# block 1

### Congestion heat map, block 1

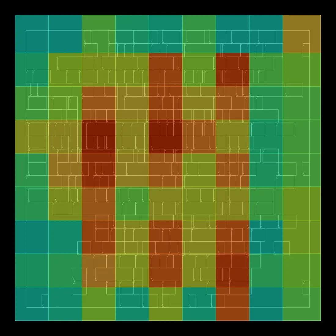

`config.mk`:
```
export PLATFORM = sky130hd
export DESIGN_NAME = trace_buffer_reader
export DESIGN_NICKNAME = d
export VERILOG_FILES = /design/src/rtl/trace_buffer_reader.sv
export SDC_FILE = /design/constraint.sdc
export NUM_CORES = 1
export LEC_CHECK = 0
export CORE_MARGIN = 2
export CORE_UTILIZATION = 40
export CTS_CLUSTER_DIAMETER = 100
export DETAILED_ROUTE_END_ITERATION = 8
export HOLD_SLACK_MARGIN = 0.02
export PLACE_DENSITY = 0.86
export SLEW_MARGIN = 20
export SYNTH_ARGS = -nofsm -noshare
export SYNTH_HDL_FRONTEND = slang
export SYNTH_SLANG_ARGS = --single-unit
```
`constraint.sdc`:
```
create_clock -name io_clk -period 3 [get_ports io_clk]
set_input_delay 0.6 -clock io_clk [delete_from_list [all_inputs] [get_ports io_clk]]
set_output_delay 0.6 -clock io_clk [all_outputs]
set_load 0.02 [all_outputs]
```
`src/rtl/trace_buffer_reader.sv`:
```
// Drain side of the trace RAM: follows the capture write pointer over RAM port B and streams
// stored words out on a valid/ready link. Define TRACE_RD_CLEAR_EN for clear-on-read.
module trace_buffer_reader #(
  parameter int unsigned wordCount = 64,
  parameter int unsigned wordWidth = 8,
  localparam int unsigned AW = $clog2(wordCount)
) (
  input  logic                 io_clk,
  input  logic                 io_reset,
  input  logic [AW:0]          io_wrPtr,
  input  logic                 io_flush,
  output logic [AW-1:0]        io_adr_b,
  output logic                 io_wr_b,
  output logic [wordWidth-1:0] io_wrdata_b,
  input  logic [wordWidth-1:0] io_rddata_b,
  output logic                 io_out_valid,
  input  logic                 io_out_ready,
  output logic [wordWidth-1:0] io_out_payload,
  output logic [AW:0]          io_level,
  output logic                 io_empty,
  output logic                 io_overrun
);

  typedef enum logic [1:0] {StIdle, StFetch, StHold} state_e;

  // wordCount expressed in pointer width (lap bit set, address bits clear)
  localparam logic [AW:0] Depth = {1'b1, {AW{1'b0}}};

  state_e               state_q, state_d;
  logic [AW:0]          rd_ptr_q, rd_ptr_d;
  logic                 valid_q, valid_d;
  logic [wordWidth-1:0] payload_q, payload_d;
  logic                 overrun_q, overrun_d;
  logic [AW:0]          level;

  assign level = io_wrPtr - rd_ptr_q;

  always_comb begin
    state_d   = state_q;
    rd_ptr_d  = rd_ptr_q;
    valid_d   = valid_q;
    payload_d = payload_q;
    overrun_d = overrun_q;
    if (io_flush) begin
      rd_ptr_d  = io_wrPtr;
      valid_d   = 1'b0;
      overrun_d = 1'b0;
      state_d   = StIdle;
    end else begin
      unique case (state_q)
        StIdle: begin
          if (level > Depth) begin
            overrun_d = 1'b1;
            rd_ptr_d  = io_wrPtr - Depth;
          end else if (level != '0) begin
            state_d = StFetch;
          end
        end
        StFetch: begin
          payload_d = io_rddata_b;
          valid_d   = 1'b1;
          rd_ptr_d  = rd_ptr_q + 1'b1;
          state_d   = StHold;
        end
        StHold: begin
          if (io_out_ready) begin
            valid_d = 1'b0;
            // a lapped pointer goes back through IDLE so the resync happens there
            state_d = ((level != '0) && (level <= Depth)) ? StFetch : StIdle;
          end
        end
        default: state_d = StIdle;
      endcase
    end
  end

  always_ff @(posedge io_clk) begin
    if (io_reset) begin
      state_q   <= StIdle;
      rd_ptr_q  <= '0;
      valid_q   <= 1'b0;
      payload_q <= '0;
      overrun_q <= 1'b0;
    end else begin
      state_q   <= state_d;
      rd_ptr_q  <= rd_ptr_d;
      valid_q   <= valid_d;
      payload_q <= payload_d;
      overrun_q <= overrun_d;
    end
  end

  assign io_adr_b       = rd_ptr_q[AW-1:0];
  assign io_out_valid   = valid_q;
  assign io_out_payload = payload_q;
  assign io_level       = level;
  assign io_empty       = (level == '0);
  assign io_overrun     = overrun_q;
  assign io_wrdata_b    = '0;

`ifdef TRACE_RD_CLEAR_EN
  // zero the slot in the same cycle its word is captured
  assign io_wr_b = (state_q == StFetch) && !io_flush && !io_reset;
`else
  assign io_wr_b = 1'b0;
`endif

endmodule

```
# block 2

===== config.mk =====
export PLATFORM = sky130hd
export DESIGN_NAME = arb2_rr_mux
export DESIGN_NICKNAME = d
export VERILOG_FILES = /design/src/rtl/arb2_rr_mux.sv
export SDC_FILE = /design/constraint.sdc
export NUM_CORES = 1
export LEC_CHECK = 0
export ABC_AREA = 1
export CELL_PAD_IN_SITES_DETAIL_PLACEMENT = 1
export CELL_PAD_IN_SITES_GLOBAL_PLACEMENT = 1
export CORE_ASPECT_RATIO = 0.75
export CORE_MARGIN = 4
export CORE_UTILIZATION = 21
export CTS_CLUSTER_DIAMETER = 200
export DETAILED_ROUTE_END_ITERATION = 16
export MAX_ROUTING_LAYER = met4
export PLACE_DENSITY_LB_ADDON = 0.08
export SYNTH_ARGS = -nofsm -noshare
export SYNTH_HDL_FRONTEND = slang
export SYNTH_SLANG_ARGS = --single-unit
export TNS_END_PERCENT = 50

===== constraint.sdc =====
create_clock -name clk -period 0.92 [get_ports clk]
set_input_delay 0.092 -clock clk [delete_from_list [all_inputs] [get_ports clk]]
set_output_delay 0.092 -clock clk [all_outputs]
set_load 0.01 [all_outputs]

===== src/rtl/arb2_rr_mux.sv =====
// arb2_rr_mux: two-input round-robin arbiter feeding a one-entry output buffer.
// Each requester and the output use a val/rdy handshake.
// Optional feature macro: ARB2_RR_MUX_BYPASS_EN. When it is defined and the
// buffer is empty, the granted input passes straight to the output in the
// same cycle.

module arb2_rr_mux #(
    parameter int nbits = 4
) (
    input  logic             clk,
    input  logic             reset,
    input  logic             in0_val,
    output logic             in0_rdy,
    input  logic [nbits-1:0] in0_msg,
    input  logic             in1_val,
    output logic             in1_rdy,
    input  logic [nbits-1:0] in1_msg,
    output logic             out_val,
    input  logic             out_rdy,
    output logic [nbits-1:0] out_msg,
    output logic             out_src
);

    typedef enum logic {EMPTY, FULL} state_t;

    state_t           state;
    logic             prio;
    logic [nbits-1:0] buf_msg;
    logic             buf_src;

    logic             gnt0;
    logic             gnt1;
    logic             gnt_src;
    logic [nbits-1:0] gnt_msg;
    logic             can_accept;
    logic             xfer_in;
`ifdef ARB2_RR_MUX_BYPASS_EN
    logic             bypass;
`endif

    // Grant selection, input-side ready and output drive; rdy never looks at out_val
    always_comb begin
        gnt0       = in0_val && (!in1_val || !prio);
        gnt1       = in1_val && (!in0_val || prio);
        gnt_src    = gnt1;
        gnt_msg    = gnt1 ? in1_msg : in0_msg;
        can_accept = (state == EMPTY) || out_rdy;
        in0_rdy    = !reset && can_accept && gnt0;
        in1_rdy    = !reset && can_accept && gnt1;
        xfer_in    = in0_rdy || in1_rdy;
`ifdef ARB2_RR_MUX_BYPASS_EN
        bypass     = !reset && (state == EMPTY) && out_rdy && (gnt0 || gnt1);
        out_val    = !reset && ((state == FULL) || bypass);
        out_msg    = bypass ? gnt_msg : buf_msg;
        out_src    = bypass ? gnt_src : buf_src;
`else
        out_val    = !reset && (state == FULL);
        out_msg    = buf_msg;
        out_src    = buf_src;
`endif
    end

    // Buffer occupancy, buffered message/source and round-robin priority update
    always_ff @(posedge clk) begin
        if (reset) begin
            state   <= EMPTY;
            prio    <= 1'b0;
            buf_msg <= '0;
            buf_src <= 1'b0;
        end else begin
            if (xfer_in) begin
                prio <= ~gnt_src;
`ifdef ARB2_RR_MUX_BYPASS_EN
                if (!bypass) begin
                    state   <= FULL;
                    buf_msg <= gnt_msg;
                    buf_src <= gnt_src;
                end
`else
                state   <= FULL;
                buf_msg <= gnt_msg;
                buf_src <= gnt_src;
`endif
            end else if (out_val && out_rdy) begin
                state <= EMPTY;
            end
        end
    end

endmodule


# block 3

[src/rtl/conv33_window_gen_if.sv]
// Pixel-in / 3x3-window-out handshake bundle for conv33_window_gen.
// The slave modport is the window generator; the master is its environment.
interface conv33_window_gen_if #(
  parameter int DATA_WIDTH = 8
);
  logic                  pix_valid;
  logic                  pix_ready;
  logic [DATA_WIDTH-1:0] pix_data;
  logic                  win_valid;
  logic                  win_ready;
  logic [DATA_WIDTH-1:0] win_0_0;
  logic [DATA_WIDTH-1:0] win_0_1;
  logic [DATA_WIDTH-1:0] win_0_2;
  logic [DATA_WIDTH-1:0] win_1_0;
  logic [DATA_WIDTH-1:0] win_1_1;
  logic [DATA_WIDTH-1:0] win_1_2;
  logic [DATA_WIDTH-1:0] win_2_0;
  logic [DATA_WIDTH-1:0] win_2_1;
  logic [DATA_WIDTH-1:0] win_2_2;
  logic                  frame_done;

  modport slave (
    input  pix_valid, pix_data, win_ready,
    output pix_ready, win_valid, frame_done,
    output win_0_0, win_0_1, win_0_2,
    output win_1_0, win_1_1, win_1_2,
    output win_2_0, win_2_1, win_2_2
  );

  modport master (
    output pix_valid, pix_data, win_ready,
    input  pix_ready, win_valid, frame_done,
    input  win_0_0, win_0_1, win_0_2,
    input  win_1_0, win_1_1, win_1_2,
    input  win_2_0, win_2_1, win_2_2
  );
endinterface

[src/rtl/conv33_window_gen.sv]
// Raster-order pixel stream to 3x3 sliding window generator.
// Two line buffers plus a 3x3 shift window; single output register stage.
module conv33_window_gen #(
  parameter int DATA_WIDTH = 8,
  parameter int IMG_WIDTH  = 28,
  parameter int IMG_HEIGHT = 28
) (
  input logic             clk,
  input logic             rst,
  conv33_window_gen_if.slave io
);

  localparam int CW = (IMG_WIDTH  > 1) ? $clog2(IMG_WIDTH)  : 1;
  localparam int RW = (IMG_HEIGHT > 1) ? $clog2(IMG_HEIGHT) : 1;
  localparam logic [CW-1:0] C_LAST = CW'(IMG_WIDTH - 1);
  localparam logic [RW-1:0] R_LAST = RW'(IMG_HEIGHT - 1);

  typedef enum logic [1:0] {
    FILL = 2'd0,
    RUN  = 2'd1,
    DONE = 2'd2
  } state_e;

  state_e state_q, state_d;
  logic [CW-1:0] c_q, c_d;
  logic [RW-1:0] r_q, r_d;
  logic          win_valid_q, win_valid_d;

  logic [2:0][2:0][DATA_WIDTH-1:0] win_q, win_d;

  logic [DATA_WIDTH-1:0] lb1_q [IMG_WIDTH];
  logic [DATA_WIDTH-1:0] lb2_q [IMG_WIDTH];

  logic accept;
  logic col_last;
  logic row_last;
  logic emit;

  assign io.pix_ready = !win_valid_q || io.win_ready;
  assign accept   = io.pix_valid && io.pix_ready;
  assign col_last = (c_q == C_LAST);
  assign row_last = (r_q == R_LAST);
  assign emit     = accept && (r_q >= RW'(2)) && (c_q >= CW'(2));

  always_comb begin
    c_d         = c_q;
    r_d         = r_q;
    win_d       = win_q;
    win_valid_d = win_valid_q;
    state_d     = state_q;

    if (accept) begin
      c_d = col_last ? '0 : c_q + 1'b1;
      if (col_last) begin
        r_d = row_last ? '0 : r_q + 1'b1;
      end
      for (int i = 0; i < 3; i++) begin
        win_d[i][0] = win_q[i][1];
        win_d[i][1] = win_q[i][2];
      end
      // newest column: rows r-2, r-1 from line buffers, row r live
      win_d[0][2] = lb2_q[c_q];
      win_d[1][2] = lb1_q[c_q];
      win_d[2][2] = io.pix_data;
    end

    if (emit) begin
      win_valid_d = 1'b1;
    end else if (io.win_ready) begin
      win_valid_d = 1'b0;
    end

    unique case (state_q)
      FILL: begin
        if (accept && col_last && (r_q == RW'(1))) begin
          state_d = RUN;
        end
      end
      RUN: begin
        if (accept && col_last && row_last) begin
          state_d = DONE;
        end
      end
      DONE:    state_d = FILL;
      default: state_d = FILL;
    endcase
  end

  always_ff @(posedge clk) begin
    if (!rst) begin
      state_q     <= FILL;
      c_q         <= '0;
      r_q         <= '0;
      win_valid_q <= 1'b0;
      win_q       <= '0;
    end else begin
      state_q     <= state_d;
      c_q         <= c_d;
      r_q         <= r_d;
      win_valid_q <= win_valid_d;
      win_q       <= win_d;
    end
  end

  // stale rows are overwritten before any window reads them
  always_ff @(posedge clk) begin
    if (accept) begin
      lb2_q[c_q] <= lb1_q[c_q];
      lb1_q[c_q] <= io.pix_data;
    end
  end

  assign io.win_valid  = win_valid_q;
  assign io.frame_done = (state_q == DONE);
  assign io.win_0_0    = win_q[0][0];
  assign io.win_0_1    = win_q[0][1];
  assign io.win_0_2    = win_q[0][2];
  assign io.win_1_0    = win_q[1][0];
  assign io.win_1_1    = win_q[1][1];
  assign io.win_1_2    = win_q[1][2];
  assign io.win_2_0    = win_q[2][0];
  assign io.win_2_1    = win_q[2][1];
  assign io.win_2_2    = win_q[2][2];

endmodule

[src/flat_wrapper.sv]
// flat-port wrapper written by rule: the top's interface ports become plain ports
module conv33_window_gen_flat 
#(
  parameter int DATA_WIDTH = 8,
  parameter int IMG_WIDTH  = 28,
  parameter int IMG_HEIGHT = 28
)
  (clk, rst, io_pix_valid, io_pix_data, io_win_ready, io_pix_ready, io_win_valid, io_frame_done, io_win_0_0, io_win_0_1, io_win_0_2, io_win_1_0, io_win_1_1, io_win_1_2, io_win_2_0, io_win_2_1, io_win_2_2);
  conv33_window_gen_if #(.DATA_WIDTH(DATA_WIDTH)) io_i ();
  input logic clk;
  input logic rst;
  input wire logic [$bits(io_i.pix_valid)-1:0] io_pix_valid;
  input wire logic [$bits(io_i.pix_data)-1:0] io_pix_data;
  input wire logic [$bits(io_i.win_ready)-1:0] io_win_ready;
  output wire logic [$bits(io_i.pix_ready)-1:0] io_pix_ready;
  output wire logic [$bits(io_i.win_valid)-1:0] io_win_valid;
  output wire logic [$bits(io_i.frame_done)-1:0] io_frame_done;
  output wire logic [$bits(io_i.win_0_0)-1:0] io_win_0_0;
  output wire logic [$bits(io_i.win_0_1)-1:0] io_win_0_1;
  output wire logic [$bits(io_i.win_0_2)-1:0] io_win_0_2;
  output wire logic [$bits(io_i.win_1_0)-1:0] io_win_1_0;
  output wire logic [$bits(io_i.win_1_1)-1:0] io_win_1_1;
  output wire logic [$bits(io_i.win_1_2)-1:0] io_win_1_2;
  output wire logic [$bits(io_i.win_2_0)-1:0] io_win_2_0;
  output wire logic [$bits(io_i.win_2_1)-1:0] io_win_2_1;
  output wire logic [$bits(io_i.win_2_2)-1:0] io_win_2_2;
  assign io_i.pix_valid = io_pix_valid;
  assign io_i.pix_data = io_pix_data;
  assign io_i.win_ready = io_win_ready;
  assign io_pix_ready = io_i.pix_ready;
  assign io_win_valid = io_i.win_valid;
  assign io_frame_done = io_i.frame_done;
  assign io_win_0_0 = io_i.win_0_0;
  assign io_win_0_1 = io_i.win_0_1;
  assign io_win_0_2 = io_i.win_0_2;
  assign io_win_1_0 = io_i.win_1_0;
  assign io_win_1_1 = io_i.win_1_1;
  assign io_win_1_2 = io_i.win_1_2;
  assign io_win_2_0 = io_i.win_2_0;
  assign io_win_2_1 = io_i.win_2_1;
  assign io_win_2_2 = io_i.win_2_2;
  conv33_window_gen #(.DATA_WIDTH(DATA_WIDTH), .IMG_WIDTH(IMG_WIDTH), .IMG_HEIGHT(IMG_HEIGHT)) u_core (.clk(clk), .rst(rst), .io(io_i));
endmodule
[config.mk]
export PLATFORM = sky130hd
export DESIGN_NAME = conv33_window_gen_flat
export DESIGN_NICKNAME = d
export VERILOG_FILES = /design/src/rtl/conv33_window_gen_if.sv /design/src/rtl/conv33_window_gen.sv /design/src/flat_wrapper.sv
export SDC_FILE = /design/constraint.sdc
export NUM_CORES = 1
export LEC_CHECK = 0
export ABC_AREA = 1
export CORE_UTILIZATION = 40
export CTS_CLUSTER_DIAMETER = 80
export DETAILED_ROUTE_END_ITERATION = 8
export SLEW_MARGIN = 20
export SYNTH_ARGS = -nofsm -noshare
export SYNTH_HDL_FRONTEND = slang
export SYNTH_SLANG_ARGS = --single-unit
[constraint.sdc]
create_clock -name clk -period 5.4 [get_ports clk]
set_clock_uncertainty 0.15 [all_clocks]
set_input_delay 0.54 -clock clk [delete_from_list [all_inputs] [get_ports clk]]
set_output_delay 0.54 -clock clk [all_outputs]
set_load 0.01 [all_outputs]

==> gallery <==
Wiring by layer.
image #1
Scale bar: 50 um.
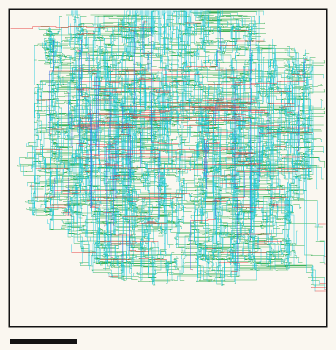
image #2
Scale bar: 20 um.
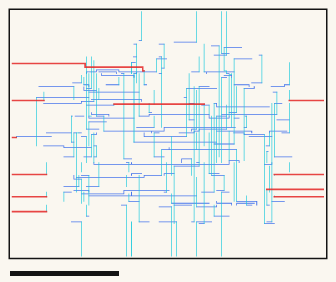
image #3
Scale bar: 20 um.
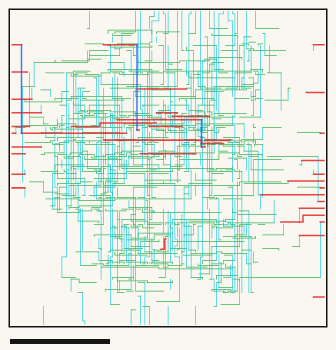
Of these, least wire: image #2
Of these, smallest die: image #2
| from | picture |
|---|---|
| block 2 | image #2 |
| block 1 | image #3 |
| block 3 | image #1 |

Key to image #3:
| color | layer | wire length |
|---|---|---|
| green | metal 1 | 1740 um |
| cyan | metal 2 | 1960 um |
| red | metal 3 | 224 um |
| blue | metal 4 | 40.1 um |

### Clock wires, drivers and flops, block 3

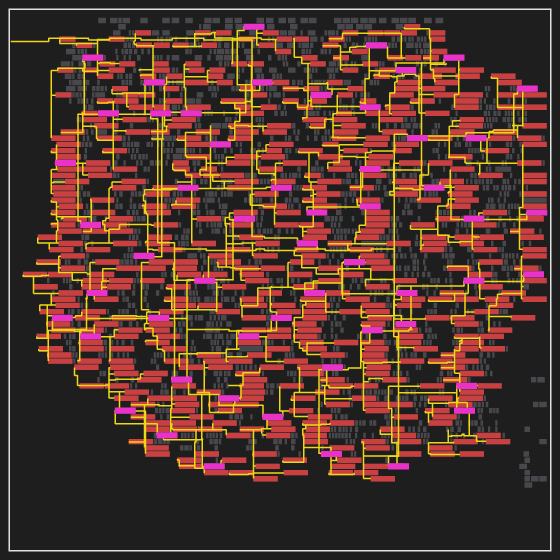
[red] flip-flops | count: 538
[yellow] clock wires | length: 6300 um
[magenta] clock drivers | count: 54
flops lie: all over the die
routed clock nets: 55
clock latency at the later pin of the worst-skew pair: 0.61 ns
Power Clock: 3590 uW
clock group share of total power: 39.7%

==> GITHUB_STEP_SUMMARY, block 3 <==
### Yosys + OpenROAD results

| Metric | Value |
|---|---|
| Final Setup Violations | 0 |
| Biggest area cells | edfxtp_1 61%, dfxtp_1 8.1%, nand2_1 8.1% |
| Maxcap violations | 0 |
| CTS tree | done |
| Leading area contributor after synthesis | edfxtp_1 |
| XOR Share, Synth | less than 1% |
| Logic pwr share | 8.5% |
| Yosys chip area | 22100 sq um |
| Crit path max-delay cell type | inv_1 |
| Core Area | 54200 sq um |
| CP Cell Sequence | buf_4, nand2_1, nand3_1, nand2_1, nand2_1, nand3_1, nand3_1, nand2_1, inv_1 |
| Synth Register Bits | 538 |
| Routed met2 length | 26.2 mm |
| CP Launch Type | flip-flop |
| Non-filler cells, final | 2940 |
| Ys Warns | 0 |
| Pwr Total | about 9000 uW |
| Status | finished, final reports clean |
| WP depth | 9 |
| Post-synthesis cell type count | 33 |
==> block 3: area by class of cell <==
type / instances / area [sq um] / share of cell area (%)
sequential: 538 / 15300 / 60.2
multi-input combinational: 1211 / 5320 / 21.0
clock buffer: 68 / 1460 / 5.74
timing repair buffer: 141 / 1280 / 5.03
inverter: 254 / 957 / 3.77
tap: 696 / 871 / 3.43
clock inverter: 32 / 224 / 0.883
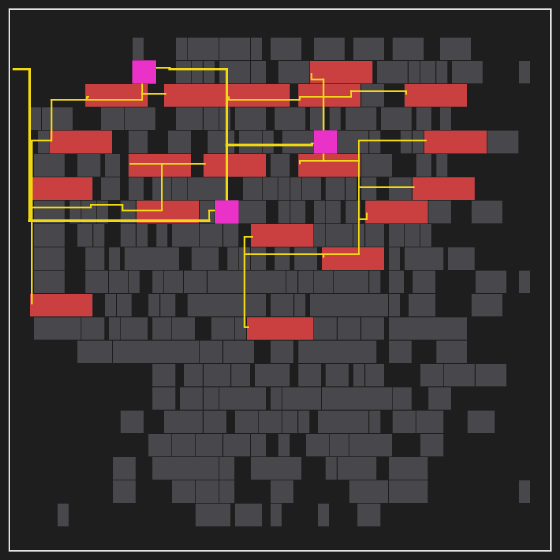
*Clock wires, drivers and flops, block 1*
[yellow] clock wires | length: 250 um
[red] flip-flops | count: 19
[magenta] clock drivers | count: 3
routed clock nets: 4
Fin Clk Skew: 0.0113 ns
Power Clock: 134 uW

About 'Congestion heat map' of block 1:
M2 GR Usage: 34.8%
GRT Max-Usage Layer: met2

==> GITHUB_STEP_SUMMARY, block 1 <==
### Yosys + OpenROAD results

| Metric | Value |
|---|---|
| Status | complete, but fails checks |
| Total setup buffers inserted after CTS | 4 |
| Sequential cell area fraction in the yosys report | between 20% and 30% |
| Drt first pass iters | 4 |
| CP max FO | 2 |
| Die H | 63.0 um |
| Fp util | a little over two fifths |
| Buffers on Ports | 42 |
| Pwr Total | approximately 1300 uW |
| Fin. max-slew vios | 0 |
| Layout cells sized above 1 | 27.8% |
| Final Setup Violations | 1 |
| First-pass GRT wire length | about 6.4 mm |
| Ys Warns | 0 |
| Count of non-CTS inverters in the layout | 13 |
| Yosys chip area | 1390 sq um |
| Setup CP Type | input port to output port |
| Top post-synthesis cells by count | 25 x nand2_1, 19 x dfxtp_1, 15 x buf_4 |
| Cell Rows | 21 |
| Synthesized instance count | 179 |
| Post-synthesis cell type count | 43 |
| Most used logic cell in the final layout | buf_4 |
| Worst setup margin | -0.140 ns |
| Worst setup path startpoint | io_wrPtr[0] |
| Max Root-Sink Buffers | 2 |
| Violated checks | negative setup slack |
| Clock group share of total power | around a tenth |
| Initial drt markers | 61 |
[block 1: per-stage QoR]
stage	area (sq um)	util, %	hold slack, ns	std cells
floorplan	1450	-	0.498	187
global placement	2030	60.9	0.442	286
detailed placement	2030	60.9	0.446	286
CTS	2150	64.4	0.462	294
global route	2180	65.4	0.478	294
finish	2180	65.4	0.462	294
[block 1: kinds of logic after synthesis]
logic type	Yosys count	synth area share (%)
buffers and inverters	34	13.2
muxes	2	1.53
and+or+nand+nor	64	22.2
AOI/OAI and AO/OA	46	24.6
adders and majority gates	8	7.73
DFF	19	27.3
other	1	0.269
xor gates and xnor gates	5	3.15
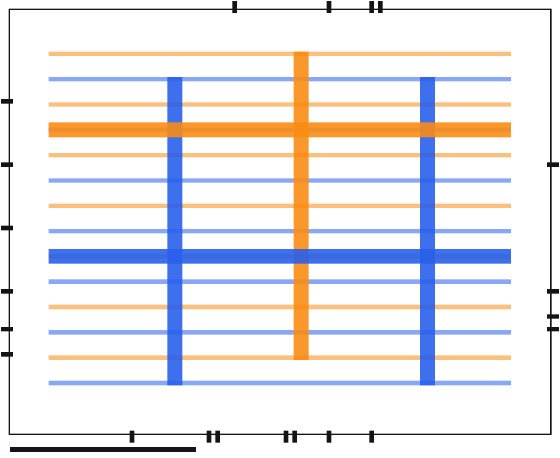
*Floorplan with the power grid, block 2*
Scale bar: 20 um. Pins as bars on the die edge.
| color | net |
|---|---|
| orange | VDD |
| blue | VSS |
met5 straps: 2
signal pins: 21
met1 rails: 14
Max VDD drop: 1020 uV
Core Area: 1760 sq um
Die H: 45.5 um
chip width: 58.0 um

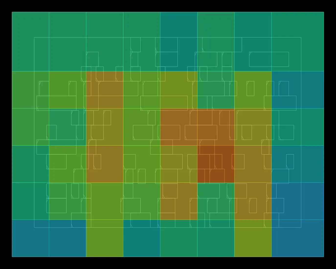
*Congestion heat map, block 2*
aggregate global-route resource usage: 12.6%
met3 global-route usage: 5.38%

==> GITHUB_STEP_SUMMARY, block 2 <==
### Yosys + OpenROAD results

| Metric | Value |
|---|---|
| Buffers on Ports | 20 |
| Leakage Power | 0.000406 uW |
| Biggest area cells | dfxtp_1 36%, nand2_1 14%, nand3_1 13% |
| Status | complete, but fails checks |
| Mux frac, synth | 0% |
| Well Taps | 22 |
| Most used logic cell in the final layout | nand2_1 |
| CTS Buf Count | 3 |
| Final Setup Violations | 10 |
| Vias | 504 |
| CTS tree | done |
| Setup CP Type | flip-flop to output port |
| Data buffer area share | between 30% and 40% |
| Violated checks | negative setup slack |
| Compound-Gate Fraction of Synth Area | roughly 8.9% |
| Non-filler cells, final | 117 |
| Clock group share of total power | 28.1% |
| Ys Warns | 0 |
| Clock Buffer Count | 4 |
| Total setup buffers inserted after CTS | 2 |
| Sw power | 314 uW |
| Top non-seq family | simple AND/OR/NAND/NOR gates |
| First-pass GRT wire length | 2.33 mm |
| FMAX | between 800 and 900 MHz |
| Worst setup margin | -0.238 ns |
| Number of flip-flops in the largest register | 4 |
| Synthesized area per cell | 6.57 sq um |
| Critical path's most frequent cell | buf_6 |
| GP Congestion | about 0.71 |
==> block 2: worst paths after layout <==
kind                 from          to  cells after the start
hold reg to reg      prio        prio                      2
setup reg to reg    state  out_msg[0]                      6
hold / removal    out_rdy       state                      4
setup / recovery    state     in0_rdy                      5
==> block 2: layer usage <==
metal | part of all wire (%) | up-vias | GRT usage, % | wire [um]
met4 | 0 | 0 | 4.17 | 0
li1 | - | 255 | - | -
met5 | 0 | - | - | 0
met1 | 39 | 236 | 13.9 | 516
met2 | 53 | 13 | 20.9 | 693
met3 | 7.7 | 0 | 5.38 | 101

# block 4

### Clock wires, drivers and flops, block 4

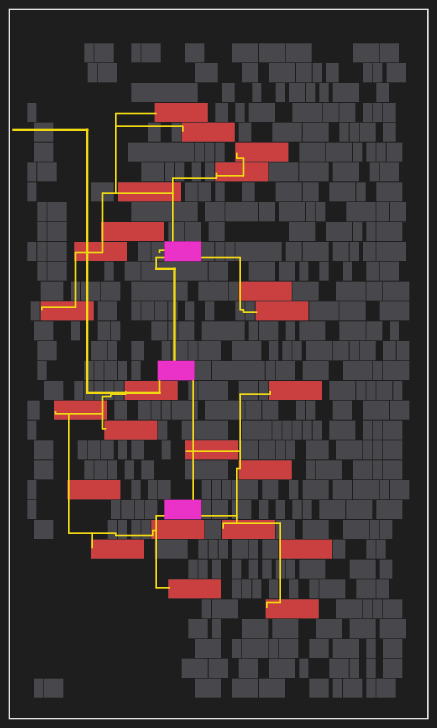

**src/rtl/dmem_arb_pkg.sv**
```systemverilog
// Shared types and default tuning constants for the data-memory arbiter.
package dmem_arb_pkg;

  typedef enum logic [1:0] {
    S_CORE,
    S_HOST,
    S_COOL
  } arb_state_t;

  typedef enum logic [1:0] {
    OWN_NONE,
    OWN_CORE,
    OWN_HOST
  } owner_t;

  localparam int MAX_WAIT_DEF  = 4;
  localparam int BURST_MAX_DEF = 16;

endpackage

```
**src/rtl/arb_sat_counter.sv**
```systemverilog
// Saturating up-counter with synchronous active-low clear.
module arb_sat_counter #(
  parameter int W = 16
) (
  input  logic         clk,
  input  logic         reset,
  input  logic         inc,
  output logic [W-1:0] count
);

  logic [W-1:0] count_q, count_d;

  always_comb begin
    count_d = count_q;
    if (inc && (count_q != '1)) count_d = count_q + 1'b1;
  end

  always_ff @(posedge clk) begin
    if (!reset) count_q <= '0;
    else        count_q <= count_d;
  end

  assign count = count_q;

endmodule

```
**src/rtl/dmem_arbiter.sv**
```systemverilog
// Core/host arbiter for the single-port data memory.
// Optional statistics counters enabled by defining DMEM_ARB_STATS_EN.
module dmem_arbiter
  import dmem_arb_pkg::*;
#(
  parameter int AW        = 8,
  parameter int DW        = 8,
  parameter int MAX_WAIT  = MAX_WAIT_DEF,
  parameter int BURST_MAX = BURST_MAX_DEF
) (
  input  logic          clk,
  input  logic          reset,
  input  logic          core_req,
  input  logic          core_wr,
  input  logic [AW-1:0] core_addr,
  input  logic [DW-1:0] core_wdata,
  output logic [DW-1:0] core_rdata,
  output logic          core_stall,
  input  logic          host_req,
  input  logic          host_wr,
  input  logic [AW-1:0] host_addr,
  input  logic [DW-1:0] host_wdata,
  output logic          host_gnt,
  output logic [DW-1:0] host_rdata,
  output logic          host_rvalid,
  output logic [AW-1:0] mem_addr,
  output logic          mem_wr_en,
  output logic [DW-1:0] mem_wdata,
  input  logic [DW-1:0] mem_rdata,
  output logic [15:0]   stat_host_beats,
  output logic [15:0]   stat_core_stalls
);

  arb_state_t    state_q, state_d;
  owner_t        owner;
  logic [3:0]    wait_cnt_q, wait_cnt_d;
  logic [7:0]    beat_cnt_q, beat_cnt_d;
  logic          host_rvalid_q, host_rvalid_d;
  logic [DW-1:0] host_rdata_q, host_rdata_d;

  always_comb begin
    owner      = OWN_NONE;
    state_d    = state_q;
    wait_cnt_d = wait_cnt_q;
    beat_cnt_d = beat_cnt_q;
    if (reset) begin
      unique case (state_q)
        S_CORE: begin
          if (host_req && (!core_req || (wait_cnt_q >= 4'(MAX_WAIT)))) begin
            owner      = OWN_HOST;
            beat_cnt_d = 8'd1;
            if (core_req) wait_cnt_d = '0;
            // A cap of one beat means the entry beat already exhausts the burst.
            state_d    = (BURST_MAX == 1) ? S_COOL : S_HOST;
          end else if (core_req) begin
            owner      = OWN_CORE;
            wait_cnt_d = host_req ? wait_cnt_q + 4'd1 : 4'd0;
          end
        end
        S_HOST: begin
          if (host_req) begin
            owner      = OWN_HOST;
            beat_cnt_d = beat_cnt_q + 8'd1;
            if (beat_cnt_q == 8'(BURST_MAX - 1)) state_d = S_COOL;
          end else begin
            owner      = core_req ? OWN_CORE : OWN_NONE;
            beat_cnt_d = '0;
            state_d    = S_CORE;
          end
        end
        S_COOL: begin
          owner      = core_req ? OWN_CORE : OWN_NONE;
          wait_cnt_d = '0;
          beat_cnt_d = '0;
          state_d    = S_CORE;
        end
        default: state_d = S_CORE;
      endcase
    end
  end

  always_comb begin
    mem_addr  = core_addr;
    mem_wdata = core_wdata;
    mem_wr_en = 1'b0;
    if (owner == OWN_HOST) begin
      mem_addr  = host_addr;
      mem_wdata = host_wdata;
      mem_wr_en = host_wr;
    end else if (owner == OWN_CORE) begin
      mem_wr_en = core_wr;
    end
  end

  assign core_rdata = mem_rdata;
  assign host_gnt   = (owner == OWN_HOST);
  assign core_stall = reset && core_req && (owner != OWN_CORE);

  always_comb begin
    host_rvalid_d = host_gnt && !host_wr;
    host_rdata_d  = host_rvalid_d ? mem_rdata : host_rdata_q;
  end

  always_ff @(posedge clk) begin
    if (!reset) begin
      state_q       <= S_CORE;
      wait_cnt_q    <= '0;
      beat_cnt_q    <= '0;
      host_rvalid_q <= 1'b0;
      host_rdata_q  <= '0;
    end else begin
      state_q       <= state_d;
      wait_cnt_q    <= wait_cnt_d;
      beat_cnt_q    <= beat_cnt_d;
      host_rvalid_q <= host_rvalid_d;
      host_rdata_q  <= host_rdata_d;
    end
  end

  assign host_rvalid = host_rvalid_q;
  assign host_rdata  = host_rdata_q;

`ifdef DMEM_ARB_STATS_EN
  arb_sat_counter #(.W(16)) u_host_beats (
    .clk   (clk),
    .reset (reset),
    .inc   (host_gnt),
    .count (stat_host_beats)
  );

  arb_sat_counter #(.W(16)) u_core_stalls (
    .clk   (clk),
    .reset (reset),
    .inc   (core_stall),
    .count (stat_core_stalls)
  );
`else
  assign stat_host_beats  = '0;
  assign stat_core_stalls = '0;
`endif

endmodule
```
**config.mk**
```make
export PLATFORM = sky130hd
export DESIGN_NAME = dmem_arbiter
export DESIGN_NICKNAME = d
export VERILOG_FILES = /design/src/rtl/dmem_arb_pkg.sv /design/src/rtl/arb_sat_counter.sv /design/src/rtl/dmem_arbiter.sv
export SDC_FILE = /design/constraint.sdc
export NUM_CORES = 1
export LEC_CHECK = 0
export ABC_AREA = 1
export CORE_ASPECT_RATIO = 1.75
export CORE_MARGIN = 2
export CORE_UTILIZATION = 37
export CTS_CLUSTER_DIAMETER = 150
export DETAILED_ROUTE_END_ITERATION = 6
export GPL_TIMING_DRIVEN = 0
export HOLD_SLACK_MARGIN = 0.02
export PLACE_DENSITY = 0.82
export SYNTH_ARGS = -nofsm -noshare
export SYNTH_HDL_FRONTEND = slang
export SYNTH_SLANG_ARGS = --single-unit
```
**constraint.sdc**
```tcl
create_clock -name clk -period 2.1 [get_ports clk]
set_clock_uncertainty 0.15 [all_clocks]
set_input_delay 0.21 -clock clk [delete_from_list [all_inputs] [get_ports clk]]
set_output_delay 0.21 -clock clk [all_outputs]
set_load 0.01 [all_outputs]
```
# block 5

`src/rtl/fetch_ctrl.sv`:
```
// rtl/fetch_ctrl.sv - single-outstanding instruction fetch sequencer with redirect/trap flush
module fetch_ctrl #(
    parameter logic [31:0] RESET_PC = 32'h0000_0000,
    parameter logic [31:0] TRAP_VEC = 32'h0000_0100
) (
    input  logic        clk,
    input  logic        rst,
    input  logic [31:0] pc_i,
    output logic [31:0] next_pc_o,
    output logic        pc_en_o,
    output logic        imem_req_o,
    output logic [31:0] imem_addr_o,
    input  logic        imem_gnt_i,
    input  logic        imem_rvalid_i,
    input  logic [31:0] imem_rdata_i,
    input  logic        redirect_i,
    input  logic [31:0] redirect_pc_i,
    input  logic        trap_i,
    output logic        if_valid_o,
    output logic [31:0] if_instr_o,
    output logic [31:0] if_pc_o,
    input  logic        if_ready_i
);

    typedef enum logic [2:0] {IDLE, REQ, WAIT, HOLD, DROP} state_t;

    state_t      state;
    logic        flush;
    logic [31:0] pc_plus4;

    // The PC register only exists after the IDLE cycle, so flushes are ignored there.
    assign flush       = (redirect_i || trap_i) && (state != IDLE);
    assign pc_plus4    = pc_i + 32'd4;
    assign imem_addr_o = pc_i;
    assign if_pc_o     = pc_i;
    assign if_valid_o  = (state == HOLD);

    always_comb begin
        imem_req_o = (state == REQ) && !flush;
        pc_en_o    = flush || ((state == HOLD) && if_ready_i);
        next_pc_o  = pc_plus4;
        if (rst)
            next_pc_o = RESET_PC;
        else if (flush)
            next_pc_o = trap_i ? TRAP_VEC : redirect_pc_i;
    end

    always_ff @(posedge clk or posedge rst) begin
        if (rst) begin
            state      <= IDLE;
            if_instr_o <= 32'd0;
        end else begin
            case (state)
                IDLE: state <= REQ;
                REQ: begin
                    if (!flush && imem_gnt_i)
                        state <= WAIT;
                end
                WAIT: begin
                    if (flush)
                        state <= imem_rvalid_i ? REQ : DROP;
                    else if (imem_rvalid_i) begin
                        if_instr_o <= imem_rdata_i;
                        state      <= HOLD;
                    end
                end
                HOLD: begin
                    if (flush || if_ready_i)
                        state <= REQ;
                end
                // The stale response must still be absorbed before a new request can go out.
                DROP: begin
                    if (imem_rvalid_i)
                        state <= REQ;
                end
                default: state <= IDLE;
            endcase
        end
    end

endmodule

```
`config.mk`:
```
export PLATFORM = sky130hd
export DESIGN_NAME = fetch_ctrl
export DESIGN_NICKNAME = d
export VERILOG_FILES = /design/src/rtl/fetch_ctrl.sv
export SDC_FILE = /design/constraint.sdc
export NUM_CORES = 1
export LEC_CHECK = 0
export CAP_MARGIN = 10
export CORE_UTILIZATION = 30
export DETAILED_ROUTE_END_ITERATION = 10
export PLACE_DENSITY = 0.73
export SYNTH_ARGS = -nofsm -noshare
export SYNTH_HDL_FRONTEND = slang
export SYNTH_SLANG_ARGS = --single-unit
```
`constraint.sdc`:
```
create_clock -name clk -period 6.9 [get_ports clk]
set_clock_uncertainty 0.1 [all_clocks]
set_input_delay 1.38 -clock clk [delete_from_list [all_inputs] [get_ports clk]]
set_output_delay 1.38 -clock clk [all_outputs]
set_load 0.005 [all_outputs]
```
# block 6

[config.mk]
export PLATFORM = sky130hd
export DESIGN_NAME = axi_master_arbiter
export DESIGN_NICKNAME = d
export VERILOG_FILES = /design/src/rtl/axi_arb_pkg.sv /design/src/rtl/rr_arbiter.sv /design/src/rtl/axi_master_arbiter.sv
export SDC_FILE = /design/constraint.sdc
export NUM_CORES = 1
export LEC_CHECK = 0
export ABC_AREA = 1
export CAP_MARGIN = 5
export CORE_AREA = 2 2 276 278
export CTS_CLUSTER_DIAMETER = 40
export DETAILED_ROUTE_END_ITERATION = 16
export DIE_AREA = 0 0 278 280
export PLACE_DENSITY = 0.38
export SYNTH_ARGS = -nofsm -noshare
export SYNTH_HDL_FRONTEND = slang
export SYNTH_SLANG_ARGS = --single-unit
[constraint.sdc]
create_clock -name ACLK -period 4.6 [get_ports ACLK]
set_input_delay 1.38 -clock ACLK [delete_from_list [all_inputs] [get_ports ACLK]]
set_output_delay 1.38 -clock ACLK [all_outputs]
set_load 0.01 [all_outputs]
[src/rtl/axi_arb_pkg.sv]
// Shared types and fixed AXI field values for the round-robin AXI master arbiter.
// The optional requester-0 priority mode is selected with the ARB_PRIO0_EN macro.
package axi_arb_pkg;

    typedef enum logic [2:0] {
        IDLE,
        WR,
        WAIT_B,
        RD,
        WAIT_R,
        RESP
    } arb_state_e;

    localparam logic [2:0] SIZE_64    = 3'b011;
    localparam logic [1:0] BURST_INCR = 2'b01;
    localparam logic [1:0] RESP_OKAY  = 2'b00;

    // Width of a requester index; a single requester still needs one bit.
    function automatic int idx_width(input int n);
        return (n > 1) ? $clog2(n) : 1;
    endfunction

endpackage

[src/rtl/rr_arbiter.sv]
// Round-robin grant selection with the last_grant pointer.
// With ARB_PRIO0_EN defined, requester 0 always wins and the rest share round-robin.
module rr_arbiter
    import axi_arb_pkg::*;
#(
    parameter int NUM_REQ = 4
) (
    input  logic                              ACLK,
    input  logic                              ARESETn,
    input  logic [NUM_REQ-1:0]                req,
    input  logic                              grant_en,
    output logic                              grant_valid,
    output logic [idx_width(NUM_REQ)-1:0]     grant_idx
);

    localparam int IDX_W = idx_width(NUM_REQ);

    logic [IDX_W-1:0]   last_grant;
    logic [IDX_W-1:0]   cand;
    logic [NUM_REQ-1:0] rr_req;

    // NOTE: every variable written here gets a default first, so no latch is inferred.
    always_comb begin
        grant_valid = 1'b0;
        grant_idx   = '0;
        cand        = '0;
`ifdef ARB_PRIO0_EN
        rr_req      = {req[NUM_REQ-1:1], 1'b0};
`else
        rr_req      = req;
`endif
        // Scan starting just after the previous winner, wrapping modulo NUM_REQ.
        for (int off = 1; off <= NUM_REQ; off++) begin
            cand = IDX_W'((int'(last_grant) + off) % NUM_REQ);
            if (!grant_valid && rr_req[cand]) begin
                grant_valid = 1'b1;
                grant_idx   = cand;
            end
        end
`ifdef ARB_PRIO0_EN
        if (req[0]) begin
            grant_valid = 1'b1;
            grant_idx   = '0;
        end
`endif
    end

    // NOTE: sequential state uses non-blocking assignments only.
    always_ff @(posedge ACLK or negedge ARESETn) begin
        if (!ARESETn) begin
            last_grant <= IDX_W'(NUM_REQ - 1);
        end else if (grant_en) begin
            last_grant <= grant_idx;
        end
    end

endmodule

[src/rtl/axi_master_arbiter.sv]
// Shares one AXI4 master port between NUM_REQ single-beat requesters, one transaction at a time.
// Arbitration policy is plain round-robin unless ARB_PRIO0_EN is defined.
module axi_master_arbiter
    import axi_arb_pkg::*;
#(
    parameter int NUM_REQ = 4,
    parameter int ADDR_W  = 32,
    parameter int DATA_W  = 64,
    parameter int ID_W    = 4
) (
    input  logic                      ACLK,
    input  logic                      ARESETn,
    input  logic [NUM_REQ-1:0]        req_valid,
    output logic [NUM_REQ-1:0]        req_ready,
    input  logic [NUM_REQ-1:0]        req_write,
    input  logic [NUM_REQ*ADDR_W-1:0] req_addr,
    input  logic [NUM_REQ*DATA_W-1:0] req_wdata,
    output logic [NUM_REQ-1:0]        resp_valid,
    output logic [DATA_W-1:0]         resp_rdata,
    output logic [1:0]                resp_err,
    output logic [ID_W-1:0]           M_AWID,
    output logic [ADDR_W-1:0]         M_AWADDR,
    output logic [7:0]                M_AWLEN,
    output logic [2:0]                M_AWSIZE,
    output logic [1:0]                M_AWBURST,
    output logic                      M_AWVALID,
    input  logic                      M_AWREADY,
    output logic [DATA_W-1:0]         M_WDATA,
    output logic [DATA_W/8-1:0]       M_WSTRB,
    output logic                      M_WLAST,
    output logic                      M_WVALID,
    input  logic                      M_WREADY,
    input  logic [1:0]                M_BRESP,
    input  logic                      M_BVALID,
    output logic                      M_BREADY,
    output logic [ID_W-1:0]           M_ARID,
    output logic [ADDR_W-1:0]         M_ARADDR,
    output logic [7:0]                M_ARLEN,
    output logic [2:0]                M_ARSIZE,
    output logic [1:0]                M_ARBURST,
    output logic                      M_ARVALID,
    input  logic                      M_ARREADY,
    input  logic [DATA_W-1:0]         M_RDATA,
    input  logic [1:0]                M_RRESP,
    input  logic                      M_RLAST,
    input  logic                      M_RVALID,
    output logic                      M_RREADY
);

    localparam int IDX_W = idx_width(NUM_REQ);

    arb_state_e        state, state_nxt;
    logic              grant_valid, take_grant;
    logic [IDX_W-1:0]  grant_idx, cur_id;
    logic [ADDR_W-1:0] cur_addr;
    logic [DATA_W-1:0] cur_wdata;
    logic              aw_done, w_done;

    assign take_grant = (state == IDLE) && grant_valid;

    rr_arbiter #(.NUM_REQ(NUM_REQ)) u_rr_arbiter (
        .ACLK        (ACLK),
        .ARESETn     (ARESETn),
        .req         (req_valid),
        .grant_en    (take_grant),
        .grant_valid (grant_valid),
        .grant_idx   (grant_idx)
    );

    always_ff @(posedge ACLK or negedge ARESETn) begin
        if (!ARESETn) state <= IDLE;
        else          state <= state_nxt;
    end

    always_comb begin
        state_nxt  = state;
        req_ready  = '0;
        resp_valid = '0;
        M_AWVALID  = 1'b0;
        M_WVALID   = 1'b0;
        M_ARVALID  = 1'b0;
        M_BREADY   = 1'b0;
        M_RREADY   = 1'b0;
        unique case (state)
            IDLE: if (grant_valid) begin
                req_ready[grant_idx] = 1'b1;
                state_nxt = req_write[grant_idx] ? WR : RD;
            end
            WR: begin
                // AW and W retire independently; leave once both have, possibly in the same cycle.
                M_AWVALID = !aw_done;
                M_WVALID  = !w_done;
                if ((aw_done || M_AWREADY) && (w_done || M_WREADY)) state_nxt = WAIT_B;
            end
            RD: begin
                M_ARVALID = 1'b1;
                if (M_ARREADY) state_nxt = WAIT_R;
            end
            WAIT_B: begin
                M_BREADY = 1'b1;
                if (M_BVALID) state_nxt = RESP;
            end
            WAIT_R: begin
                M_RREADY = 1'b1;
                if (M_RVALID && M_RLAST) state_nxt = RESP;
            end
            RESP: begin
                resp_valid[cur_id] = 1'b1;
                state_nxt = IDLE;
            end
            default: state_nxt = IDLE;
        endcase
    end

    always_ff @(posedge ACLK or negedge ARESETn) begin
        if (!ARESETn) begin
            cur_id     <= '0;
            cur_addr   <= '0;
            cur_wdata  <= '0;
            aw_done    <= 1'b0;
            w_done     <= 1'b0;
            resp_rdata <= '0;
            resp_err   <= RESP_OKAY;
        end else begin
            if (take_grant) begin
                cur_id    <= grant_idx;
                cur_addr  <= req_addr[grant_idx*ADDR_W +: ADDR_W];
                cur_wdata <= req_wdata[grant_idx*DATA_W +: DATA_W];
                aw_done   <= 1'b0;
                w_done    <= 1'b0;
            end
            if (state == WR) begin
                if (M_AWREADY) aw_done <= 1'b1;
                if (M_WREADY)  w_done  <= 1'b1;
            end
            if (state == WAIT_B && M_BVALID) resp_err <= M_BRESP;
            // Non-final read beats are accepted but never captured.
            if (state == WAIT_R && M_RVALID && M_RLAST) begin
                resp_err   <= M_RRESP;
                resp_rdata <= M_RDATA;
            end
        end
    end

    assign M_AWID    = ID_W'(cur_id);
    assign M_AWADDR  = cur_addr;
    assign M_AWLEN   = 8'd0;
    assign M_AWSIZE  = SIZE_64;
    assign M_AWBURST = BURST_INCR;
    assign M_WDATA   = cur_wdata;
    assign M_WSTRB   = '1;
    assign M_WLAST   = 1'b1;
    assign M_ARID    = ID_W'(cur_id);
    assign M_ARADDR  = cur_addr;
    assign M_ARLEN   = 8'd0;
    assign M_ARSIZE  = SIZE_64;
    assign M_ARBURST = BURST_INCR;

endmodule

# block 7

--- src/rtl/manchester_pkg.sv ---
// Shared Manchester line definitions: FSM state encoding, default timing
// constants and a 3-input majority helper used by the receive filter.
package manchester_pkg;

    typedef enum logic [1:0] {
        ST_IDLE    = 2'd0,
        ST_SYNC_HI = 2'd1,
        ST_SYNC_LO = 2'd2,
        ST_DATA    = 2'd3
    } state_t;

    localparam int unsigned DEF_HALF_BIT_LEN = 40;
    localparam int unsigned DEF_SYNC_TOL     = 12;

    function automatic logic maj3(input logic a, input logic b, input logic c);
        return (a & b) | (a & c) | (b & c);
    endfunction

endpackage

--- src/rtl/manchester_rx_filter.sv ---
// Receive line conditioning: 2-flop synchronizer, plus a 3-sample majority
// glitch filter when MANCHESTER_RX_GLITCH_FILTER_EN is defined.
module manchester_rx_filter
    import manchester_pkg::*;
(
    input  logic clk16x,
    input  logic resetn,
    input  logic i_rx,
    output logic o_rxs
);

    logic r_sync1;
    logic r_sync2;

    always_ff @(posedge clk16x or negedge resetn) begin
        if (!resetn) begin
            r_sync1 <= 1'b0;
            r_sync2 <= 1'b0;
        end else begin
            r_sync1 <= i_rx;
            r_sync2 <= r_sync1;
        end
    end

`ifdef MANCHESTER_RX_GLITCH_FILTER_EN
    logic r_hist1;
    logic r_hist2;

    always_ff @(posedge clk16x or negedge resetn) begin
        if (!resetn) begin
            r_hist1 <= 1'b0;
            r_hist2 <= 1'b0;
        end else begin
            r_hist1 <= r_sync2;
            r_hist2 <= r_hist1;
        end
    end

    // A level must persist for two samples to win the vote: one cycle of delay.
    assign o_rxs = maj3(r_sync2, r_hist1, r_hist2);
`else
    assign o_rxs = r_sync2;
`endif

endmodule

--- src/rtl/manchester_decoder.sv ---
// Manchester receiver: sync detection, mid-bit drift resync and LSB-first byte
// assembly. Optional glitch filter enabled by MANCHESTER_RX_GLITCH_FILTER_EN.
module manchester_decoder
    import manchester_pkg::*;
#(
    parameter int unsigned HALF_BIT_LEN = DEF_HALF_BIT_LEN,
    parameter int unsigned SYNC_TOL     = DEF_SYNC_TOL
) (
    input  logic       clk16x,
    input  logic       resetn,
    input  logic       rx,
    output logic [7:0] data_out,
    output logic       data_valid,
    output logic       decoding,
    output logic       code_err
);

    localparam int unsigned SYNC_NOM = 3 * HALF_BIT_LEN;
    localparam int unsigned SYNC_MIN = SYNC_NOM - SYNC_TOL;
    localparam int unsigned SYNC_MAX = SYNC_NOM + SYNC_TOL;
    localparam int unsigned BIT_LEN  = 2 * HALF_BIT_LEN;
    localparam int unsigned MID_MIN  = HALF_BIT_LEN - SYNC_TOL;
    localparam int unsigned MID_MAX  = HALF_BIT_LEN + SYNC_TOL;
    localparam int unsigned CNT_W    = $clog2(SYNC_MAX + 1);

    logic             w_rxs;
    logic             w_rise;
    logic             w_fall;
    logic             w_edge;
    logic             w_in_mid;

    state_t           r_state;
    logic [CNT_W-1:0] r_cnt;
    logic [2:0]       r_idx;
    logic             r_rxs_d;
    logic             r_first;
    logic             r_second;
    logic [7:0]       r_shift;
    logic [7:0]       r_data_out;
    logic             r_data_valid;
    logic             r_decoding;
    logic             r_code_err;

    manchester_rx_filter u_rx_filter (
        .clk16x (clk16x),
        .resetn (resetn),
        .i_rx   (rx),
        .o_rxs  (w_rxs)
    );

    assign w_rise   = w_rxs & ~r_rxs_d;
    assign w_fall   = ~w_rxs & r_rxs_d;
    assign w_edge   = w_rxs ^ r_rxs_d;
    assign w_in_mid = (r_cnt >= CNT_W'(MID_MIN)) && (r_cnt <= CNT_W'(MID_MAX));

    // In SYNC_HI r_cnt+1 is the high-run length; in SYNC_LO/DATA it is cycles elapsed.
    always_ff @(posedge clk16x or negedge resetn) begin
        if (!resetn) begin
            r_state      <= ST_IDLE;
            r_cnt        <= '0;
            r_idx        <= '0;
            r_rxs_d      <= 1'b0;
            r_first      <= 1'b0;
            r_second     <= 1'b0;
            r_shift      <= '0;
            r_data_out   <= '0;
            r_data_valid <= 1'b0;
            r_decoding   <= 1'b0;
            r_code_err   <= 1'b0;
        end else begin
            r_rxs_d      <= w_rxs;
            r_data_valid <= 1'b0;
            r_code_err   <= 1'b0;
            case (r_state)
                ST_IDLE: begin
                    if (w_rise) begin
                        r_state    <= ST_SYNC_HI;
                        r_cnt      <= '0;
                        r_decoding <= 1'b1;
                    end
                end
                ST_SYNC_HI: begin
                    if (w_fall) begin
                        if ((r_cnt >= CNT_W'(SYNC_MIN - 1)) && (r_cnt <= CNT_W'(SYNC_MAX - 1))) begin
                            r_state <= ST_SYNC_LO;
                            r_cnt   <= CNT_W'(1);
                        end else begin
                            r_state    <= ST_IDLE;
                            r_decoding <= 1'b0;
                        end
                    end else if (r_cnt >= CNT_W'(SYNC_MAX - 1)) begin
                        r_state    <= ST_IDLE;
                        r_decoding <= 1'b0;
                        r_code_err <= 1'b1;
                    end else begin
                        r_cnt <= r_cnt + CNT_W'(1);
                    end
                end
                ST_SYNC_LO: begin
                    if (w_rise && (r_cnt < CNT_W'(SYNC_MIN))) begin
                        r_state    <= ST_IDLE;
                        r_decoding <= 1'b0;
                    end else if (r_cnt == CNT_W'(SYNC_NOM - 1)) begin
                        r_state <= ST_DATA;
                        r_cnt   <= '0;
                        r_idx   <= '0;
                    end else begin
                        r_cnt <= r_cnt + CNT_W'(1);
                    end
                end
                ST_DATA: begin
                    if (r_cnt == CNT_W'(HALF_BIT_LEN / 2)) begin
                        r_first <= w_rxs;
                    end
                    if (r_cnt == CNT_W'((3 * HALF_BIT_LEN) / 2)) begin
                        r_second <= w_rxs;
                    end
                    if (r_cnt == CNT_W'(BIT_LEN - 1)) begin
                        r_cnt <= '0;
                        if (r_first != r_second) begin
                            r_shift <= {r_second, r_shift[7:1]};
                            r_idx   <= r_idx + 3'd1;
                            if (r_idx == 3'd7) begin
                                r_data_out   <= {r_second, r_shift[7:1]};
                                r_data_valid <= 1'b1;
                            end
                        end else begin
                            // Low/low at a byte boundary is the idle line ending the frame.
                            r_state    <= ST_IDLE;
                            r_decoding <= 1'b0;
                            if ((r_idx != 3'd0) || r_first) begin
                                r_code_err <= 1'b1;
                            end
                        end
                    end else if (w_edge && w_in_mid) begin
                        r_cnt <= CNT_W'(HALF_BIT_LEN + 1);
                    end else begin
                        r_cnt <= r_cnt + CNT_W'(1);
                    end
                end
                default: begin
                    r_state    <= ST_IDLE;
                    r_decoding <= 1'b0;
                end
            endcase
        end
    end

    assign data_out   = r_data_out;
    assign data_valid = r_data_valid;
    assign decoding   = r_decoding;
    assign code_err   = r_code_err;

endmodule

--- config.mk ---
export PLATFORM = sky130hd
export DESIGN_NAME = manchester_decoder
export DESIGN_NICKNAME = d
export VERILOG_FILES = /design/src/rtl/manchester_pkg.sv /design/src/rtl/manchester_rx_filter.sv /design/src/rtl/manchester_decoder.sv
export SDC_FILE = /design/constraint.sdc
export NUM_CORES = 1
export LEC_CHECK = 0
export ABC_AREA = 1
export CORE_ASPECT_RATIO = 0.75
export CORE_MARGIN = 2
export CORE_UTILIZATION = 57
export DETAILED_ROUTE_END_ITERATION = 12
export PLACE_DENSITY = 0.84
export SYNTH_ARGS = -nofsm -noshare
export SYNTH_HDL_FRONTEND = slang
export SYNTH_SLANG_ARGS = --single-unit
--- constraint.sdc ---
create_clock -name clk16x -period 2.75 [get_ports clk16x]
set_input_delay 0.55 -clock clk16x [delete_from_list [all_inputs] [get_ports clk16x]]
set_output_delay 0.55 -clock clk16x [all_outputs]
set_load 0.05 [all_outputs]
### Clock wires, drivers and flops, block 7

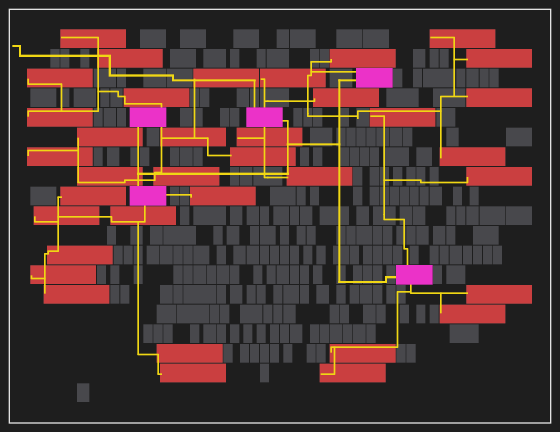
[yellow] clock wires | length: 477 um
[magenta] clock drivers | count: 5
[red] flip-flops | count: 36
flops lie: all over the die
clock latency at the later pin of the worst-skew pair: 0.29 ns
Fin Clk Skew: 0.00908 ns
clock group share of total power: 29.1%

==> GITHUB_STEP_SUMMARY, block 7 <==
### Yosys + OpenROAD results

| Metric | Value |
|---|---|
| Status | finished, final reports clean |
| Max VDD drop | between 400 and 500 uV |
| Most used logic cell in the final layout | nand2_1 |
| Mux frac, synth | 0% |
| Clock transition at path regs | 0.08 ns |
| Initial antenna violation count | 0 |
| Sw power | about 460 uW |
| HPWL after detailed placement | 3.26 mm |
| Setup CP Type | flip-flop to output port |
| Fin area | 2360 sq um |
| CP Cell Sequence | clkdlybuf4s50_1 |
| Top cells excl fill/tap | 108 x nand2_1, 36 x dfrtp_1, 35 x inv_1 |
| Sw Ratio | 35.4% |
| WHS | 0.341 ns |
| Buffers on Ports | 13 |
| Non-clock buffer count in the final layout | 13 |
| Buf+Inv Stages, Crit Path | 1 |
| Placed Area | 2270 sq um |
| Top Metal Used | met4 |
| Maxcap violations | 0 |
| Cell total after placement | ~350 |
| Layout cells sized above 1 | between 10% and 20% |
| Area Overhead vs Synth | 10.6% |
| Ys async rst share | 100% |
| Setup Total Neg Slack | 0 ns |
| Yosys chip area | 2130 sq um |
-- block 7: sequential cells by signal, indices dropped and copies added (netlist names), 2 cells and up --
name      flops
r_shift       7
r_cnt         8
r_state       2
data_out      8
r_idx         3
-- block 7: how the worst max path moves through the flow --
stage	start	end	slack [ns]	cells after the start
detailed placement	r_cnt[0]	data_out[7]	0.96	8
global placement	r_cnt[0]	data_out[5]	1.04	8
finish	data_out[5]	data_out[5]	0.73	1
CTS	data_out[5]	data_out[5]	0.72	1
floorplan	r_cnt[0]	data_out[5]	1.21	9
global route	data_out[5]	data_out[5]	0.69	1
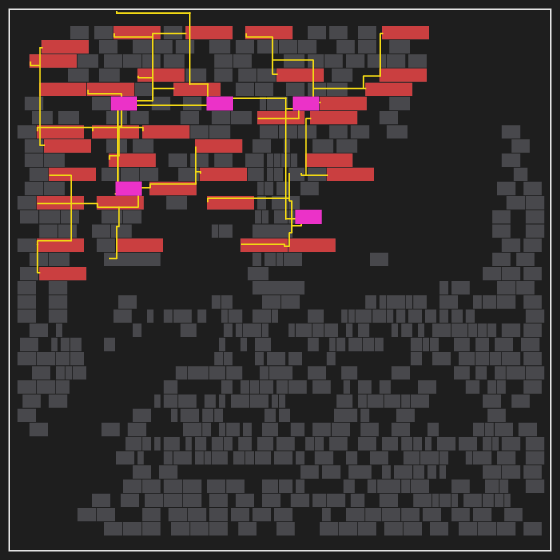
*Clock wires, drivers and flops, block 5*
[yellow] clock wires | length: 445 um
[magenta] clock drivers | count: 5
[red] flip-flops | count: 35
routed clock nets: 6
clock group share of total power: 28.7%
clock latency at the later pin of the worst-skew pair: 0.29 ns
Power Clock: 193 uW

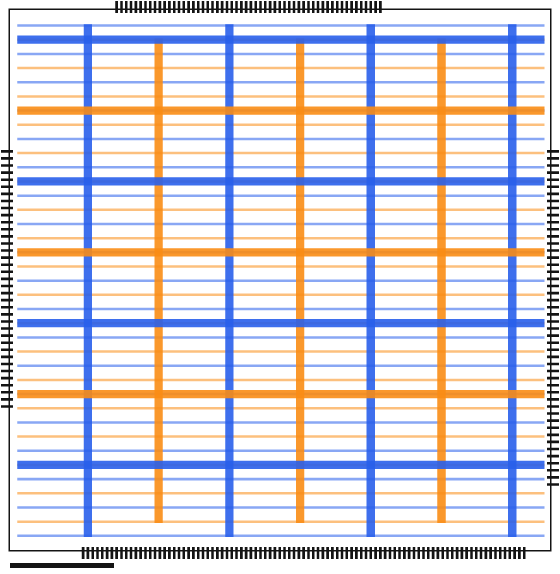
*Floorplan with the power grid, block 5*
Scale bar: 20 um. Pins as bars on the die edge.
| color | net |
|---|---|
| blue | VSS |
| orange | VDD |
rows: 36
signal pins: 234
met4 straps: 7
met5 straps: 7
met1 rails: 37
Core Area: 9910 sq um
Die H: 104 um

==> GITHUB_STEP_SUMMARY, block 5 <==
### Yosys + OpenROAD results

| Metric | Value |
|---|---|
| Buffers on Ports | roughly 230 |
| Ys Warns | 0 |
| GP Congestion | 0.843 |
| WP depth | 7 |
| CTS tree | done |
| # DRC | 0 |
| CP max FO | 9 |
| Setup CP Type | input port to output port |
| Status | finished, final reports clean |
| Final design utilization | 52.7% |
| Yosys chip area | slightly above 3000 sq um |
| Mapped cell area | 3100 sq um |
| R2R setup slack | 4.90 ns |
| Ys async rst share | 100% |
| Initial drt markers | 236 |
| Int Pwr | 485 uW |
| Nets | around 630 |
| Logic pwr share | 37.4% |
| Critical path's most frequent cell | clkdlybuf4s50_1 |
| Area leader share | 28.3% |
-- block 5: per-layer routing --
metal	vias to the layer above	global-route usage (%)	share of wire [%]
met2	159	33.0	50
li1	1607	-	-
met1	1569	24.4	41
met3	21	3.52	7.0
met5	-	0	0
met4	0	5.69	2.1
-- block 5: sequential cells by signal, summed over array words and instances (netlist names) --
signal / count
state: 3
if_instr_o: 32
-- block 5: final cells by class --
type	instances	area [sq um]	area share, %
inverter	8	30.0	0.576
sequential	35	876	16.8
clock inverter	3	47.5	0.911
multi-input combinational	237	1660	31.8
timing repair buffer	238	2370	45.4
tap	133	166	3.19
clock buffer	5	68.8	1.32
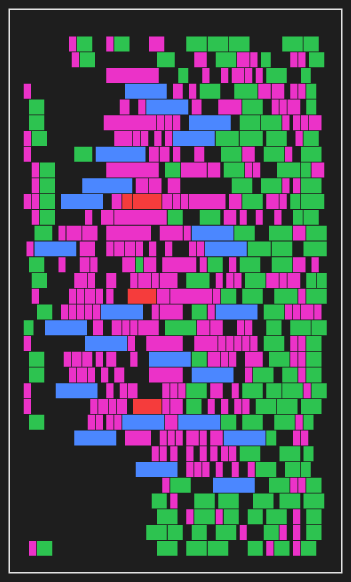
*Cell classes on the final placement, block 4*
| color | class | cells |
|---|---|---|
| red | clock drivers and dummy loads | 4 |
| blue | flops | 23 |
| magenta | combinational and other logic | 247 |
| green | other buffers and delay cells | 139 |
Core Area: 4710 sq um
final design utilization: 65.4%
Seq area share: 15.2%
Cell Rows: 33
fin area: 3080 sq um

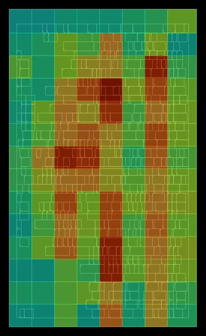
*Congestion heat map, block 4*
WL per Instance: 12.0 um
M2 GR Usage: 36.6%

## Picture notes: 'Clock wires, drivers and flops' of block 4
[yellow] clock wires | length: 333 um
[magenta] clock drivers | count: 3
[red] flip-flops | count: 23
routed clock nets: 4
clock latency at the later pin of the worst-skew pair: 0.27 ns
clock group share of total power: 12.3%
Power Clock: 285 uW

==> GITHUB_STEP_SUMMARY, block 4 <==
### Yosys + OpenROAD results

| Metric | Value |
|---|---|
| Status | complete, but fails checks |
| Violated checks | negative setup slack |
| Clock sink count | 23 |
| Metal1 wirelength | approximately 1.9 mm |
| Critical path's most frequent cell | nand2_1 |
| Dominant register cell | dfxtp_1 |
| Most used logic cell in the final layout | nand2_1 |
| Chip area | 5540 sq um |
| Comb/total area | a little over a third |
| Reg2reg end | host_rdata[6] |
| H-tree levels | 1 |
| Final Setup Violations | 11 |
| CTS Buf Count | 3 |
| Pwr Total | approximately 2300 uW |
| Cell Pwr Density | 750 nW/um^2 |
| Int Pwr | 1310 uW |
| Met3 global-route usage | 3.34% |
| Min-Delay Path Depth | 3 |
| Critical path data required time | 1.74 ns |
| Largest net degree at the start of global routing | 14 |
| Synth Register Bits | 23 |
| Worst setup margin | -0.0293 ns |
| CTS Root Cell | clkbuf_8 |
| Leading area contributor after synthesis | dfxtp_1 |
| Setup CP Type | flip-flop to output port |
| Flop+latch power | between 500 and 600 uW |
| Sequential power share | roughly a quarter |
| Count leader, synth | nand2_1 |
| Leakage Power | ~0.0016 uW |
| CP Launch Type | flip-flop |
block 4: registers in the layout, summed over array words and instances, names as in the netlist:
signal,count
host_rvalid,1
host_rdata,8
wait_cnt_q,4
beat_cnt_q,8
state_q,2
block 4: stage by stage:
step                TNS [ns]  std cells  setup slack, ns  area, sq um  util [%]
global route           -1.34        465           -0.112         3080      65.4
detailed placement     -8.13        447           -0.514         2820      59.9
global placement       -7.88        447           -0.522         2820      59.9
CTS                  -0.0646        460          -0.0313         2940      62.4
finish                -0.219        465          -0.0293         3080      65.4
floorplan                  0        314            0.332         1940         -
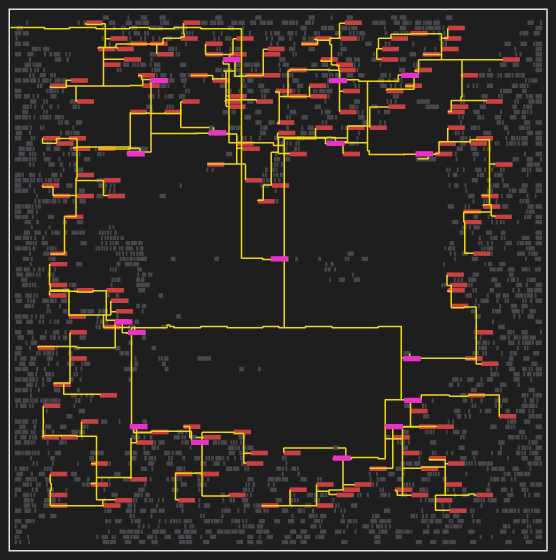
*Clock wires, drivers and flops, block 6*
[magenta] clock drivers | count: 17
[red] flip-flops | count: 171
[yellow] clock wires | length: 3510 um
flops lie: all over the die
Power Clock: 1590 uW
clock latency at the later pin of the worst-skew pair: 0.48 ns

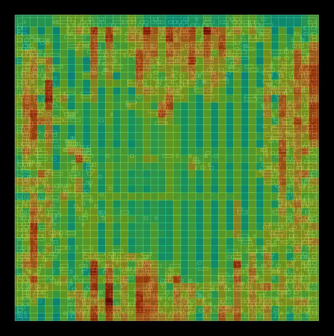
*Congestion heat map, block 6*
GRT Max-Usage Layer: met2
aggregate global-route resource usage: 13.7%

==> GITHUB_STEP_SUMMARY, block 6 <==
### Yosys + OpenROAD results

| Metric | Value |
|---|---|
| Log Warnings | 31 |
| Clock transition at path regs | 0.08 ns |
| Worst setup path startpoint | req_valid[1] |
| CTS Root Cell | clkbuf_16 |
| Buffers on Ports | 678 |
| Number of enable flip-flop cells | 0 |
| CP Launch Type | input port |
| Clock Buffer Count | 20 |
| Most used logic cell in the final layout | nand2_1 |
| Status | finished, final reports clean |
| Synthesized area per cell | just under 7 sq um |
| Unrepaired setup endpoints after global routing | true |
| Register area | 4280 sq um |
| Placed Area | approximately 18000 sq um |
| Met1 usage in global routing | around 15% |
| Int Pwr | 6860 uW |
| WP depth | 13 |
| Logic area | 4970 sq um |
| Drt first pass iters | 5 |
| XOR Share, Synth | 0% |
| WHS | 0.474 ns |
| Vias in the first global route | 12144 |
| Chip width | approximately 280 um |
| CP max stage delay | 0.45 ns |
[block 6: repair_timing]
action | 4_1_cts | 5_1_grt
pin swaps | 0 | 0
hold buffers | 0 | 0
endpoints found under the setup margin | 4 | 4
buffers inserted | 0 | 0
resized | 11 | 8
[block 6: power groups by stage]
stage / Clock (uW) / Sequential [uW] / Combinational (uW)
after floorplan: 0 / 2980 / 5780
after global placement: 0 / 2790 / 9630
after detailed placement: 0 / 2810 / 9620
after CTS: 1680 / 2800 / 9640
after global routing: 1730 / 2870 / 10500
final: 1590 / 2780 / 9390

## Gallery

Wiring by layer.
Plate I
Scale bar: 20 um.
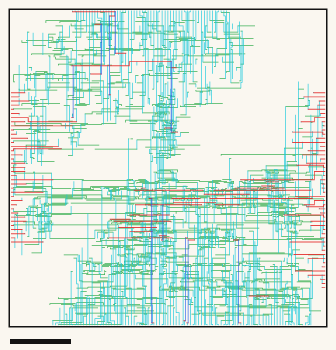
Plate II
Scale bar: 20 um.
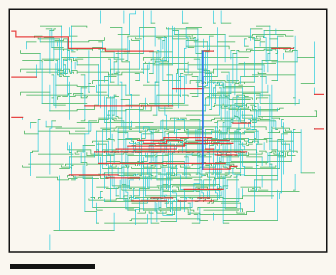
Plate III
Scale bar: 20 um.
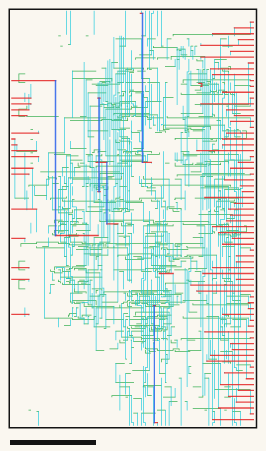
Plate IV
Scale bar: 100 um.
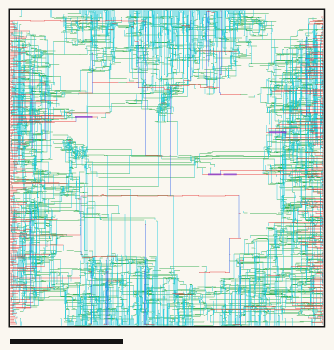
block 4: Plate III
block 5: Plate I
block 7: Plate II
block 6: Plate IV

Key to Plate I:
| color | layer | wire length |
|---|---|---|
| green | metal 1 | 4420 um |
| blue | metal 4 | 230 um |
| red | metal 3 | 753 um |
| cyan | metal 2 | 5370 um |


# block 8

===== config.mk =====
export PLATFORM = sky130hd
export DESIGN_NAME = alu_seq
export DESIGN_NICKNAME = d
export VERILOG_FILES = /design/src/rtl/alu_pkg.sv /design/src/rtl/alu_mul_iter.sv /design/src/rtl/alu_seq.sv
export SDC_FILE = /design/constraint.sdc
export NUM_CORES = 1
export LEC_CHECK = 0
export ABC_AREA = 1
export ABC_CLOCK_PERIOD_IN_PS = 7830
export CAP_MARGIN = 20
export CORE_UTILIZATION = 30
export DETAILED_ROUTE_END_ITERATION = 6
export GPL_ROUTABILITY_DRIVEN = 0
export HOLD_SLACK_MARGIN = 0.1
export SYNTH_ARGS = -nofsm -noshare
export SYNTH_HDL_FRONTEND = slang
export SYNTH_SLANG_ARGS = --single-unit
export TNS_END_PERCENT = 10

===== constraint.sdc =====
create_clock -name clk -period 7.83 [get_ports clk]
set_clock_uncertainty 0.2 [all_clocks]
set_input_delay 0.783 -clock clk [delete_from_list [all_inputs] [get_ports clk]]
set_output_delay 0.783 -clock clk [all_outputs]
set_load 0.01 [all_outputs]

===== src/rtl/alu_pkg.sv =====
// Shared types for the sequential ALU: opcode map, FSM states and the ZCNV flag record.
package alu_pkg;

    typedef enum logic [4:0] {
        OP_AND = 5'b00000,
        OP_OR  = 5'b00001,
        OP_NOT = 5'b00010,
        OP_XOR = 5'b00011,
        OP_ADD = 5'b00100,
        OP_SUB = 5'b00101,
        OP_MUL = 5'b00110,
        OP_LSL = 5'b10000,
        OP_LSR = 5'b10001,
        OP_ASR = 5'b10010
    } op_e;

    typedef enum logic [1:0] {
        IDLE = 2'd0,
        BUSY = 2'd1,
        DONE = 2'd2
    } state_e;

    typedef struct packed {
        logic z;
        logic c;
        logic n;
        logic v;
    } flags_t;

    localparam int OP_BITS = 5;

endpackage


===== src/rtl/alu_mul_iter.sv =====
// Iterative shift-add unsigned multiplier, one partial product per clock, W clocks per product.
module alu_mul_iter #(
    parameter int W = 8
) (
    input  logic           clk,
    input  logic           reset,
    input  logic           start,
    input  logic [W-1:0]   a,
    input  logic [W-1:0]   b,
    output logic           busy,
    output logic           done,
    output logic [2*W-1:0] prod
);

    localparam int CW = $clog2(W);

    logic           busy_r;
    logic [CW-1:0]  cnt_r;
    logic [W-1:0]   a_r;
    logic [2*W-1:0] p_r;
    logic [W:0]     sum_s;
    logic [2*W-1:0] step_s;

    // Upper half accumulates the multiplicand; lower half shifts the multiplier out LSB first.
    assign sum_s  = {1'b0, p_r[2*W-1:W]} + (p_r[0] ? {1'b0, a_r} : {(W+1){1'b0}});
    assign step_s = {sum_s, p_r[W-1:1]};

    // prod is the value the final iteration writes, so the caller can capture it on the same edge.
    assign busy = busy_r;
    assign done = busy_r && (cnt_r == {CW{1'b0}});
    assign prod = step_s;

    // Load operands on start, then iterate with the counter running W-1 down to 0.
    always_ff @(posedge clk) begin
        if (reset) begin
            busy_r <= 1'b0;
            cnt_r  <= {CW{1'b0}};
            a_r    <= {W{1'b0}};
            p_r    <= {(2*W){1'b0}};
        end else if (start) begin
            busy_r <= 1'b1;
            cnt_r  <= CW'(W - 1);
            a_r    <= a;
            p_r    <= {{W{1'b0}}, b};
        end else if (busy_r) begin
            p_r <= step_s;
            if (cnt_r == {CW{1'b0}}) begin
                busy_r <= 1'b0;
            end else begin
                cnt_r <= cnt_r - CW'(1);
            end
        end
    end

endmodule


===== src/rtl/alu_seq.sv =====
// Handshaked ALU with registered result and ZCNV flags; MUL runs on the iterative multiplier.
module alu_seq
    import alu_pkg::*;
#(
    parameter int W   = 8,
    parameter int SHW = $clog2(W) + 1
) (
    input  logic         clk,
    input  logic         reset,
    input  logic         in_valid,
    output logic         in_ready,
    input  logic [4:0]   op,
    input  logic [W-1:0] in1,
    input  logic [W-1:0] in2,
    output logic         out_valid,
    input  logic         out_ready,
    output logic [W-1:0] result,
    output logic [W-1:0] result_hi,
    output logic [3:0]   flags,
    output logic         err
);

    localparam logic [W-1:0] W_LIM = W'(W);

    state_e         state_r;
    logic [W-1:0]   result_r, result_hi_r;
    flags_t         flags_r;
    logic           err_r, out_valid_r;

    op_e            op_s;
    logic           in_ready_s, accept_s, start_mul_s;
    logic [W-1:0]   res_s;
    flags_t         flg_s;
    logic           err_s;
    logic [W:0]     add_s, sub_s;
    logic [SHW-1:0] shamt_s;
    logic           sh_big_s;
    logic           mul_busy_s, mul_done_s;
    logic [2*W-1:0] prod_s;

    assign op_s        = op_e'(op);
    assign accept_s    = in_valid && in_ready_s;
    assign start_mul_s = accept_s && (op_s == OP_MUL);
    assign add_s       = {1'b0, in1} + {1'b0, in2};
    assign sub_s       = {1'b0, in1} - {1'b0, in2};
    assign shamt_s     = in2[SHW-1:0];
    assign sh_big_s    = (in2 >= W_LIM);

    alu_mul_iter #(.W(W)) u_mul (
        .clk   (clk),
        .reset (reset),
        .start (start_mul_s),
        .a     (in1),
        .b     (in2),
        .busy  (mul_busy_s),
        .done  (mul_done_s),
        .prod  (prod_s)
    );

    // DONE passes out_ready straight through so a new op can follow without a bubble.
    always_comb begin
        in_ready_s = 1'b0;
        case (state_r)
            IDLE:    in_ready_s = 1'b1;
            BUSY:    in_ready_s = 1'b0;
            DONE:    in_ready_s = out_ready;
            default: in_ready_s = 1'b0;
        endcase
    end

    // Single-cycle datapath for every op except MUL.
    always_comb begin
        res_s = {W{1'b0}};
        flg_s = flags_t'(4'b0000);
        err_s = 1'b0;
        case (op_s)
            OP_AND: res_s = in1 & in2;
            OP_OR:  res_s = in1 | in2;
            OP_NOT: res_s = ~in1;
            OP_XOR: res_s = in1 ^ in2;
            OP_ADD: begin
                res_s   = add_s[W-1:0];
                flg_s.c = add_s[W];
                flg_s.v = (in1[W-1] == in2[W-1]) && (add_s[W-1] != in1[W-1]);
            end
            OP_SUB: begin
                res_s   = sub_s[W-1:0];
                flg_s.c = sub_s[W];
                flg_s.v = (in1[W-1] != in2[W-1]) && (sub_s[W-1] != in1[W-1]);
            end
            OP_LSL: begin
                if (sh_big_s) res_s = {W{1'b0}};
                else          res_s = in1 << shamt_s;
            end
            OP_LSR: begin
                if (sh_big_s) res_s = {W{1'b0}};
                else          res_s = in1 >> shamt_s;
            end
            OP_ASR: begin
                if (sh_big_s) res_s = {W{in1[W-1]}};
                else          res_s = $signed(in1) >>> shamt_s;
            end
            OP_MUL: res_s = {W{1'b0}};
            default: begin
                res_s = {W{1'b1}};
                err_s = 1'b1;
            end
        endcase
        if (err_s) begin
            flg_s.z = 1'b0;
            flg_s.n = 1'b0;
        end else begin
            flg_s.z = (res_s == {W{1'b0}});
            flg_s.n = res_s[W-1];
        end
    end

    // Control FSM with all result/flag outputs registered.
    always_ff @(posedge clk) begin
        if (reset) begin
            state_r     <= IDLE;
            out_valid_r <= 1'b0;
            result_r    <= {W{1'b0}};
            result_hi_r <= {W{1'b0}};
            flags_r     <= flags_t'(4'b0000);
            err_r       <= 1'b0;
        end else begin
            case (state_r)
                IDLE, DONE: begin
                    if (accept_s) begin
                        if (start_mul_s) begin
                            state_r     <= BUSY;
                            out_valid_r <= 1'b0;
                        end else begin
                            state_r     <= DONE;
                            out_valid_r <= 1'b1;
                            result_r    <= res_s;
                            result_hi_r <= {W{1'b0}};
                            flags_r     <= flg_s;
                            err_r       <= err_s;
                        end
                    end else if ((state_r == DONE) && out_ready) begin
                        state_r     <= IDLE;
                        out_valid_r <= 1'b0;
                    end
                end
                BUSY: begin
                    if (mul_busy_s && mul_done_s) begin
                        state_r     <= DONE;
                        out_valid_r <= 1'b1;
                        result_r    <= prod_s[W-1:0];
                        result_hi_r <= prod_s[2*W-1:W];
                        flags_r     <= '{z: (prod_s[W-1:0] == {W{1'b0}}),
                                         c: (prod_s[2*W-1:W] != {W{1'b0}}),
                                         n: prod_s[W-1],
                                         v: 1'b0};
                        err_r       <= 1'b0;
                    end
                end
                default: begin
                    state_r     <= IDLE;
                    out_valid_r <= 1'b0;
                end
            endcase
        end
    end

    assign in_ready  = in_ready_s;
    assign out_valid = out_valid_r;
    assign result    = result_r;
    assign result_hi = result_hi_r;
    assign flags     = flags_r;
    assign err       = err_r;

endmodule


# block 9

`config.mk`:
```
export PLATFORM = sky130hd
export DESIGN_NAME = stat_tx
export DESIGN_NICKNAME = d
export VERILOG_FILES = /design/src/rtl/stat_tx_pkg.sv /design/src/rtl/uart_baud_gen.sv /design/src/rtl/stat_tx.sv
export SDC_FILE = /design/constraint.sdc
export NUM_CORES = 1
export LEC_CHECK = 0
export CORE_MARGIN = 3
export CORE_UTILIZATION = 57
export CTS_BUF_LIST = sky130_fd_sc_hd__clkbuf_16
export DETAILED_ROUTE_END_ITERATION = 8
export PLACE_DENSITY = 0.76
export REMOVE_ABC_BUFFERS = 1
export SLEW_MARGIN = 20
export SYNTH_ARGS = -nofsm -noshare
export SYNTH_HDL_FRONTEND = slang
export SYNTH_HIERARCHICAL = 1
export SYNTH_SLANG_ARGS = --single-unit
```
`constraint.sdc`:
```
create_clock -name in_clk -period 2.8 [get_ports in_clk]
set_input_delay 0.84 -clock in_clk [delete_from_list [all_inputs] [get_ports in_clk]]
set_output_delay 0.84 -clock in_clk [all_outputs]
set_load 0.03 [all_outputs]
```
`src/rtl/stat_tx_pkg.sv`:
```
// Shared types and sizes for the serial status reporter and its UART helpers.
package stat_tx_pkg;

  typedef enum logic [1:0] {
    IDLE  = 2'd0,
    START = 2'd1,
    DATA  = 2'd2,
    STOP  = 2'd3
  } tx_state_t;

  localparam int FRAME_BITS = 10;
  localparam int DATA_BITS  = 8;
  localparam int STAT_W     = 6;

endpackage

```
`src/rtl/uart_baud_gen.sv`:
```
// Bit-period timer: one-cycle tick on the last clock of every UART bit.
module uart_baud_gen #(
  parameter int CLKS_PER_BIT = 434
) (
  input  logic in_clk,
  input  logic in_rst_n,
  input  logic in_clr,
  output logic out_tick
);

  localparam int CNT_W = (CLKS_PER_BIT > 1) ? $clog2(CLKS_PER_BIT) : 1;
  localparam logic [CNT_W-1:0] TERM = CNT_W'(CLKS_PER_BIT - 1);

  logic [CNT_W-1:0] r_cnt;

  // Held at zero while cleared, so the first bit after a clear is full length.
  assign out_tick = !in_clr && (r_cnt == TERM);

  always_ff @(posedge in_clk or negedge in_rst_n) begin
    if (!in_rst_n) begin
      r_cnt <= '0;
    end else if (in_clr || out_tick) begin
      r_cnt <= '0;
    end else begin
      r_cnt <= r_cnt + 1'b1;
    end
  end

endmodule

```
`src/rtl/stat_tx.sv`:
```
// Sends {2'b00, status} as one 8N1 UART frame on request or on status change.
module stat_tx
  import stat_tx_pkg::*;
#(
  parameter int CLKS_PER_BIT = 434,
  parameter bit AUTO_SEND    = 1'b1
) (
  input  logic              in_clk,
  input  logic              in_rst_n,
  input  logic [STAT_W-1:0] in_stat,
  input  logic              in_req,
  output logic              out_tx,
  output logic              out_busy,
  output logic              out_done
);

  tx_state_t             r_state;
  logic [DATA_BITS-1:0]  r_shift;
  logic [2:0]            r_bit;
  logic                  r_pending;
  logic [STAT_W-1:0]     r_last;
  logic                  r_tx;
  logic                  r_busy;
  logic                  r_done;

  logic                  w_clr;
  logic                  w_tick;
  logic                  w_auto;
  logic                  w_launch;
  logic [DATA_BITS-1:0]  w_shift_nxt;

  assign w_clr       = (r_state == IDLE);
  assign w_auto      = AUTO_SEND && (in_stat != r_last);
  assign w_launch    = (r_state == IDLE) && (in_req || w_auto || r_pending);
  assign w_shift_nxt = r_shift >> 1;

  uart_baud_gen #(
    .CLKS_PER_BIT(CLKS_PER_BIT)
  ) u_baud (
    .in_clk   (in_clk),
    .in_rst_n (in_rst_n),
    .in_clr   (w_clr),
    .out_tick (w_tick)
  );

  always_ff @(posedge in_clk or negedge in_rst_n) begin
    if (!in_rst_n) begin
      r_state   <= IDLE;
      r_shift   <= '0;
      r_bit     <= '0;
      r_pending <= 1'b0;
      r_last    <= '0;
      r_tx      <= 1'b1;
      r_busy    <= 1'b0;
      r_done    <= 1'b0;
    end else begin
      r_done <= 1'b0;
      // Only explicit requests queue while busy; a status change is re-evaluated
      // in IDLE against last_sent, so a change that reverts mid-frame sends nothing.
      if (r_state != IDLE && in_req) begin
        r_pending <= 1'b1;
      end
      case (r_state)
        IDLE: begin
          if (w_launch) begin
            r_shift   <= {{(DATA_BITS-STAT_W){1'b0}}, in_stat};
            r_last    <= in_stat;
            r_pending <= 1'b0;
            r_bit     <= '0;
            r_state   <= START;
            r_tx      <= 1'b0;
            r_busy    <= 1'b1;
          end
        end
        START: begin
          if (w_tick) begin
            r_state <= DATA;
            r_bit   <= '0;
            r_tx    <= r_shift[0];
          end
        end
        DATA: begin
          if (w_tick) begin
            if (r_bit == 3'(DATA_BITS - 1)) begin
              r_state <= STOP;
              r_tx    <= 1'b1;
            end else begin
              r_shift <= w_shift_nxt;
              r_tx    <= w_shift_nxt[0];
              r_bit   <= r_bit + 3'd1;
            end
          end
        end
        STOP: begin
          if (w_tick) begin
            r_state <= IDLE;
            r_busy  <= 1'b0;
            r_done  <= 1'b1;
          end
        end
        default: r_state <= IDLE;
      endcase
    end
  end

  assign out_tx   = r_tx;
  assign out_busy = r_busy;
  assign out_done = r_done;

endmodule

```
# block 10

==> src/rtl/output_mode_sequencer.sv <==
// output_mode_sequencer
//   Owns the select controls of the shared digital output port. Arbitrates
//   between the DFE datapath and the ADC TEG capture path. A guard interval,
//   with both enables low, separates every hand-over. When both paths request,
//   ownership alternates round-robin after a minimum dwell time.
//
// Ports
//   CLK            : system clock
//   RST            : synchronous, active-high reset
//   REQ_DFE        : level request from the DFE path
//   REQ_ADC_TEG    : level request from the ADC TEG path
//   ENABLE_DFE     : registered one-hot enable for the DFE source
//   ENABLE_ADC_TEG : registered one-hot enable for the ADC TEG source
//   MODE           : registered state (00 IDLE, 01 DFE, 10 ADC, 11 GUARD)
//   BUSY           : high while MODE is GUARD
//   SWITCH_COUNT   : count of entries into DFE or ADC, wraps at 16 bits
module output_mode_sequencer #(
  parameter int unsigned GUARD_CYCLES = 8,
  parameter int unsigned DWELL_MIN    = 64
) (
  input  logic        CLK,
  input  logic        RST,
  input  logic        REQ_DFE,
  input  logic        REQ_ADC_TEG,
  output logic        ENABLE_DFE,
  output logic        ENABLE_ADC_TEG,
  output logic [1:0]  MODE,
  output logic        BUSY,
  output logic [15:0] SWITCH_COUNT
);

  typedef enum logic [1:0] {
    S_IDLE  = 2'b00,
    S_DFE   = 2'b01,
    S_ADC   = 2'b10,
    S_GUARD = 2'b11
  } state_e;

  localparam logic [15:0] DWELL_LAST = 16'(DWELL_MIN - 1);
  localparam logic [7:0]  GUARD_LAST = 8'(GUARD_CYCLES - 1);

  state_e      state_q, state_d;
  logic        last_adc_q, last_adc_d;   // 1: ADC was served last
  logic [15:0] dcnt_q, dcnt_d;
  logic [7:0]  gcnt_q, gcnt_d;
  logic [15:0] switch_count_q, switch_count_d;
  logic        enable_dfe_q, enable_dfe_d;
  logic        enable_adc_teg_q, enable_adc_teg_d;
  logic        busy_q, busy_d;

  // Round-robin pick: DFE wins unless ADC is also requesting and DFE was last.
  function automatic state_e arb(input logic req_dfe, input logic req_adc,
                                 input logic last_adc);
    if (req_dfe && (!req_adc || last_adc)) return S_DFE;
    else if (req_adc)                      return S_ADC;
    else                                   return S_IDLE;
  endfunction

  always_comb begin
    state_d          = state_q;
    last_adc_d       = last_adc_q;
    dcnt_d           = dcnt_q;
    gcnt_d           = gcnt_q;
    switch_count_d   = switch_count_q;

    case (state_q)
      S_IDLE: state_d = arb(REQ_DFE, REQ_ADC_TEG, last_adc_q);
      S_DFE: begin
        if (!REQ_DFE || (REQ_ADC_TEG && dcnt_q == DWELL_LAST)) begin
          state_d    = S_GUARD;
          last_adc_d = 1'b0;
        end else if (dcnt_q != DWELL_LAST) begin
          dcnt_d = dcnt_q + 16'd1;
        end
      end
      S_ADC: begin
        if (!REQ_ADC_TEG || (REQ_DFE && dcnt_q == DWELL_LAST)) begin
          state_d    = S_GUARD;
          last_adc_d = 1'b1;
        end else if (dcnt_q != DWELL_LAST) begin
          dcnt_d = dcnt_q + 16'd1;
        end
      end
      default: begin
        if (gcnt_q == GUARD_LAST) state_d = arb(REQ_DFE, REQ_ADC_TEG, last_adc_q);
        else                      gcnt_d  = gcnt_q + 8'd1;
      end
    endcase

    // Counters restart on state entry; a grant is any entry into DFE or ADC.
    if (state_d != state_q) begin
      if (state_d == S_DFE || state_d == S_ADC) begin
        dcnt_d         = '0;
        switch_count_d = switch_count_q + 16'd1;
      end
      if (state_d == S_GUARD) gcnt_d = '0;
    end

    enable_dfe_d     = (state_d == S_DFE);
    enable_adc_teg_d = (state_d == S_ADC);
    busy_d           = (state_d == S_GUARD);
  end

  always_ff @(posedge CLK) begin
    if (RST) begin
      state_q          <= S_IDLE;
      last_adc_q       <= 1'b1;
      dcnt_q           <= '0;
      gcnt_q           <= '0;
      switch_count_q   <= '0;
      enable_dfe_q     <= 1'b0;
      enable_adc_teg_q <= 1'b0;
      busy_q           <= 1'b0;
    end else begin
      state_q          <= state_d;
      last_adc_q       <= last_adc_d;
      dcnt_q           <= dcnt_d;
      gcnt_q           <= gcnt_d;
      switch_count_q   <= switch_count_d;
      enable_dfe_q     <= enable_dfe_d;
      enable_adc_teg_q <= enable_adc_teg_d;
      busy_q           <= busy_d;
    end
  end

  assign ENABLE_DFE     = enable_dfe_q;
  assign ENABLE_ADC_TEG = enable_adc_teg_q;
  assign MODE           = state_q;
  assign BUSY           = busy_q;
  assign SWITCH_COUNT   = switch_count_q;

endmodule
==> config.mk <==
export PLATFORM = sky130hd
export DESIGN_NAME = output_mode_sequencer
export DESIGN_NICKNAME = d
export VERILOG_FILES = /design/src/rtl/output_mode_sequencer.sv
export SDC_FILE = /design/constraint.sdc
export NUM_CORES = 1
export LEC_CHECK = 0
export CAP_MARGIN = 5
export CORE_MARGIN = 2
export CORE_UTILIZATION = 51
export CTS_CLUSTER_DIAMETER = 200
export DETAILED_ROUTE_END_ITERATION = 10
export PLACE_DENSITY_LB_ADDON = 0.3
export SKIP_CTS_REPAIR_TIMING = 1
export SLEW_MARGIN = 20
export SYNTH_ARGS = -nofsm -noshare
export SYNTH_HDL_FRONTEND = slang
export SYNTH_SLANG_ARGS = --single-unit
==> constraint.sdc <==
create_clock -name CLK -period 2.6 [get_ports CLK]
set_input_delay 0.39 -clock CLK [delete_from_list [all_inputs] [get_ports CLK]]
set_output_delay 0.39 -clock CLK [all_outputs]
set_load 0.05 [all_outputs]
### Clock wires, drivers and flops, block 10

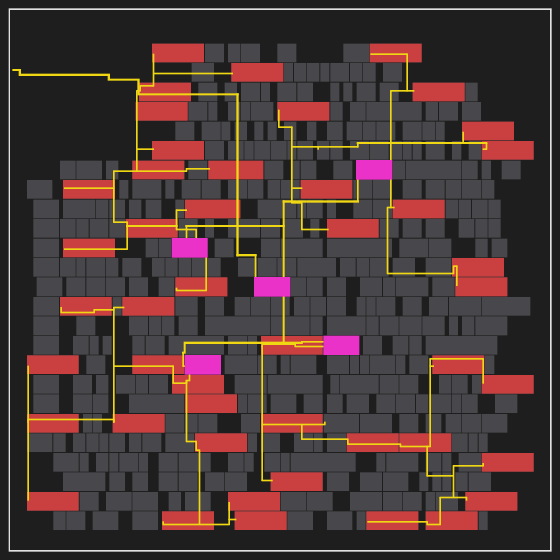
[magenta] clock drivers | count: 5
[yellow] clock wires | length: 585 um
[red] flip-flops | count: 46
flops lie: all over the die
routed clock nets: 6
clock latency at the later pin of the worst-skew pair: 0.30 ns
Fin Clk Skew: 0.00840 ns
Power Clock: 461 uW

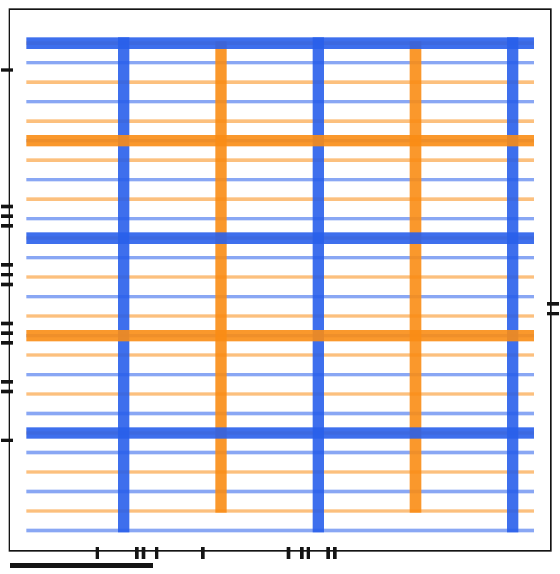
*Floorplan with the power grid, block 10*
Scale bar: 20 um. Pins as bars on the die edge.
| color | net |
|---|---|
| orange | VDD |
| blue | VSS |
met4 straps: 5
rows: 25
met1 rails: 26
signal pins: 25
chip width: 75.4 um
Max VDD drop: 672 uV
Die H: 75.4 um

==> GITHUB_STEP_SUMMARY, block 10 <==
### Yosys + OpenROAD results

| Metric | Value |
|---|---|
| Count of non-CTS inverters in the layout | 14 |
| Violated checks | negative setup slack |
| Ys Warns | 0 |
| Worst Tran Pin Value | a little over 0.5 ns |
| Core Area | 4820 sq um |
| Top cells excl fill/tap | 60 x buf_4, 42 x dfxtp_1, 28 x nor2_1, 28 x a21oi_1, 24 x nand2_1 |
| Final Setup Violations | 2 |
| Synthesized area per cell | around 8 sq um |
| CTS tree | done |
| Status | complete, but fails checks |
| Clock sink count | between 40 and 50 |
| Worst setup margin | -0.0789 ns |
| Initial antenna violation count | 0 |
| Worst path top cell family by delay | simple AND/OR/NAND/NOR gates |
| Fp util | 53.9% |
| Most used logic cell in the final layout | buf_4 |
block 10: layer usage:
layer / routed length [um] / share of wire, % / vias up
met1: 3130 / 43 / 1358
met2: 3640 / 49 / 93
met5: 0 / 0 / -
li1: - / - / 1358
met3: 393 / 5.3 / 22
met4: 189 / 2.6 / 0
block 10: registers in the layout, summed over array words and instances (netlist names):
name,flops
SWITCH_COUNT,16
ENABLE_ADC_TEG,1
ENABLE_DFE,1
gcnt_q,8
BUSY,1
last_adc_q,1
dcnt_q,16
MODE,2
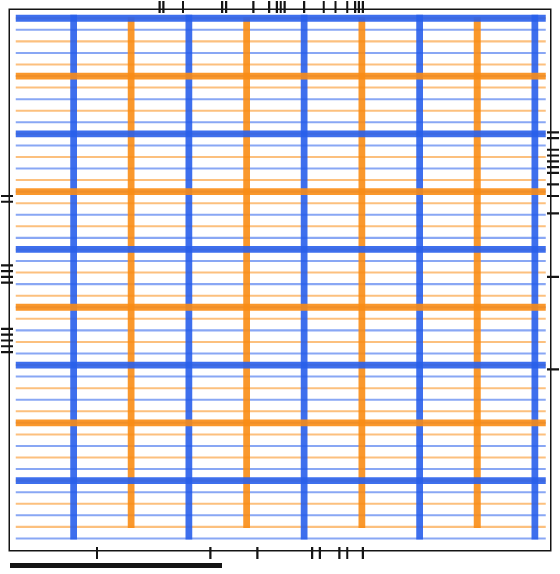
*Floorplan with the power grid, block 8*
Scale bar: 50 um. Pins as bars on the die edge.
| color | net |
|---|---|
| blue | VSS |
| orange | VDD |
signal pins: 48
rows: 45
met5 straps: 9
Die H: 127 um
Max VDD drop: 86.3 uV

==> GITHUB_STEP_SUMMARY, block 8 <==
### Yosys + OpenROAD results

| Metric | Value |
|---|---|
| Status | finished, final reports clean |
| Critical path's most frequent cell | nor2_1 |
| Power Clock | about 250 uW |
| Final Hold Vio Count | 0 |
| First-pass GRT wire length | 24.4 mm |
| Synthesized instance count | slightly below 800 |
| Critical path data required time | 7.86 ns |
| Mapped cell area | 4690 sq um |
| Log Warnings | 44 |
| Metal1 wirelength | a little under 7 mm |
| Data buffer area share | 8.91% |
| Pwr Total | 697 uW |
| Clock network area share | under 10% |
| Syn Nets | 843 |
| Min-Delay Path Depth | 2 |
| Unrepaired setup endpoints after global routing | false |
block 8: worst min-delay path: stages, from the launching register on:
cell	delay (ns)
dfxtp_1	0.31
nand2_1	0.06
a21oi_1	0.05
block 8: cell families after synthesis:
kind of cell | count (synthesis) | synth area share (%)
buf+inv | 129 | 11.5
fa+ha+maj | 38 | 10.6
xor+xnor | 6 | 1.12
flops | 51 | 21.8
compound gates | 137 | 15.9
simple gates | 419 | 39.1
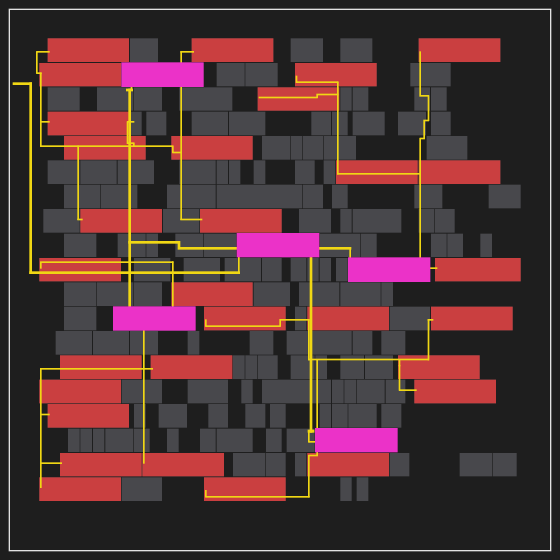
*Clock wires, drivers and flops, block 9*
[magenta] clock drivers | count: 5
[yellow] clock wires | length: 399 um
[red] flip-flops | count: 30
flops lie: all over the die
Fin Clk Skew: 0.00401 ns
clock latency at the later pin of the worst-skew pair: 0.27 ns
Power Clock: 495 uW

==> GITHUB_STEP_SUMMARY, block 9 <==
### Yosys + OpenROAD results

| Metric | Value |
|---|---|
| Status | finished, final reports clean |
| Worst setup path startpoint | in_stat[2] |
| Yosys simple share | around a fifth |
| Yosys chip area | 1680 sq um |
| Final Setup Violations | 0 |
| Register area | 752 sq um |
| Comb_multi_in | 107 |
| Synth Register Bits | 30 |
| Leakage Power | 0.000851 uW |
| Synthesized area per cell | 11.3 sq um |
| Min-delay src | out_tx |
| Area leader share | 43.3% |
| Gr ovfl total | 0 |
| Top non-seq family | simple AND/OR/NAND/NOR gates |
| Chip area | 3630 sq um |
| Setup Total Neg Slack | 0 ns |
| Core Area | roughly 2800 sq um |
| Yosys adder share | around 6.7% |
| Worst reg2reg path depth | 5 |
| CTS tree | done |
==> block 9: metrics by stage <==
stage | cell area, sq um | utilization (%)
2_1_floorplan | 1660 | -
3_3_place_gp | 1830 | 65.7
3_5_place_dp | 1830 | 65.7
4_1_cts | 1960 | 70.6
5_1_grt | 1960 | 70.6
6_report | 1960 | 70.6
==> block 9: flip-flops by register name (all words and copies together) (netlist names), 2 cells and up <==
register / count
r_last: 6
r_state: 2
r_shift: 6
r_bit: 3
u_baud/r_cnt: 9
==> block 9: power breakdown <==
part           switching, uW  internal [uW]  total (uW)
clock network            175            320         495
logic                    430            454         884
registers                140            606         746

# block 11

`config.mk`:
```
export PLATFORM = sky130hd
export DESIGN_NAME = board_matrix_scanner_flat
export DESIGN_NICKNAME = d
export VERILOG_FILES = /design/src/rtl/board_matrix_scanner_if.sv /design/src/rtl/board_matrix_scanner.sv /design/src/flat_wrapper.sv
export SDC_FILE = /design/constraint.sdc
export NUM_CORES = 1
export LEC_CHECK = 0
export CAP_MARGIN = 20
export CORE_ASPECT_RATIO = 0.8
export CORE_MARGIN = 8
export CORE_UTILIZATION = 59
export CTS_CLUSTER_SIZE = 25
export DETAILED_ROUTE_END_ITERATION = 7
export PLACE_DENSITY = 0.82
export SYNTH_ARGS = -nofsm -noshare
export SYNTH_HDL_FRONTEND = slang
export SYNTH_SLANG_ARGS = --single-unit
```
`constraint.sdc`:
```
create_clock -name clk -period 3.7 [get_ports clk]
set_input_delay 1.11 -clock clk [delete_from_list [all_inputs] [get_ports clk]]
set_output_delay 1.11 -clock clk [all_outputs]
set_load 0.005 [all_outputs]
```
`src/rtl/board_matrix_scanner_if.sv`:
```
// Write/swap handshake and scan outputs of the board matrix scanner, grouped.
// A transfer happens on a rising edge where wr_valid && wr_ready are both high; wr_valid, wr_col and wr_data are sampled on that edge.
interface board_matrix_scanner_if #(
  parameter int N = 16
);
  localparam int CW = $clog2(N);

  logic          wr_valid;
  logic          wr_ready;
  logic [CW-1:0] wr_col;
  logic [N-1:0]  wr_data;
  logic          swap_req;
  logic          swap_done;
  logic [N-1:0]  scanline_vertical;
  logic [N-1:0]  scanline_horizontal;
  logic          frame_start;
  logic          scan_active;

  modport master (
    output wr_valid, wr_col, wr_data, swap_req,
    input  wr_ready, swap_done, scanline_vertical, scanline_horizontal,
    input  frame_start, scan_active
  );

  modport slave (
    input  wr_valid, wr_col, wr_data, swap_req,
    output wr_ready, swap_done, scanline_vertical, scanline_horizontal,
    output frame_start, scan_active
  );
endinterface

```
`src/rtl/board_matrix_scanner.sv`:
```
// Double-buffered N x N matrix scanner: drives one column for DWELL clocks,
// blanks for BLANK clocks, and exchanges front/back buffers on frame boundaries.
module board_matrix_scanner #(
  parameter int N     = 16,
  parameter int DWELL = 1024,
  parameter int BLANK = 16
) (
  input  logic                  clk,
  input  logic                  rst,
  board_matrix_scanner_if.slave bus
);
  localparam int CW         = $clog2(N);
  localparam int DWELL_LAST = DWELL - 1;
  localparam int BLANK_LAST = (BLANK > 0) ? BLANK - 1 : 0;
  localparam int CNT_MAX    = (DWELL > BLANK) ? DWELL : BLANK;
  localparam int CNT_W      = $clog2(CNT_MAX + 1);

  typedef enum logic {S_ACTIVE = 1'b0, S_BLANK = 1'b1} state_t;

  state_t           state, state_n;
  logic [CW-1:0]    col, col_n, col_inc;
  logic [CNT_W-1:0] cnt, cnt_n;
  logic             running;
  logic             boundary;
  logic             pending, pending_n;
  logic             front_sel, front_sel_n;
  logic             swap_now;
  logic             wr_fire;
  logic [N-1:0]     mem [2][N];

  logic [N-1:0]     vert_q, vert_n;
  logic [N-1:0]     horiz_q, horiz_n;
  logic             frame_start_q, swap_done_q, wr_ready_q, wr_ready_n;

  assign col_inc = (col == CW'(N - 1)) ? '0 : col + CW'(1);
  assign wr_fire = bus.wr_valid && wr_ready_q && ({1'b0, bus.wr_col} < (CW + 1)'(N));

  // The first clock out of reset is treated as a frame boundary into column 0.
  always_comb begin
    state_n  = state;
    col_n    = col;
    cnt_n    = cnt;
    boundary = 1'b0;
    if (!running) begin
      state_n  = S_ACTIVE;
      col_n    = '0;
      cnt_n    = '0;
      boundary = 1'b1;
    end else if (state == S_ACTIVE) begin
      if (cnt == CNT_W'(DWELL_LAST)) begin
        cnt_n = '0;
        if (BLANK == 0) begin
          col_n    = col_inc;
          boundary = (col == CW'(N - 1));
        end else begin
          state_n = S_BLANK;
        end
      end else begin
        cnt_n = cnt + CNT_W'(1);
      end
    end else begin
      if (cnt == CNT_W'(BLANK_LAST)) begin
        state_n  = S_ACTIVE;
        col_n    = col_inc;
        cnt_n    = '0;
        boundary = (col == CW'(N - 1));
      end else begin
        cnt_n = cnt + CNT_W'(1);
      end
    end
  end

  // Outputs are computed from the next state so they register in step with it;
  // column 0 of a swapping frame is read straight from the new front buffer.
  always_comb begin
    swap_now    = boundary && pending;
    pending_n   = swap_now ? 1'b0 : (pending || bus.swap_req);
    front_sel_n = front_sel ^ swap_now;
    wr_ready_n  = !(pending_n || swap_now);
    vert_n      = '0;
    horiz_n     = '0;
    if (state_n == S_ACTIVE) begin
      vert_n  = N'(1) << col_n;
      horiz_n = mem[front_sel_n][col_n];
    end
  end

  always_ff @(posedge clk) begin
    if (rst) begin
      state         <= S_BLANK;
      col           <= '0;
      cnt           <= '0;
      running       <= 1'b0;
      pending       <= 1'b0;
      front_sel     <= 1'b0;
      vert_q        <= '0;
      horiz_q       <= '0;
      frame_start_q <= 1'b0;
      swap_done_q   <= 1'b0;
      wr_ready_q    <= 1'b0;
      for (int b = 0; b < 2; b++) begin
        for (int i = 0; i < N; i++) begin
          mem[b][i] <= '0;
        end
      end
    end else begin
      state         <= state_n;
      col           <= col_n;
      cnt           <= cnt_n;
      running       <= 1'b1;
      pending       <= pending_n;
      front_sel     <= front_sel_n;
      vert_q        <= vert_n;
      horiz_q       <= horiz_n;
      frame_start_q <= boundary;
      swap_done_q   <= swap_now;
      wr_ready_q    <= wr_ready_n;
      if (wr_fire) begin
        mem[~front_sel][bus.wr_col] <= bus.wr_data;
      end
    end
  end

  assign bus.scanline_vertical   = vert_q;
  assign bus.scanline_horizontal = horiz_q;
  assign bus.frame_start         = frame_start_q;
  assign bus.swap_done           = swap_done_q;
  assign bus.wr_ready            = wr_ready_q;
  assign bus.scan_active         = running && (state == S_ACTIVE);
endmodule

```
`src/flat_wrapper.sv`:
```
// flat-port wrapper written by rule: the top's interface ports become plain ports
module board_matrix_scanner_flat 
#(
  parameter int N     = 16,
  parameter int DWELL = 1024,
  parameter int BLANK = 16
)
  (clk, rst, bus_wr_valid, bus_wr_col, bus_wr_data, bus_swap_req, bus_wr_ready, bus_swap_done, bus_scanline_vertical, bus_scanline_horizontal, bus_frame_start, bus_scan_active);
  board_matrix_scanner_if #(.N(N)) bus_i ();
  input  logic clk;
  input  logic rst;
  input wire logic [$bits(bus_i.wr_valid)-1:0] bus_wr_valid;
  input wire logic [$bits(bus_i.wr_col)-1:0] bus_wr_col;
  input wire logic [$bits(bus_i.wr_data)-1:0] bus_wr_data;
  input wire logic [$bits(bus_i.swap_req)-1:0] bus_swap_req;
  output wire logic [$bits(bus_i.wr_ready)-1:0] bus_wr_ready;
  output wire logic [$bits(bus_i.swap_done)-1:0] bus_swap_done;
  output wire logic [$bits(bus_i.scanline_vertical)-1:0] bus_scanline_vertical;
  output wire logic [$bits(bus_i.scanline_horizontal)-1:0] bus_scanline_horizontal;
  output wire logic [$bits(bus_i.frame_start)-1:0] bus_frame_start;
  output wire logic [$bits(bus_i.scan_active)-1:0] bus_scan_active;
  assign bus_i.wr_valid = bus_wr_valid;
  assign bus_i.wr_col = bus_wr_col;
  assign bus_i.wr_data = bus_wr_data;
  assign bus_i.swap_req = bus_swap_req;
  assign bus_wr_ready = bus_i.wr_ready;
  assign bus_swap_done = bus_i.swap_done;
  assign bus_scanline_vertical = bus_i.scanline_vertical;
  assign bus_scanline_horizontal = bus_i.scanline_horizontal;
  assign bus_frame_start = bus_i.frame_start;
  assign bus_scan_active = bus_i.scan_active;
  board_matrix_scanner #(.N(N), .DWELL(DWELL), .BLANK(BLANK)) u_core (.clk(clk), .rst(rst), .bus(bus_i));
endmodule
```
# block 12

===== src/rtl/display_pkg.sv =====
// display_pkg: digit ordering and sizing constants shared by the display datapath.
package display_pkg;
  localparam int NUM_DIGITS = 4;
  localparam int SEL_W = 2;
  typedef logic [SEL_W-1:0] sel_t;
  typedef logic [NUM_DIGITS-1:0] dig_en_t;
  localparam sel_t DIG1_SEL = 2'd0;
  localparam sel_t DIG2_SEL = 2'd1;
  localparam sel_t DIG3_SEL = 2'd2;
  localparam sel_t DIG4_SEL = 2'd3;
  localparam int DIG1_EN_BIT = 3;
  localparam int DIG2_EN_BIT = 2;
  localparam int DIG3_EN_BIT = 1;
  localparam int DIG4_EN_BIT = 0;
  localparam logic [3:0] BCD_ZERO = 4'd0;
  function automatic int cnt_width(input int modulus);
    return (modulus > 1) ? $clog2(modulus) : 1;
  endfunction
endpackage


===== src/rtl/mod_counter.sv =====
// mod_counter: modulus counter with count-enable; wrap_o flags the wrapping edge,
// tick_o is the registered one-cycle pulse that follows it.
module mod_counter
  import display_pkg::*;
#(
  parameter int MOD = 4
) (
  input  logic clk,
  input  logic rst,
  input  logic en_i,
  output logic wrap_o,
  output logic tick_o
);
  localparam int W = cnt_width(MOD);
  logic [W-1:0] count_q, count_d;
  logic tick_q;
  assign wrap_o = en_i & (count_q == W'(MOD - 1));
  assign count_d = wrap_o ? '0 : en_i ? count_q + W'(1) : count_q;
  assign tick_o = tick_q;
  always_ff @(posedge clk) begin
    if (rst) begin
      count_q <= '0;
      tick_q <= 1'b0;
    end else begin
      count_q <= count_d;
      tick_q <= wrap_o;
    end
  end
endmodule


===== src/rtl/display_scan_ctrl.sv =====
// display_scan_ctrl: digit-slot scan sequencing, blink phase and registered
// digit/dot enables for the 4-digit 7-segment display.
module display_scan_ctrl
  import display_pkg::*;
#(
  parameter int SCAN_DIV = 12000,
  parameter int BLINK_HALF = 125
) (
  input  logic                  i_Clk,
  input  logic                  i_Reset,
  input  logic [NUM_DIGITS-1:0] i_Digits_On,
  input  logic [NUM_DIGITS-1:0] i_Blink_Mask,
  input  logic                  i_Dot_On,
  input  logic                  i_Dot_Blink,
  input  logic                  i_Lead_Zero_Blank,
  input  logic [3:0]            i_Data_Dig1,
  output logic [SEL_W-1:0]      o_Select,
  output logic [NUM_DIGITS-1:0] o_Enable_Digits,
  output logic                  o_Enable_Dot,
  output logic                  o_Slot_Tick,
  output logic                  o_Blink_Phase
);
  logic pre_wrap, frame_en, frame_wrap, frame_tick_unused;
  sel_t sel_q, sel_d;
  logic phase_q, phase_d;
  dig_en_t en_q, en_d;
  logic dot_q, dot_d;
  mod_counter #(.MOD(SCAN_DIV)) u_prescaler (
    .clk    (i_Clk),
    .rst    (i_Reset),
    .en_i   (1'b1),
    .wrap_o (pre_wrap),
    .tick_o (o_Slot_Tick)
  );
  // The frame counter must step on the same edge the select wraps, so it is
  // enabled from the combinational prescaler wrap rather than the registered tick.
  assign frame_en = pre_wrap & (sel_q == DIG4_SEL);
  mod_counter #(.MOD(BLINK_HALF)) u_frame (
    .clk    (i_Clk),
    .rst    (i_Reset),
    .en_i   (frame_en),
    .wrap_o (frame_wrap),
    .tick_o (frame_tick_unused)
  );
  always_comb begin
    sel_d = pre_wrap ? sel_q + sel_t'(1) : sel_q;
    phase_d = phase_q ^ frame_wrap;
    en_d = i_Digits_On & ~(i_Blink_Mask & {NUM_DIGITS{phase_q}});
    en_d[DIG1_EN_BIT] = en_d[DIG1_EN_BIT] & ~(i_Lead_Zero_Blank & (i_Data_Dig1 == BCD_ZERO));
    dot_d = i_Dot_On & ~(i_Dot_Blink & phase_q);
  end
  always_ff @(posedge i_Clk) begin
    if (i_Reset) begin
      sel_q <= DIG1_SEL;
      phase_q <= 1'b0;
      en_q <= '0;
      dot_q <= 1'b0;
    end else begin
      sel_q <= sel_d;
      phase_q <= phase_d;
      en_q <= en_d;
      dot_q <= dot_d;
    end
  end
  assign o_Select = sel_q;
  assign o_Blink_Phase = phase_q;
  assign o_Enable_Digits = en_q;
  assign o_Enable_Dot = dot_q;
endmodule


===== config.mk =====
export PLATFORM = sky130hd
export DESIGN_NAME = display_scan_ctrl
export DESIGN_NICKNAME = d
export VERILOG_FILES = /design/src/rtl/display_pkg.sv /design/src/rtl/mod_counter.sv /design/src/rtl/display_scan_ctrl.sv
export SDC_FILE = /design/constraint.sdc
export NUM_CORES = 1
export LEC_CHECK = 0
export ABC_AREA = 1
export CAP_MARGIN = 10
export CORE_ASPECT_RATIO = 1.75
export CORE_MARGIN = 1
export CORE_UTILIZATION = 42
export DETAILED_ROUTE_END_ITERATION = 16
export PLACE_DENSITY = 0.73
export RECOVER_POWER = 100
export SLEW_MARGIN = 30
export SYNTH_ARGS = -nofsm -noshare
export SYNTH_HDL_FRONTEND = slang
export SYNTH_SLANG_ARGS = --single-unit
export TNS_END_PERCENT = 50

===== constraint.sdc =====
create_clock -name i_Clk -period 2.32 [get_ports i_Clk]
set_clock_uncertainty 0.15 [all_clocks]
set_input_delay 0.232 -clock i_Clk [delete_from_list [all_inputs] [get_ports i_Clk]]
set_output_delay 0.232 -clock i_Clk [all_outputs]
set_load 0.03 [all_outputs]

### Clock wires, drivers and flops, block 11

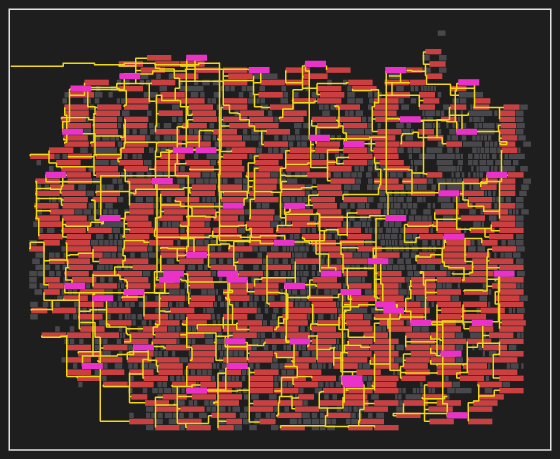
[red] flip-flops | count: 566
[yellow] clock wires | length: 6000 um
[magenta] clock drivers | count: 51
routed clock nets: 52
clock group share of total power: 40.5%
Power Clock: 5560 uW
clock latency at the later pin of the worst-skew pair: 0.59 ns
Fin Clk Skew: 0.0259 ns

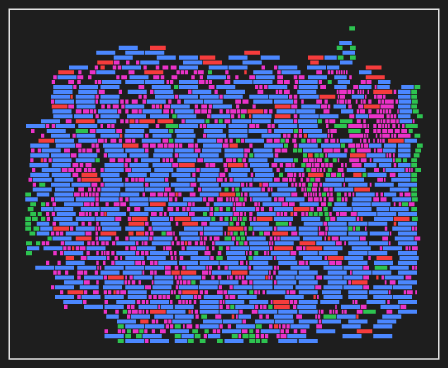
*Cell classes on the final placement, block 11*
| color | class | cells |
|---|---|---|
| magenta | combinational and other logic | 963 |
| green | other buffers and delay cells | 164 |
| blue | flops | 566 |
| red | clock drivers and dummy loads | 95 |
Core Area: 39200 sq um
Cell Rows: 65
fin area: 26800 sq um
final design utilization: 68.4%
Seq area share: 61.4%

==> GITHUB_STEP_SUMMARY, block 11 <==
### Yosys + OpenROAD results

| Metric | Value |
|---|---|
| M2 GR Usage | around 40% |
| Post-synthesis cell type count | 47 |
| Count of non-CTS inverters in the layout | 6 |
| # DRC | 4 |
| Drt first pass iters | 8 |
| Min-delay src | u_core.cnt[0] |
| Sequential power share | 53.3% |
| Antenna diodes | 1 |
| Total Wirelength | 62.5 mm |
| Crit path capture type | flip-flop |
| Unrepaired setup endpoints after global routing | false |
| Critical path's most frequent cell | nand4_1 |
| Critical path data required time | a little over 4 ns |
| Worst setup margin | 0.154 ns |
| Clock network area share | between 6 and 7% |
| Status | complete, but fails checks |
| WP depth | 10 |
| Count leader, synth | edfxtp_1 |
| Area leader share | 65.9% |
| Violated checks | design-rule violations |
| P_comb | 855 uW |
| Flop+latch power | 7300 uW |
==> block 11: registers in the layout, summed over array words and instances (netlist names) <==
register	count
u_core.bus.frame_start	1
u_core.bus.swap_done	1
u_core.bus.scanline_vertical	16
u_core.state	1
u_core.col	4
u_core.bus.scanline_horizontal	16
u_core.cnt	11
u_core.running	1
u_core.mem	512
u_core.front_sel	1
u_core.pending	1
u_core.bus.wr_ready	1
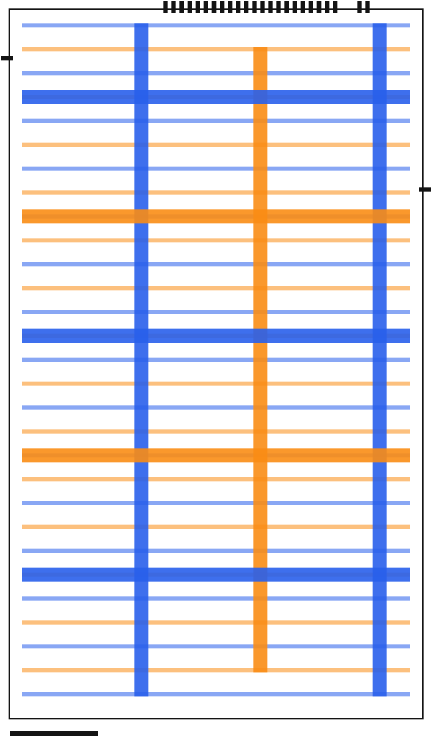
*Floorplan with the power grid, block 12*
Scale bar: 10 um. Pins as bars on the die edge.
| color | net |
|---|---|
| blue | VSS |
| orange | VDD |
met4 straps: 3
met1 rails: 29
Die H: 80.6 um
Core Area: 3360 sq um
Max VDD drop: 692 uV
chip width: 46.9 um

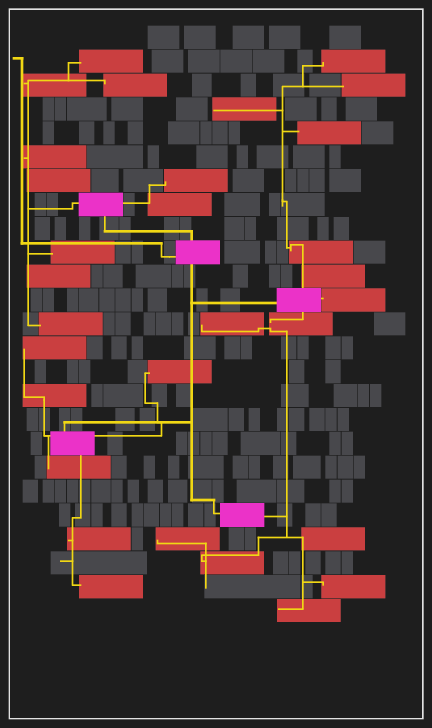
*Clock wires, drivers and flops, block 12*
[yellow] clock wires | length: 385 um
[magenta] clock drivers | count: 5
[red] flip-flops | count: 30
flops lie: all over the die
clock group share of total power: 52.0%
clock latency at the later pin of the worst-skew pair: 0.28 ns
Power Clock: 657 uW

==> GITHUB_STEP_SUMMARY, block 12 <==
### Yosys + OpenROAD results

| Metric | Value |
|---|---|
| Initial drt markers | 37 |
| Clock sink count | 30 |
| Count leader, synth | nand2_1 |
| Synthesized area per cell | 7.42 sq um |
| Clock transition at path regs | about 0.060 ns |
| Mapped cell area | ~1500 sq um |
| Logic area | around 770 sq um |
| Cell Pwr Density | roughly 670 nW/um^2 |
| Top cells excl fill/tap | 43 x nand2_1, 30 x dfxtp_1, 24 x nor2_1 |
| Clock Buffer Count | 6 |
| GRT Max-Usage Layer | met2 |
| Worst setup margin | 0.434 ns |
| Routed met2 length | around 1.8 mm |
| Number of enable flip-flop cells | 0 |
| DRT antenna net count | 0 |
| Yosys adder share | approximately 3.4% |
| Crit path max-delay cell type | dlygate4sd3_1 |
| CP max FO | 7 |
| Largest net degree at the start of global routing | 13 |
| Status | finished, final reports clean |
| Most used logic cell in the final layout | nand2_1 |
| Unrepaired setup endpoints after global routing | false |
-- block 12: report_power, final --
part | internal (uW) | leakage [uW] | switching [uW]
clock | 458 | 0.0000714 | 199
combinational | 39.2 | 0.000425 | 35.8
sequential | 526 | 0.000244 | 6.04
total | 1020 | 0.000740 | 241
-- block 12: registers in the layout, summed over array words and instances (netlist names) --
signal	flops
u_frame.count_q	7
o_Select	2
o_Blink_Phase	1
u_prescaler.tick_o	1
u_prescaler.count_q	14
o_Enable_Dot	1
o_Enable_Digits	4

# block 13

## src/rtl/alu_arbiter.sv

```systemverilog
// Two-requester arbiter in front of a shared combinational ALU: grant, execute, respond.
// Define ALU_ARB_ROUND_ROBIN_EN to alternate priority on conflicts; otherwise requester 0 wins.
module alu_arbiter #(
  parameter int unsigned W = 32
) (
  input  logic         clk,
  input  logic         rst_n,
  input  logic [1:0]   req_valid,
  output logic [1:0]   req_ready,
  input  logic [W-1:0] req_op1_0,
  input  logic [W-1:0] req_op2_0,
  input  logic [W-1:0] req_op1_1,
  input  logic [W-1:0] req_op2_1,
  input  logic [2:0]   req_sel_0,
  input  logic [2:0]   req_sel_1,
  output logic [W-1:0] alu_in1,
  output logic [W-1:0] alu_in2,
  output logic [2:0]   alu_sel,
  input  logic [W-1:0] alu_out,
  input  logic         alu_bgt,
  input  logic         alu_beq,
  input  logic         alu_bne,
  output logic [1:0]   rsp_valid,
  input  logic [1:0]   rsp_ready,
  output logic [W-1:0] rsp_result,
  output logic         rsp_bgt,
  output logic         rsp_beq,
  output logic         rsp_bne,
  output logic         rsp_dz,
  output logic         busy
);

  typedef enum logic [1:0] {StIdle, StExec, StResp} state_e;

  state_e         state_q, state_d;
  logic [W-1:0]   op1_q, op1_d, op2_q, op2_d;
  logic [2:0]     sel_q, sel_d;
  logic           owner_q, owner_d;
  logic [W-1:0]   result_q, result_d;
  logic           bgt_q, bgt_d, beq_q, beq_d, bne_q, bne_d, dz_q, dz_d;
  logic           grant;
  logic           div_zero;

`ifdef ALU_ARB_ROUND_ROBIN_EN
  logic ptr_q, ptr_d;

  // On conflict the pointer decides; a lone request always wins.
  always_comb begin
    grant = ptr_q;
    if (req_valid != 2'b11) grant = req_valid[1];
  end
`else
  always_comb begin
    grant = ~req_valid[0];
  end
`endif

  assign div_zero = (sel_q == 3'd7) && (op2_q == '0);

  always_comb begin
    state_d   = state_q;
    op1_d     = op1_q;
    op2_d     = op2_q;
    sel_d     = sel_q;
    owner_d   = owner_q;
    result_d  = result_q;
    bgt_d     = bgt_q;
    beq_d     = beq_q;
    bne_d     = bne_q;
    dz_d      = dz_q;
    req_ready = 2'b00;
    rsp_valid = 2'b00;
`ifdef ALU_ARB_ROUND_ROBIN_EN
    ptr_d     = ptr_q;
`endif
    unique case (state_q)
      StIdle: begin
        // Gated by rst_n so no accept is ever signalled while held in reset.
        if (rst_n && (req_valid != 2'b00)) begin
          req_ready[grant] = 1'b1;
          op1_d   = grant ? req_op1_1 : req_op1_0;
          op2_d   = grant ? req_op2_1 : req_op2_0;
          sel_d   = grant ? req_sel_1 : req_sel_0;
          owner_d = grant;
          state_d = StExec;
        end
      end
      StExec: begin
        result_d = div_zero ? '0 : alu_out;
        dz_d     = div_zero;
        bgt_d    = alu_bgt;
        beq_d    = alu_beq;
        bne_d    = alu_bne;
        state_d  = StResp;
      end
      StResp: begin
        rsp_valid[owner_q] = 1'b1;
        if (rsp_ready[owner_q]) begin
          state_d = StIdle;
`ifdef ALU_ARB_ROUND_ROBIN_EN
          ptr_d   = ~owner_q;
`endif
        end
      end
      default: state_d = StIdle;
    endcase
  end

  always_ff @(posedge clk or negedge rst_n) begin
    if (!rst_n) begin
      state_q  <= StIdle;
      op1_q    <= '0;
      op2_q    <= '0;
      sel_q    <= '0;
      owner_q  <= 1'b0;
      result_q <= '0;
      bgt_q    <= 1'b0;
      beq_q    <= 1'b0;
      bne_q    <= 1'b0;
      dz_q     <= 1'b0;
`ifdef ALU_ARB_ROUND_ROBIN_EN
      ptr_q    <= 1'b0;
`endif
    end else begin
      state_q  <= state_d;
      op1_q    <= op1_d;
      op2_q    <= op2_d;
      sel_q    <= sel_d;
      owner_q  <= owner_d;
      result_q <= result_d;
      bgt_q    <= bgt_d;
      beq_q    <= beq_d;
      bne_q    <= bne_d;
      dz_q     <= dz_d;
`ifdef ALU_ARB_ROUND_ROBIN_EN
      ptr_q    <= ptr_d;
`endif
    end
  end

  assign alu_in1    = op1_q;
  assign alu_in2    = op2_q;
  assign alu_sel    = sel_q;
  assign rsp_result = result_q;
  assign rsp_bgt    = bgt_q;
  assign rsp_beq    = beq_q;
  assign rsp_bne    = bne_q;
  assign rsp_dz     = dz_q;
  assign busy       = (state_q != StIdle);

endmodule

```

## config.mk

```make
export PLATFORM = sky130hd
export DESIGN_NAME = alu_arbiter
export DESIGN_NICKNAME = d
export VERILOG_FILES = /design/src/rtl/alu_arbiter.sv
export SDC_FILE = /design/constraint.sdc
export NUM_CORES = 1
export LEC_CHECK = 0
export CAP_MARGIN = 20
export CORE_ASPECT_RATIO = 1.4
export CORE_MARGIN = 3
export CORE_UTILIZATION = 39
export DETAILED_ROUTE_END_ITERATION = 8
export PLACE_DENSITY = 0.83
export SYNTH_ARGS = -nofsm -noshare
export SYNTH_HDL_FRONTEND = slang
export SYNTH_SLANG_ARGS = --single-unit
```

## constraint.sdc

```tcl
create_clock -name clk -period 2.4 [get_ports clk]
set_clock_uncertainty 0.1 [all_clocks]
set_input_delay 0.48 -clock clk [delete_from_list [all_inputs] [get_ports clk]]
set_output_delay 0.48 -clock clk [all_outputs]
set_load 0.05 [all_outputs]
```

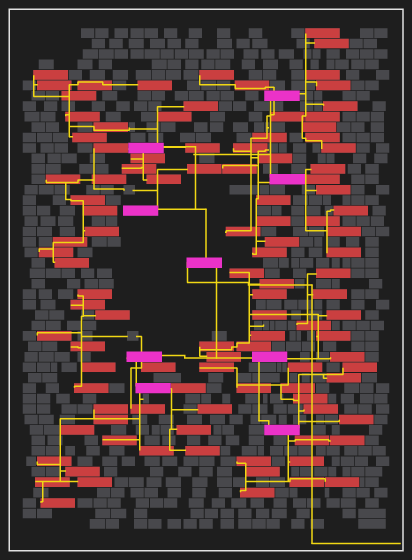
*Clock wires, drivers and flops, block 13*
[red] flip-flops | count: 106
[magenta] clock drivers | count: 9
[yellow] clock wires | length: 1240 um
routed clock nets: 10
Power Clock: 1350 uW
clock latency at the later pin of the worst-skew pair: 0.34 ns

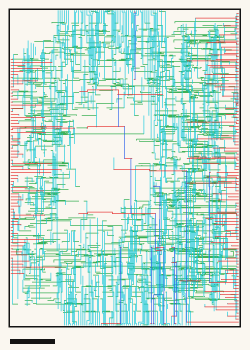
*Wiring by layer, block 13*
Scale bar: 20 um.
| color | layer | wire length |
|---|---|---|
| blue | metal 4 | 442 um |
| cyan | metal 2 | 8210 um |
| green | metal 1 | 5540 um |
| red | metal 3 | 1330 um |
Vias: 4136
aggregate global-route resource usage: 21.4%
WL per Instance: 19.6 um
Total Wirelength: 15.5 mm

-- through the flow --
stage               std cells  total power (uW)
floorplan                 363              7830
global placement          776             10400
detailed placement        776             10500
CTS                       792             11900
global route              793             12300
finish                    793             11800
-- state kept, by name, indices dropped and copies added, names as in the netlist --
name	flops
rsp_dz	1
alu_in1	32
rsp_beq	1
rsp_result	32
alu_in2	32
state_q	2
rsp_bne	1
owner_q	1
rsp_bgt	1
alu_sel	3
-- per-layer routing --
layer,share of wire (%),GRT usage (%)
met5,0,0
met4,2.8,8.22
met3,8.5,6.53
met1,36,22.8
met2,53,38.8
==> GITHUB_STEP_SUMMARY <==
### Yosys + OpenROAD results

| Metric | Value |
|---|---|
| Synth Register Bits | 106 |
| Max Root-Sink Buffers | 2 |
| Comb/total area | 27.0% |
| Registers | 106 |
| Layout cells sized above 1 | 27.1% |
| Status | finished, final reports clean |
| Logic pwr share | 60.9% |
| Clock sink count | 106 |
| Antenna diodes | 1 |
| Gr ovfl total | 0 |
| Unrepaired setup endpoints after global routing | false |
| Fp util | 40.4% |
| Period utilisation layout | 94.5% |
| HPWL after detailed placement | 12.3 mm |
| Nets | 812 |
| Setup Total Neg Slack | 0 ns |
| GP Congestion | 0.759 |
| Top cells excl fill/tap | 275 x clkdlybuf4s50_1, 138 x mux2_2, 106 x dfrtp_1 |
| CTS Root Cell | clkbuf_16 |
| Clock transition at path regs | 0.07 ns |
| Top non-seq family | multiplexers |
| Chip area | 14400 sq um |
| Synthesized area per cell | 13.9 sq um |
| Final Hold Vio Count | 0 |
| Clock group share of total power | 11.4% |
| Cell Pwr Density | 1420 nW/um^2 |
| Final design utilization | 66.6% |


==> gallery <==
Cell classes on the final placement.
panel A
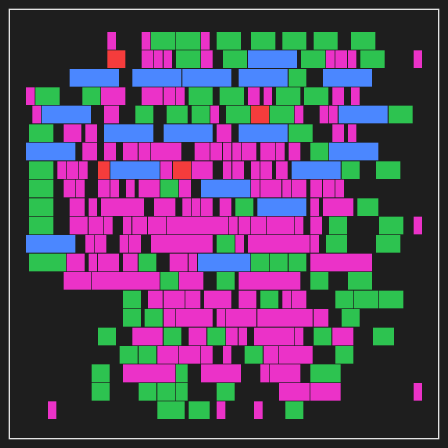
panel B
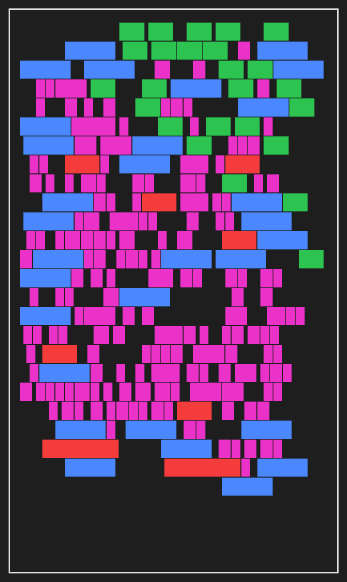
panel C
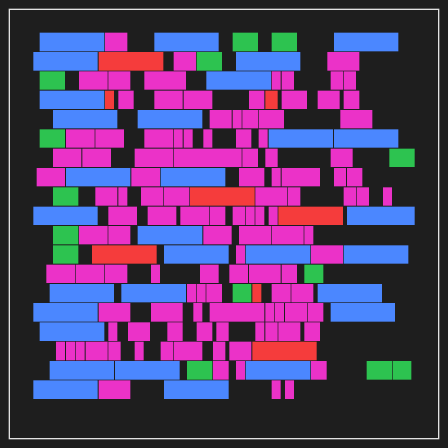
panel D
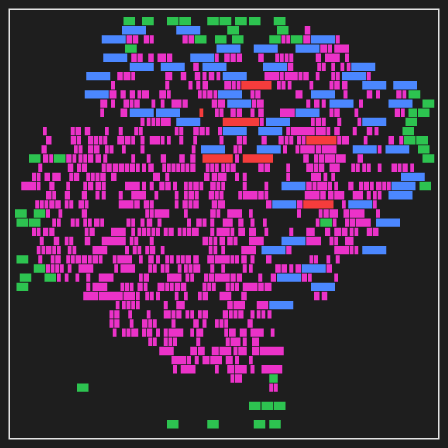
panel E
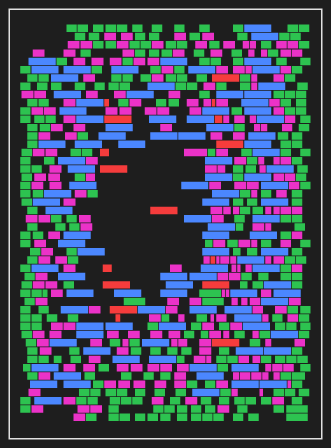
panel F
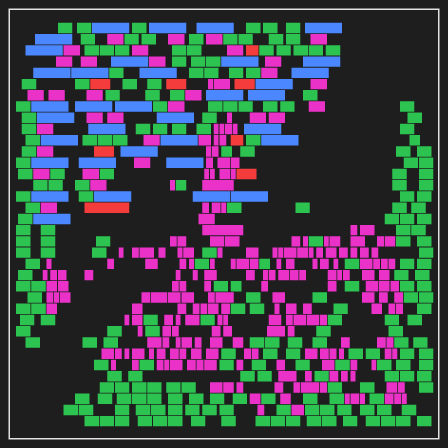
For block 9, see panel C.
For block 13, see panel E.
For block 5, see panel F.
For block 1, see panel A.
For block 8, see panel D.
For block 12, see panel B.
- lowest utilization: panel D
- fewest cells: panel C


==> layout pictures side by side <==
Wiring by layer.
picture 1
Scale bar: 50 um.
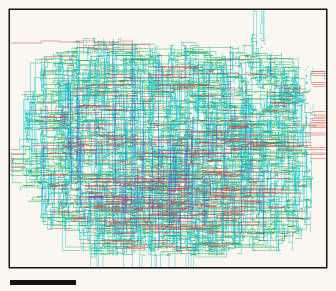
picture 2
Scale bar: 20 um.
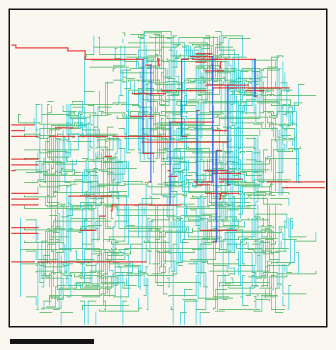
picture 3
Scale bar: 50 um.
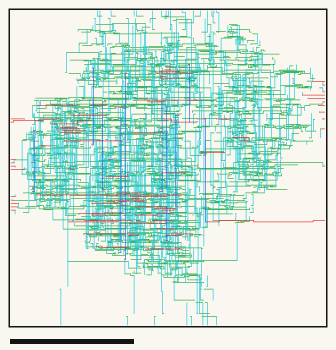
picture 4
Scale bar: 10 um.
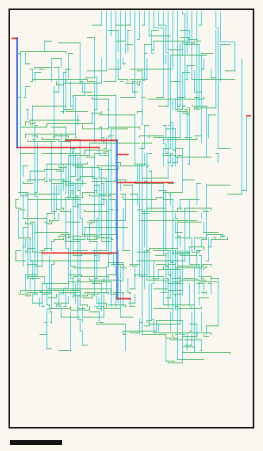
picture 5
Scale bar: 20 um.
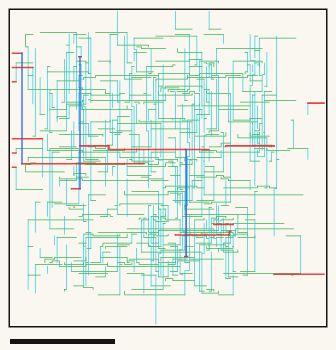
- picture 5 = block 9
- picture 4 = block 12
- picture 1 = block 11
- picture 3 = block 8
- picture 2 = block 10

Power figures rest on the tool's default switching activity, not on a simulated workload.
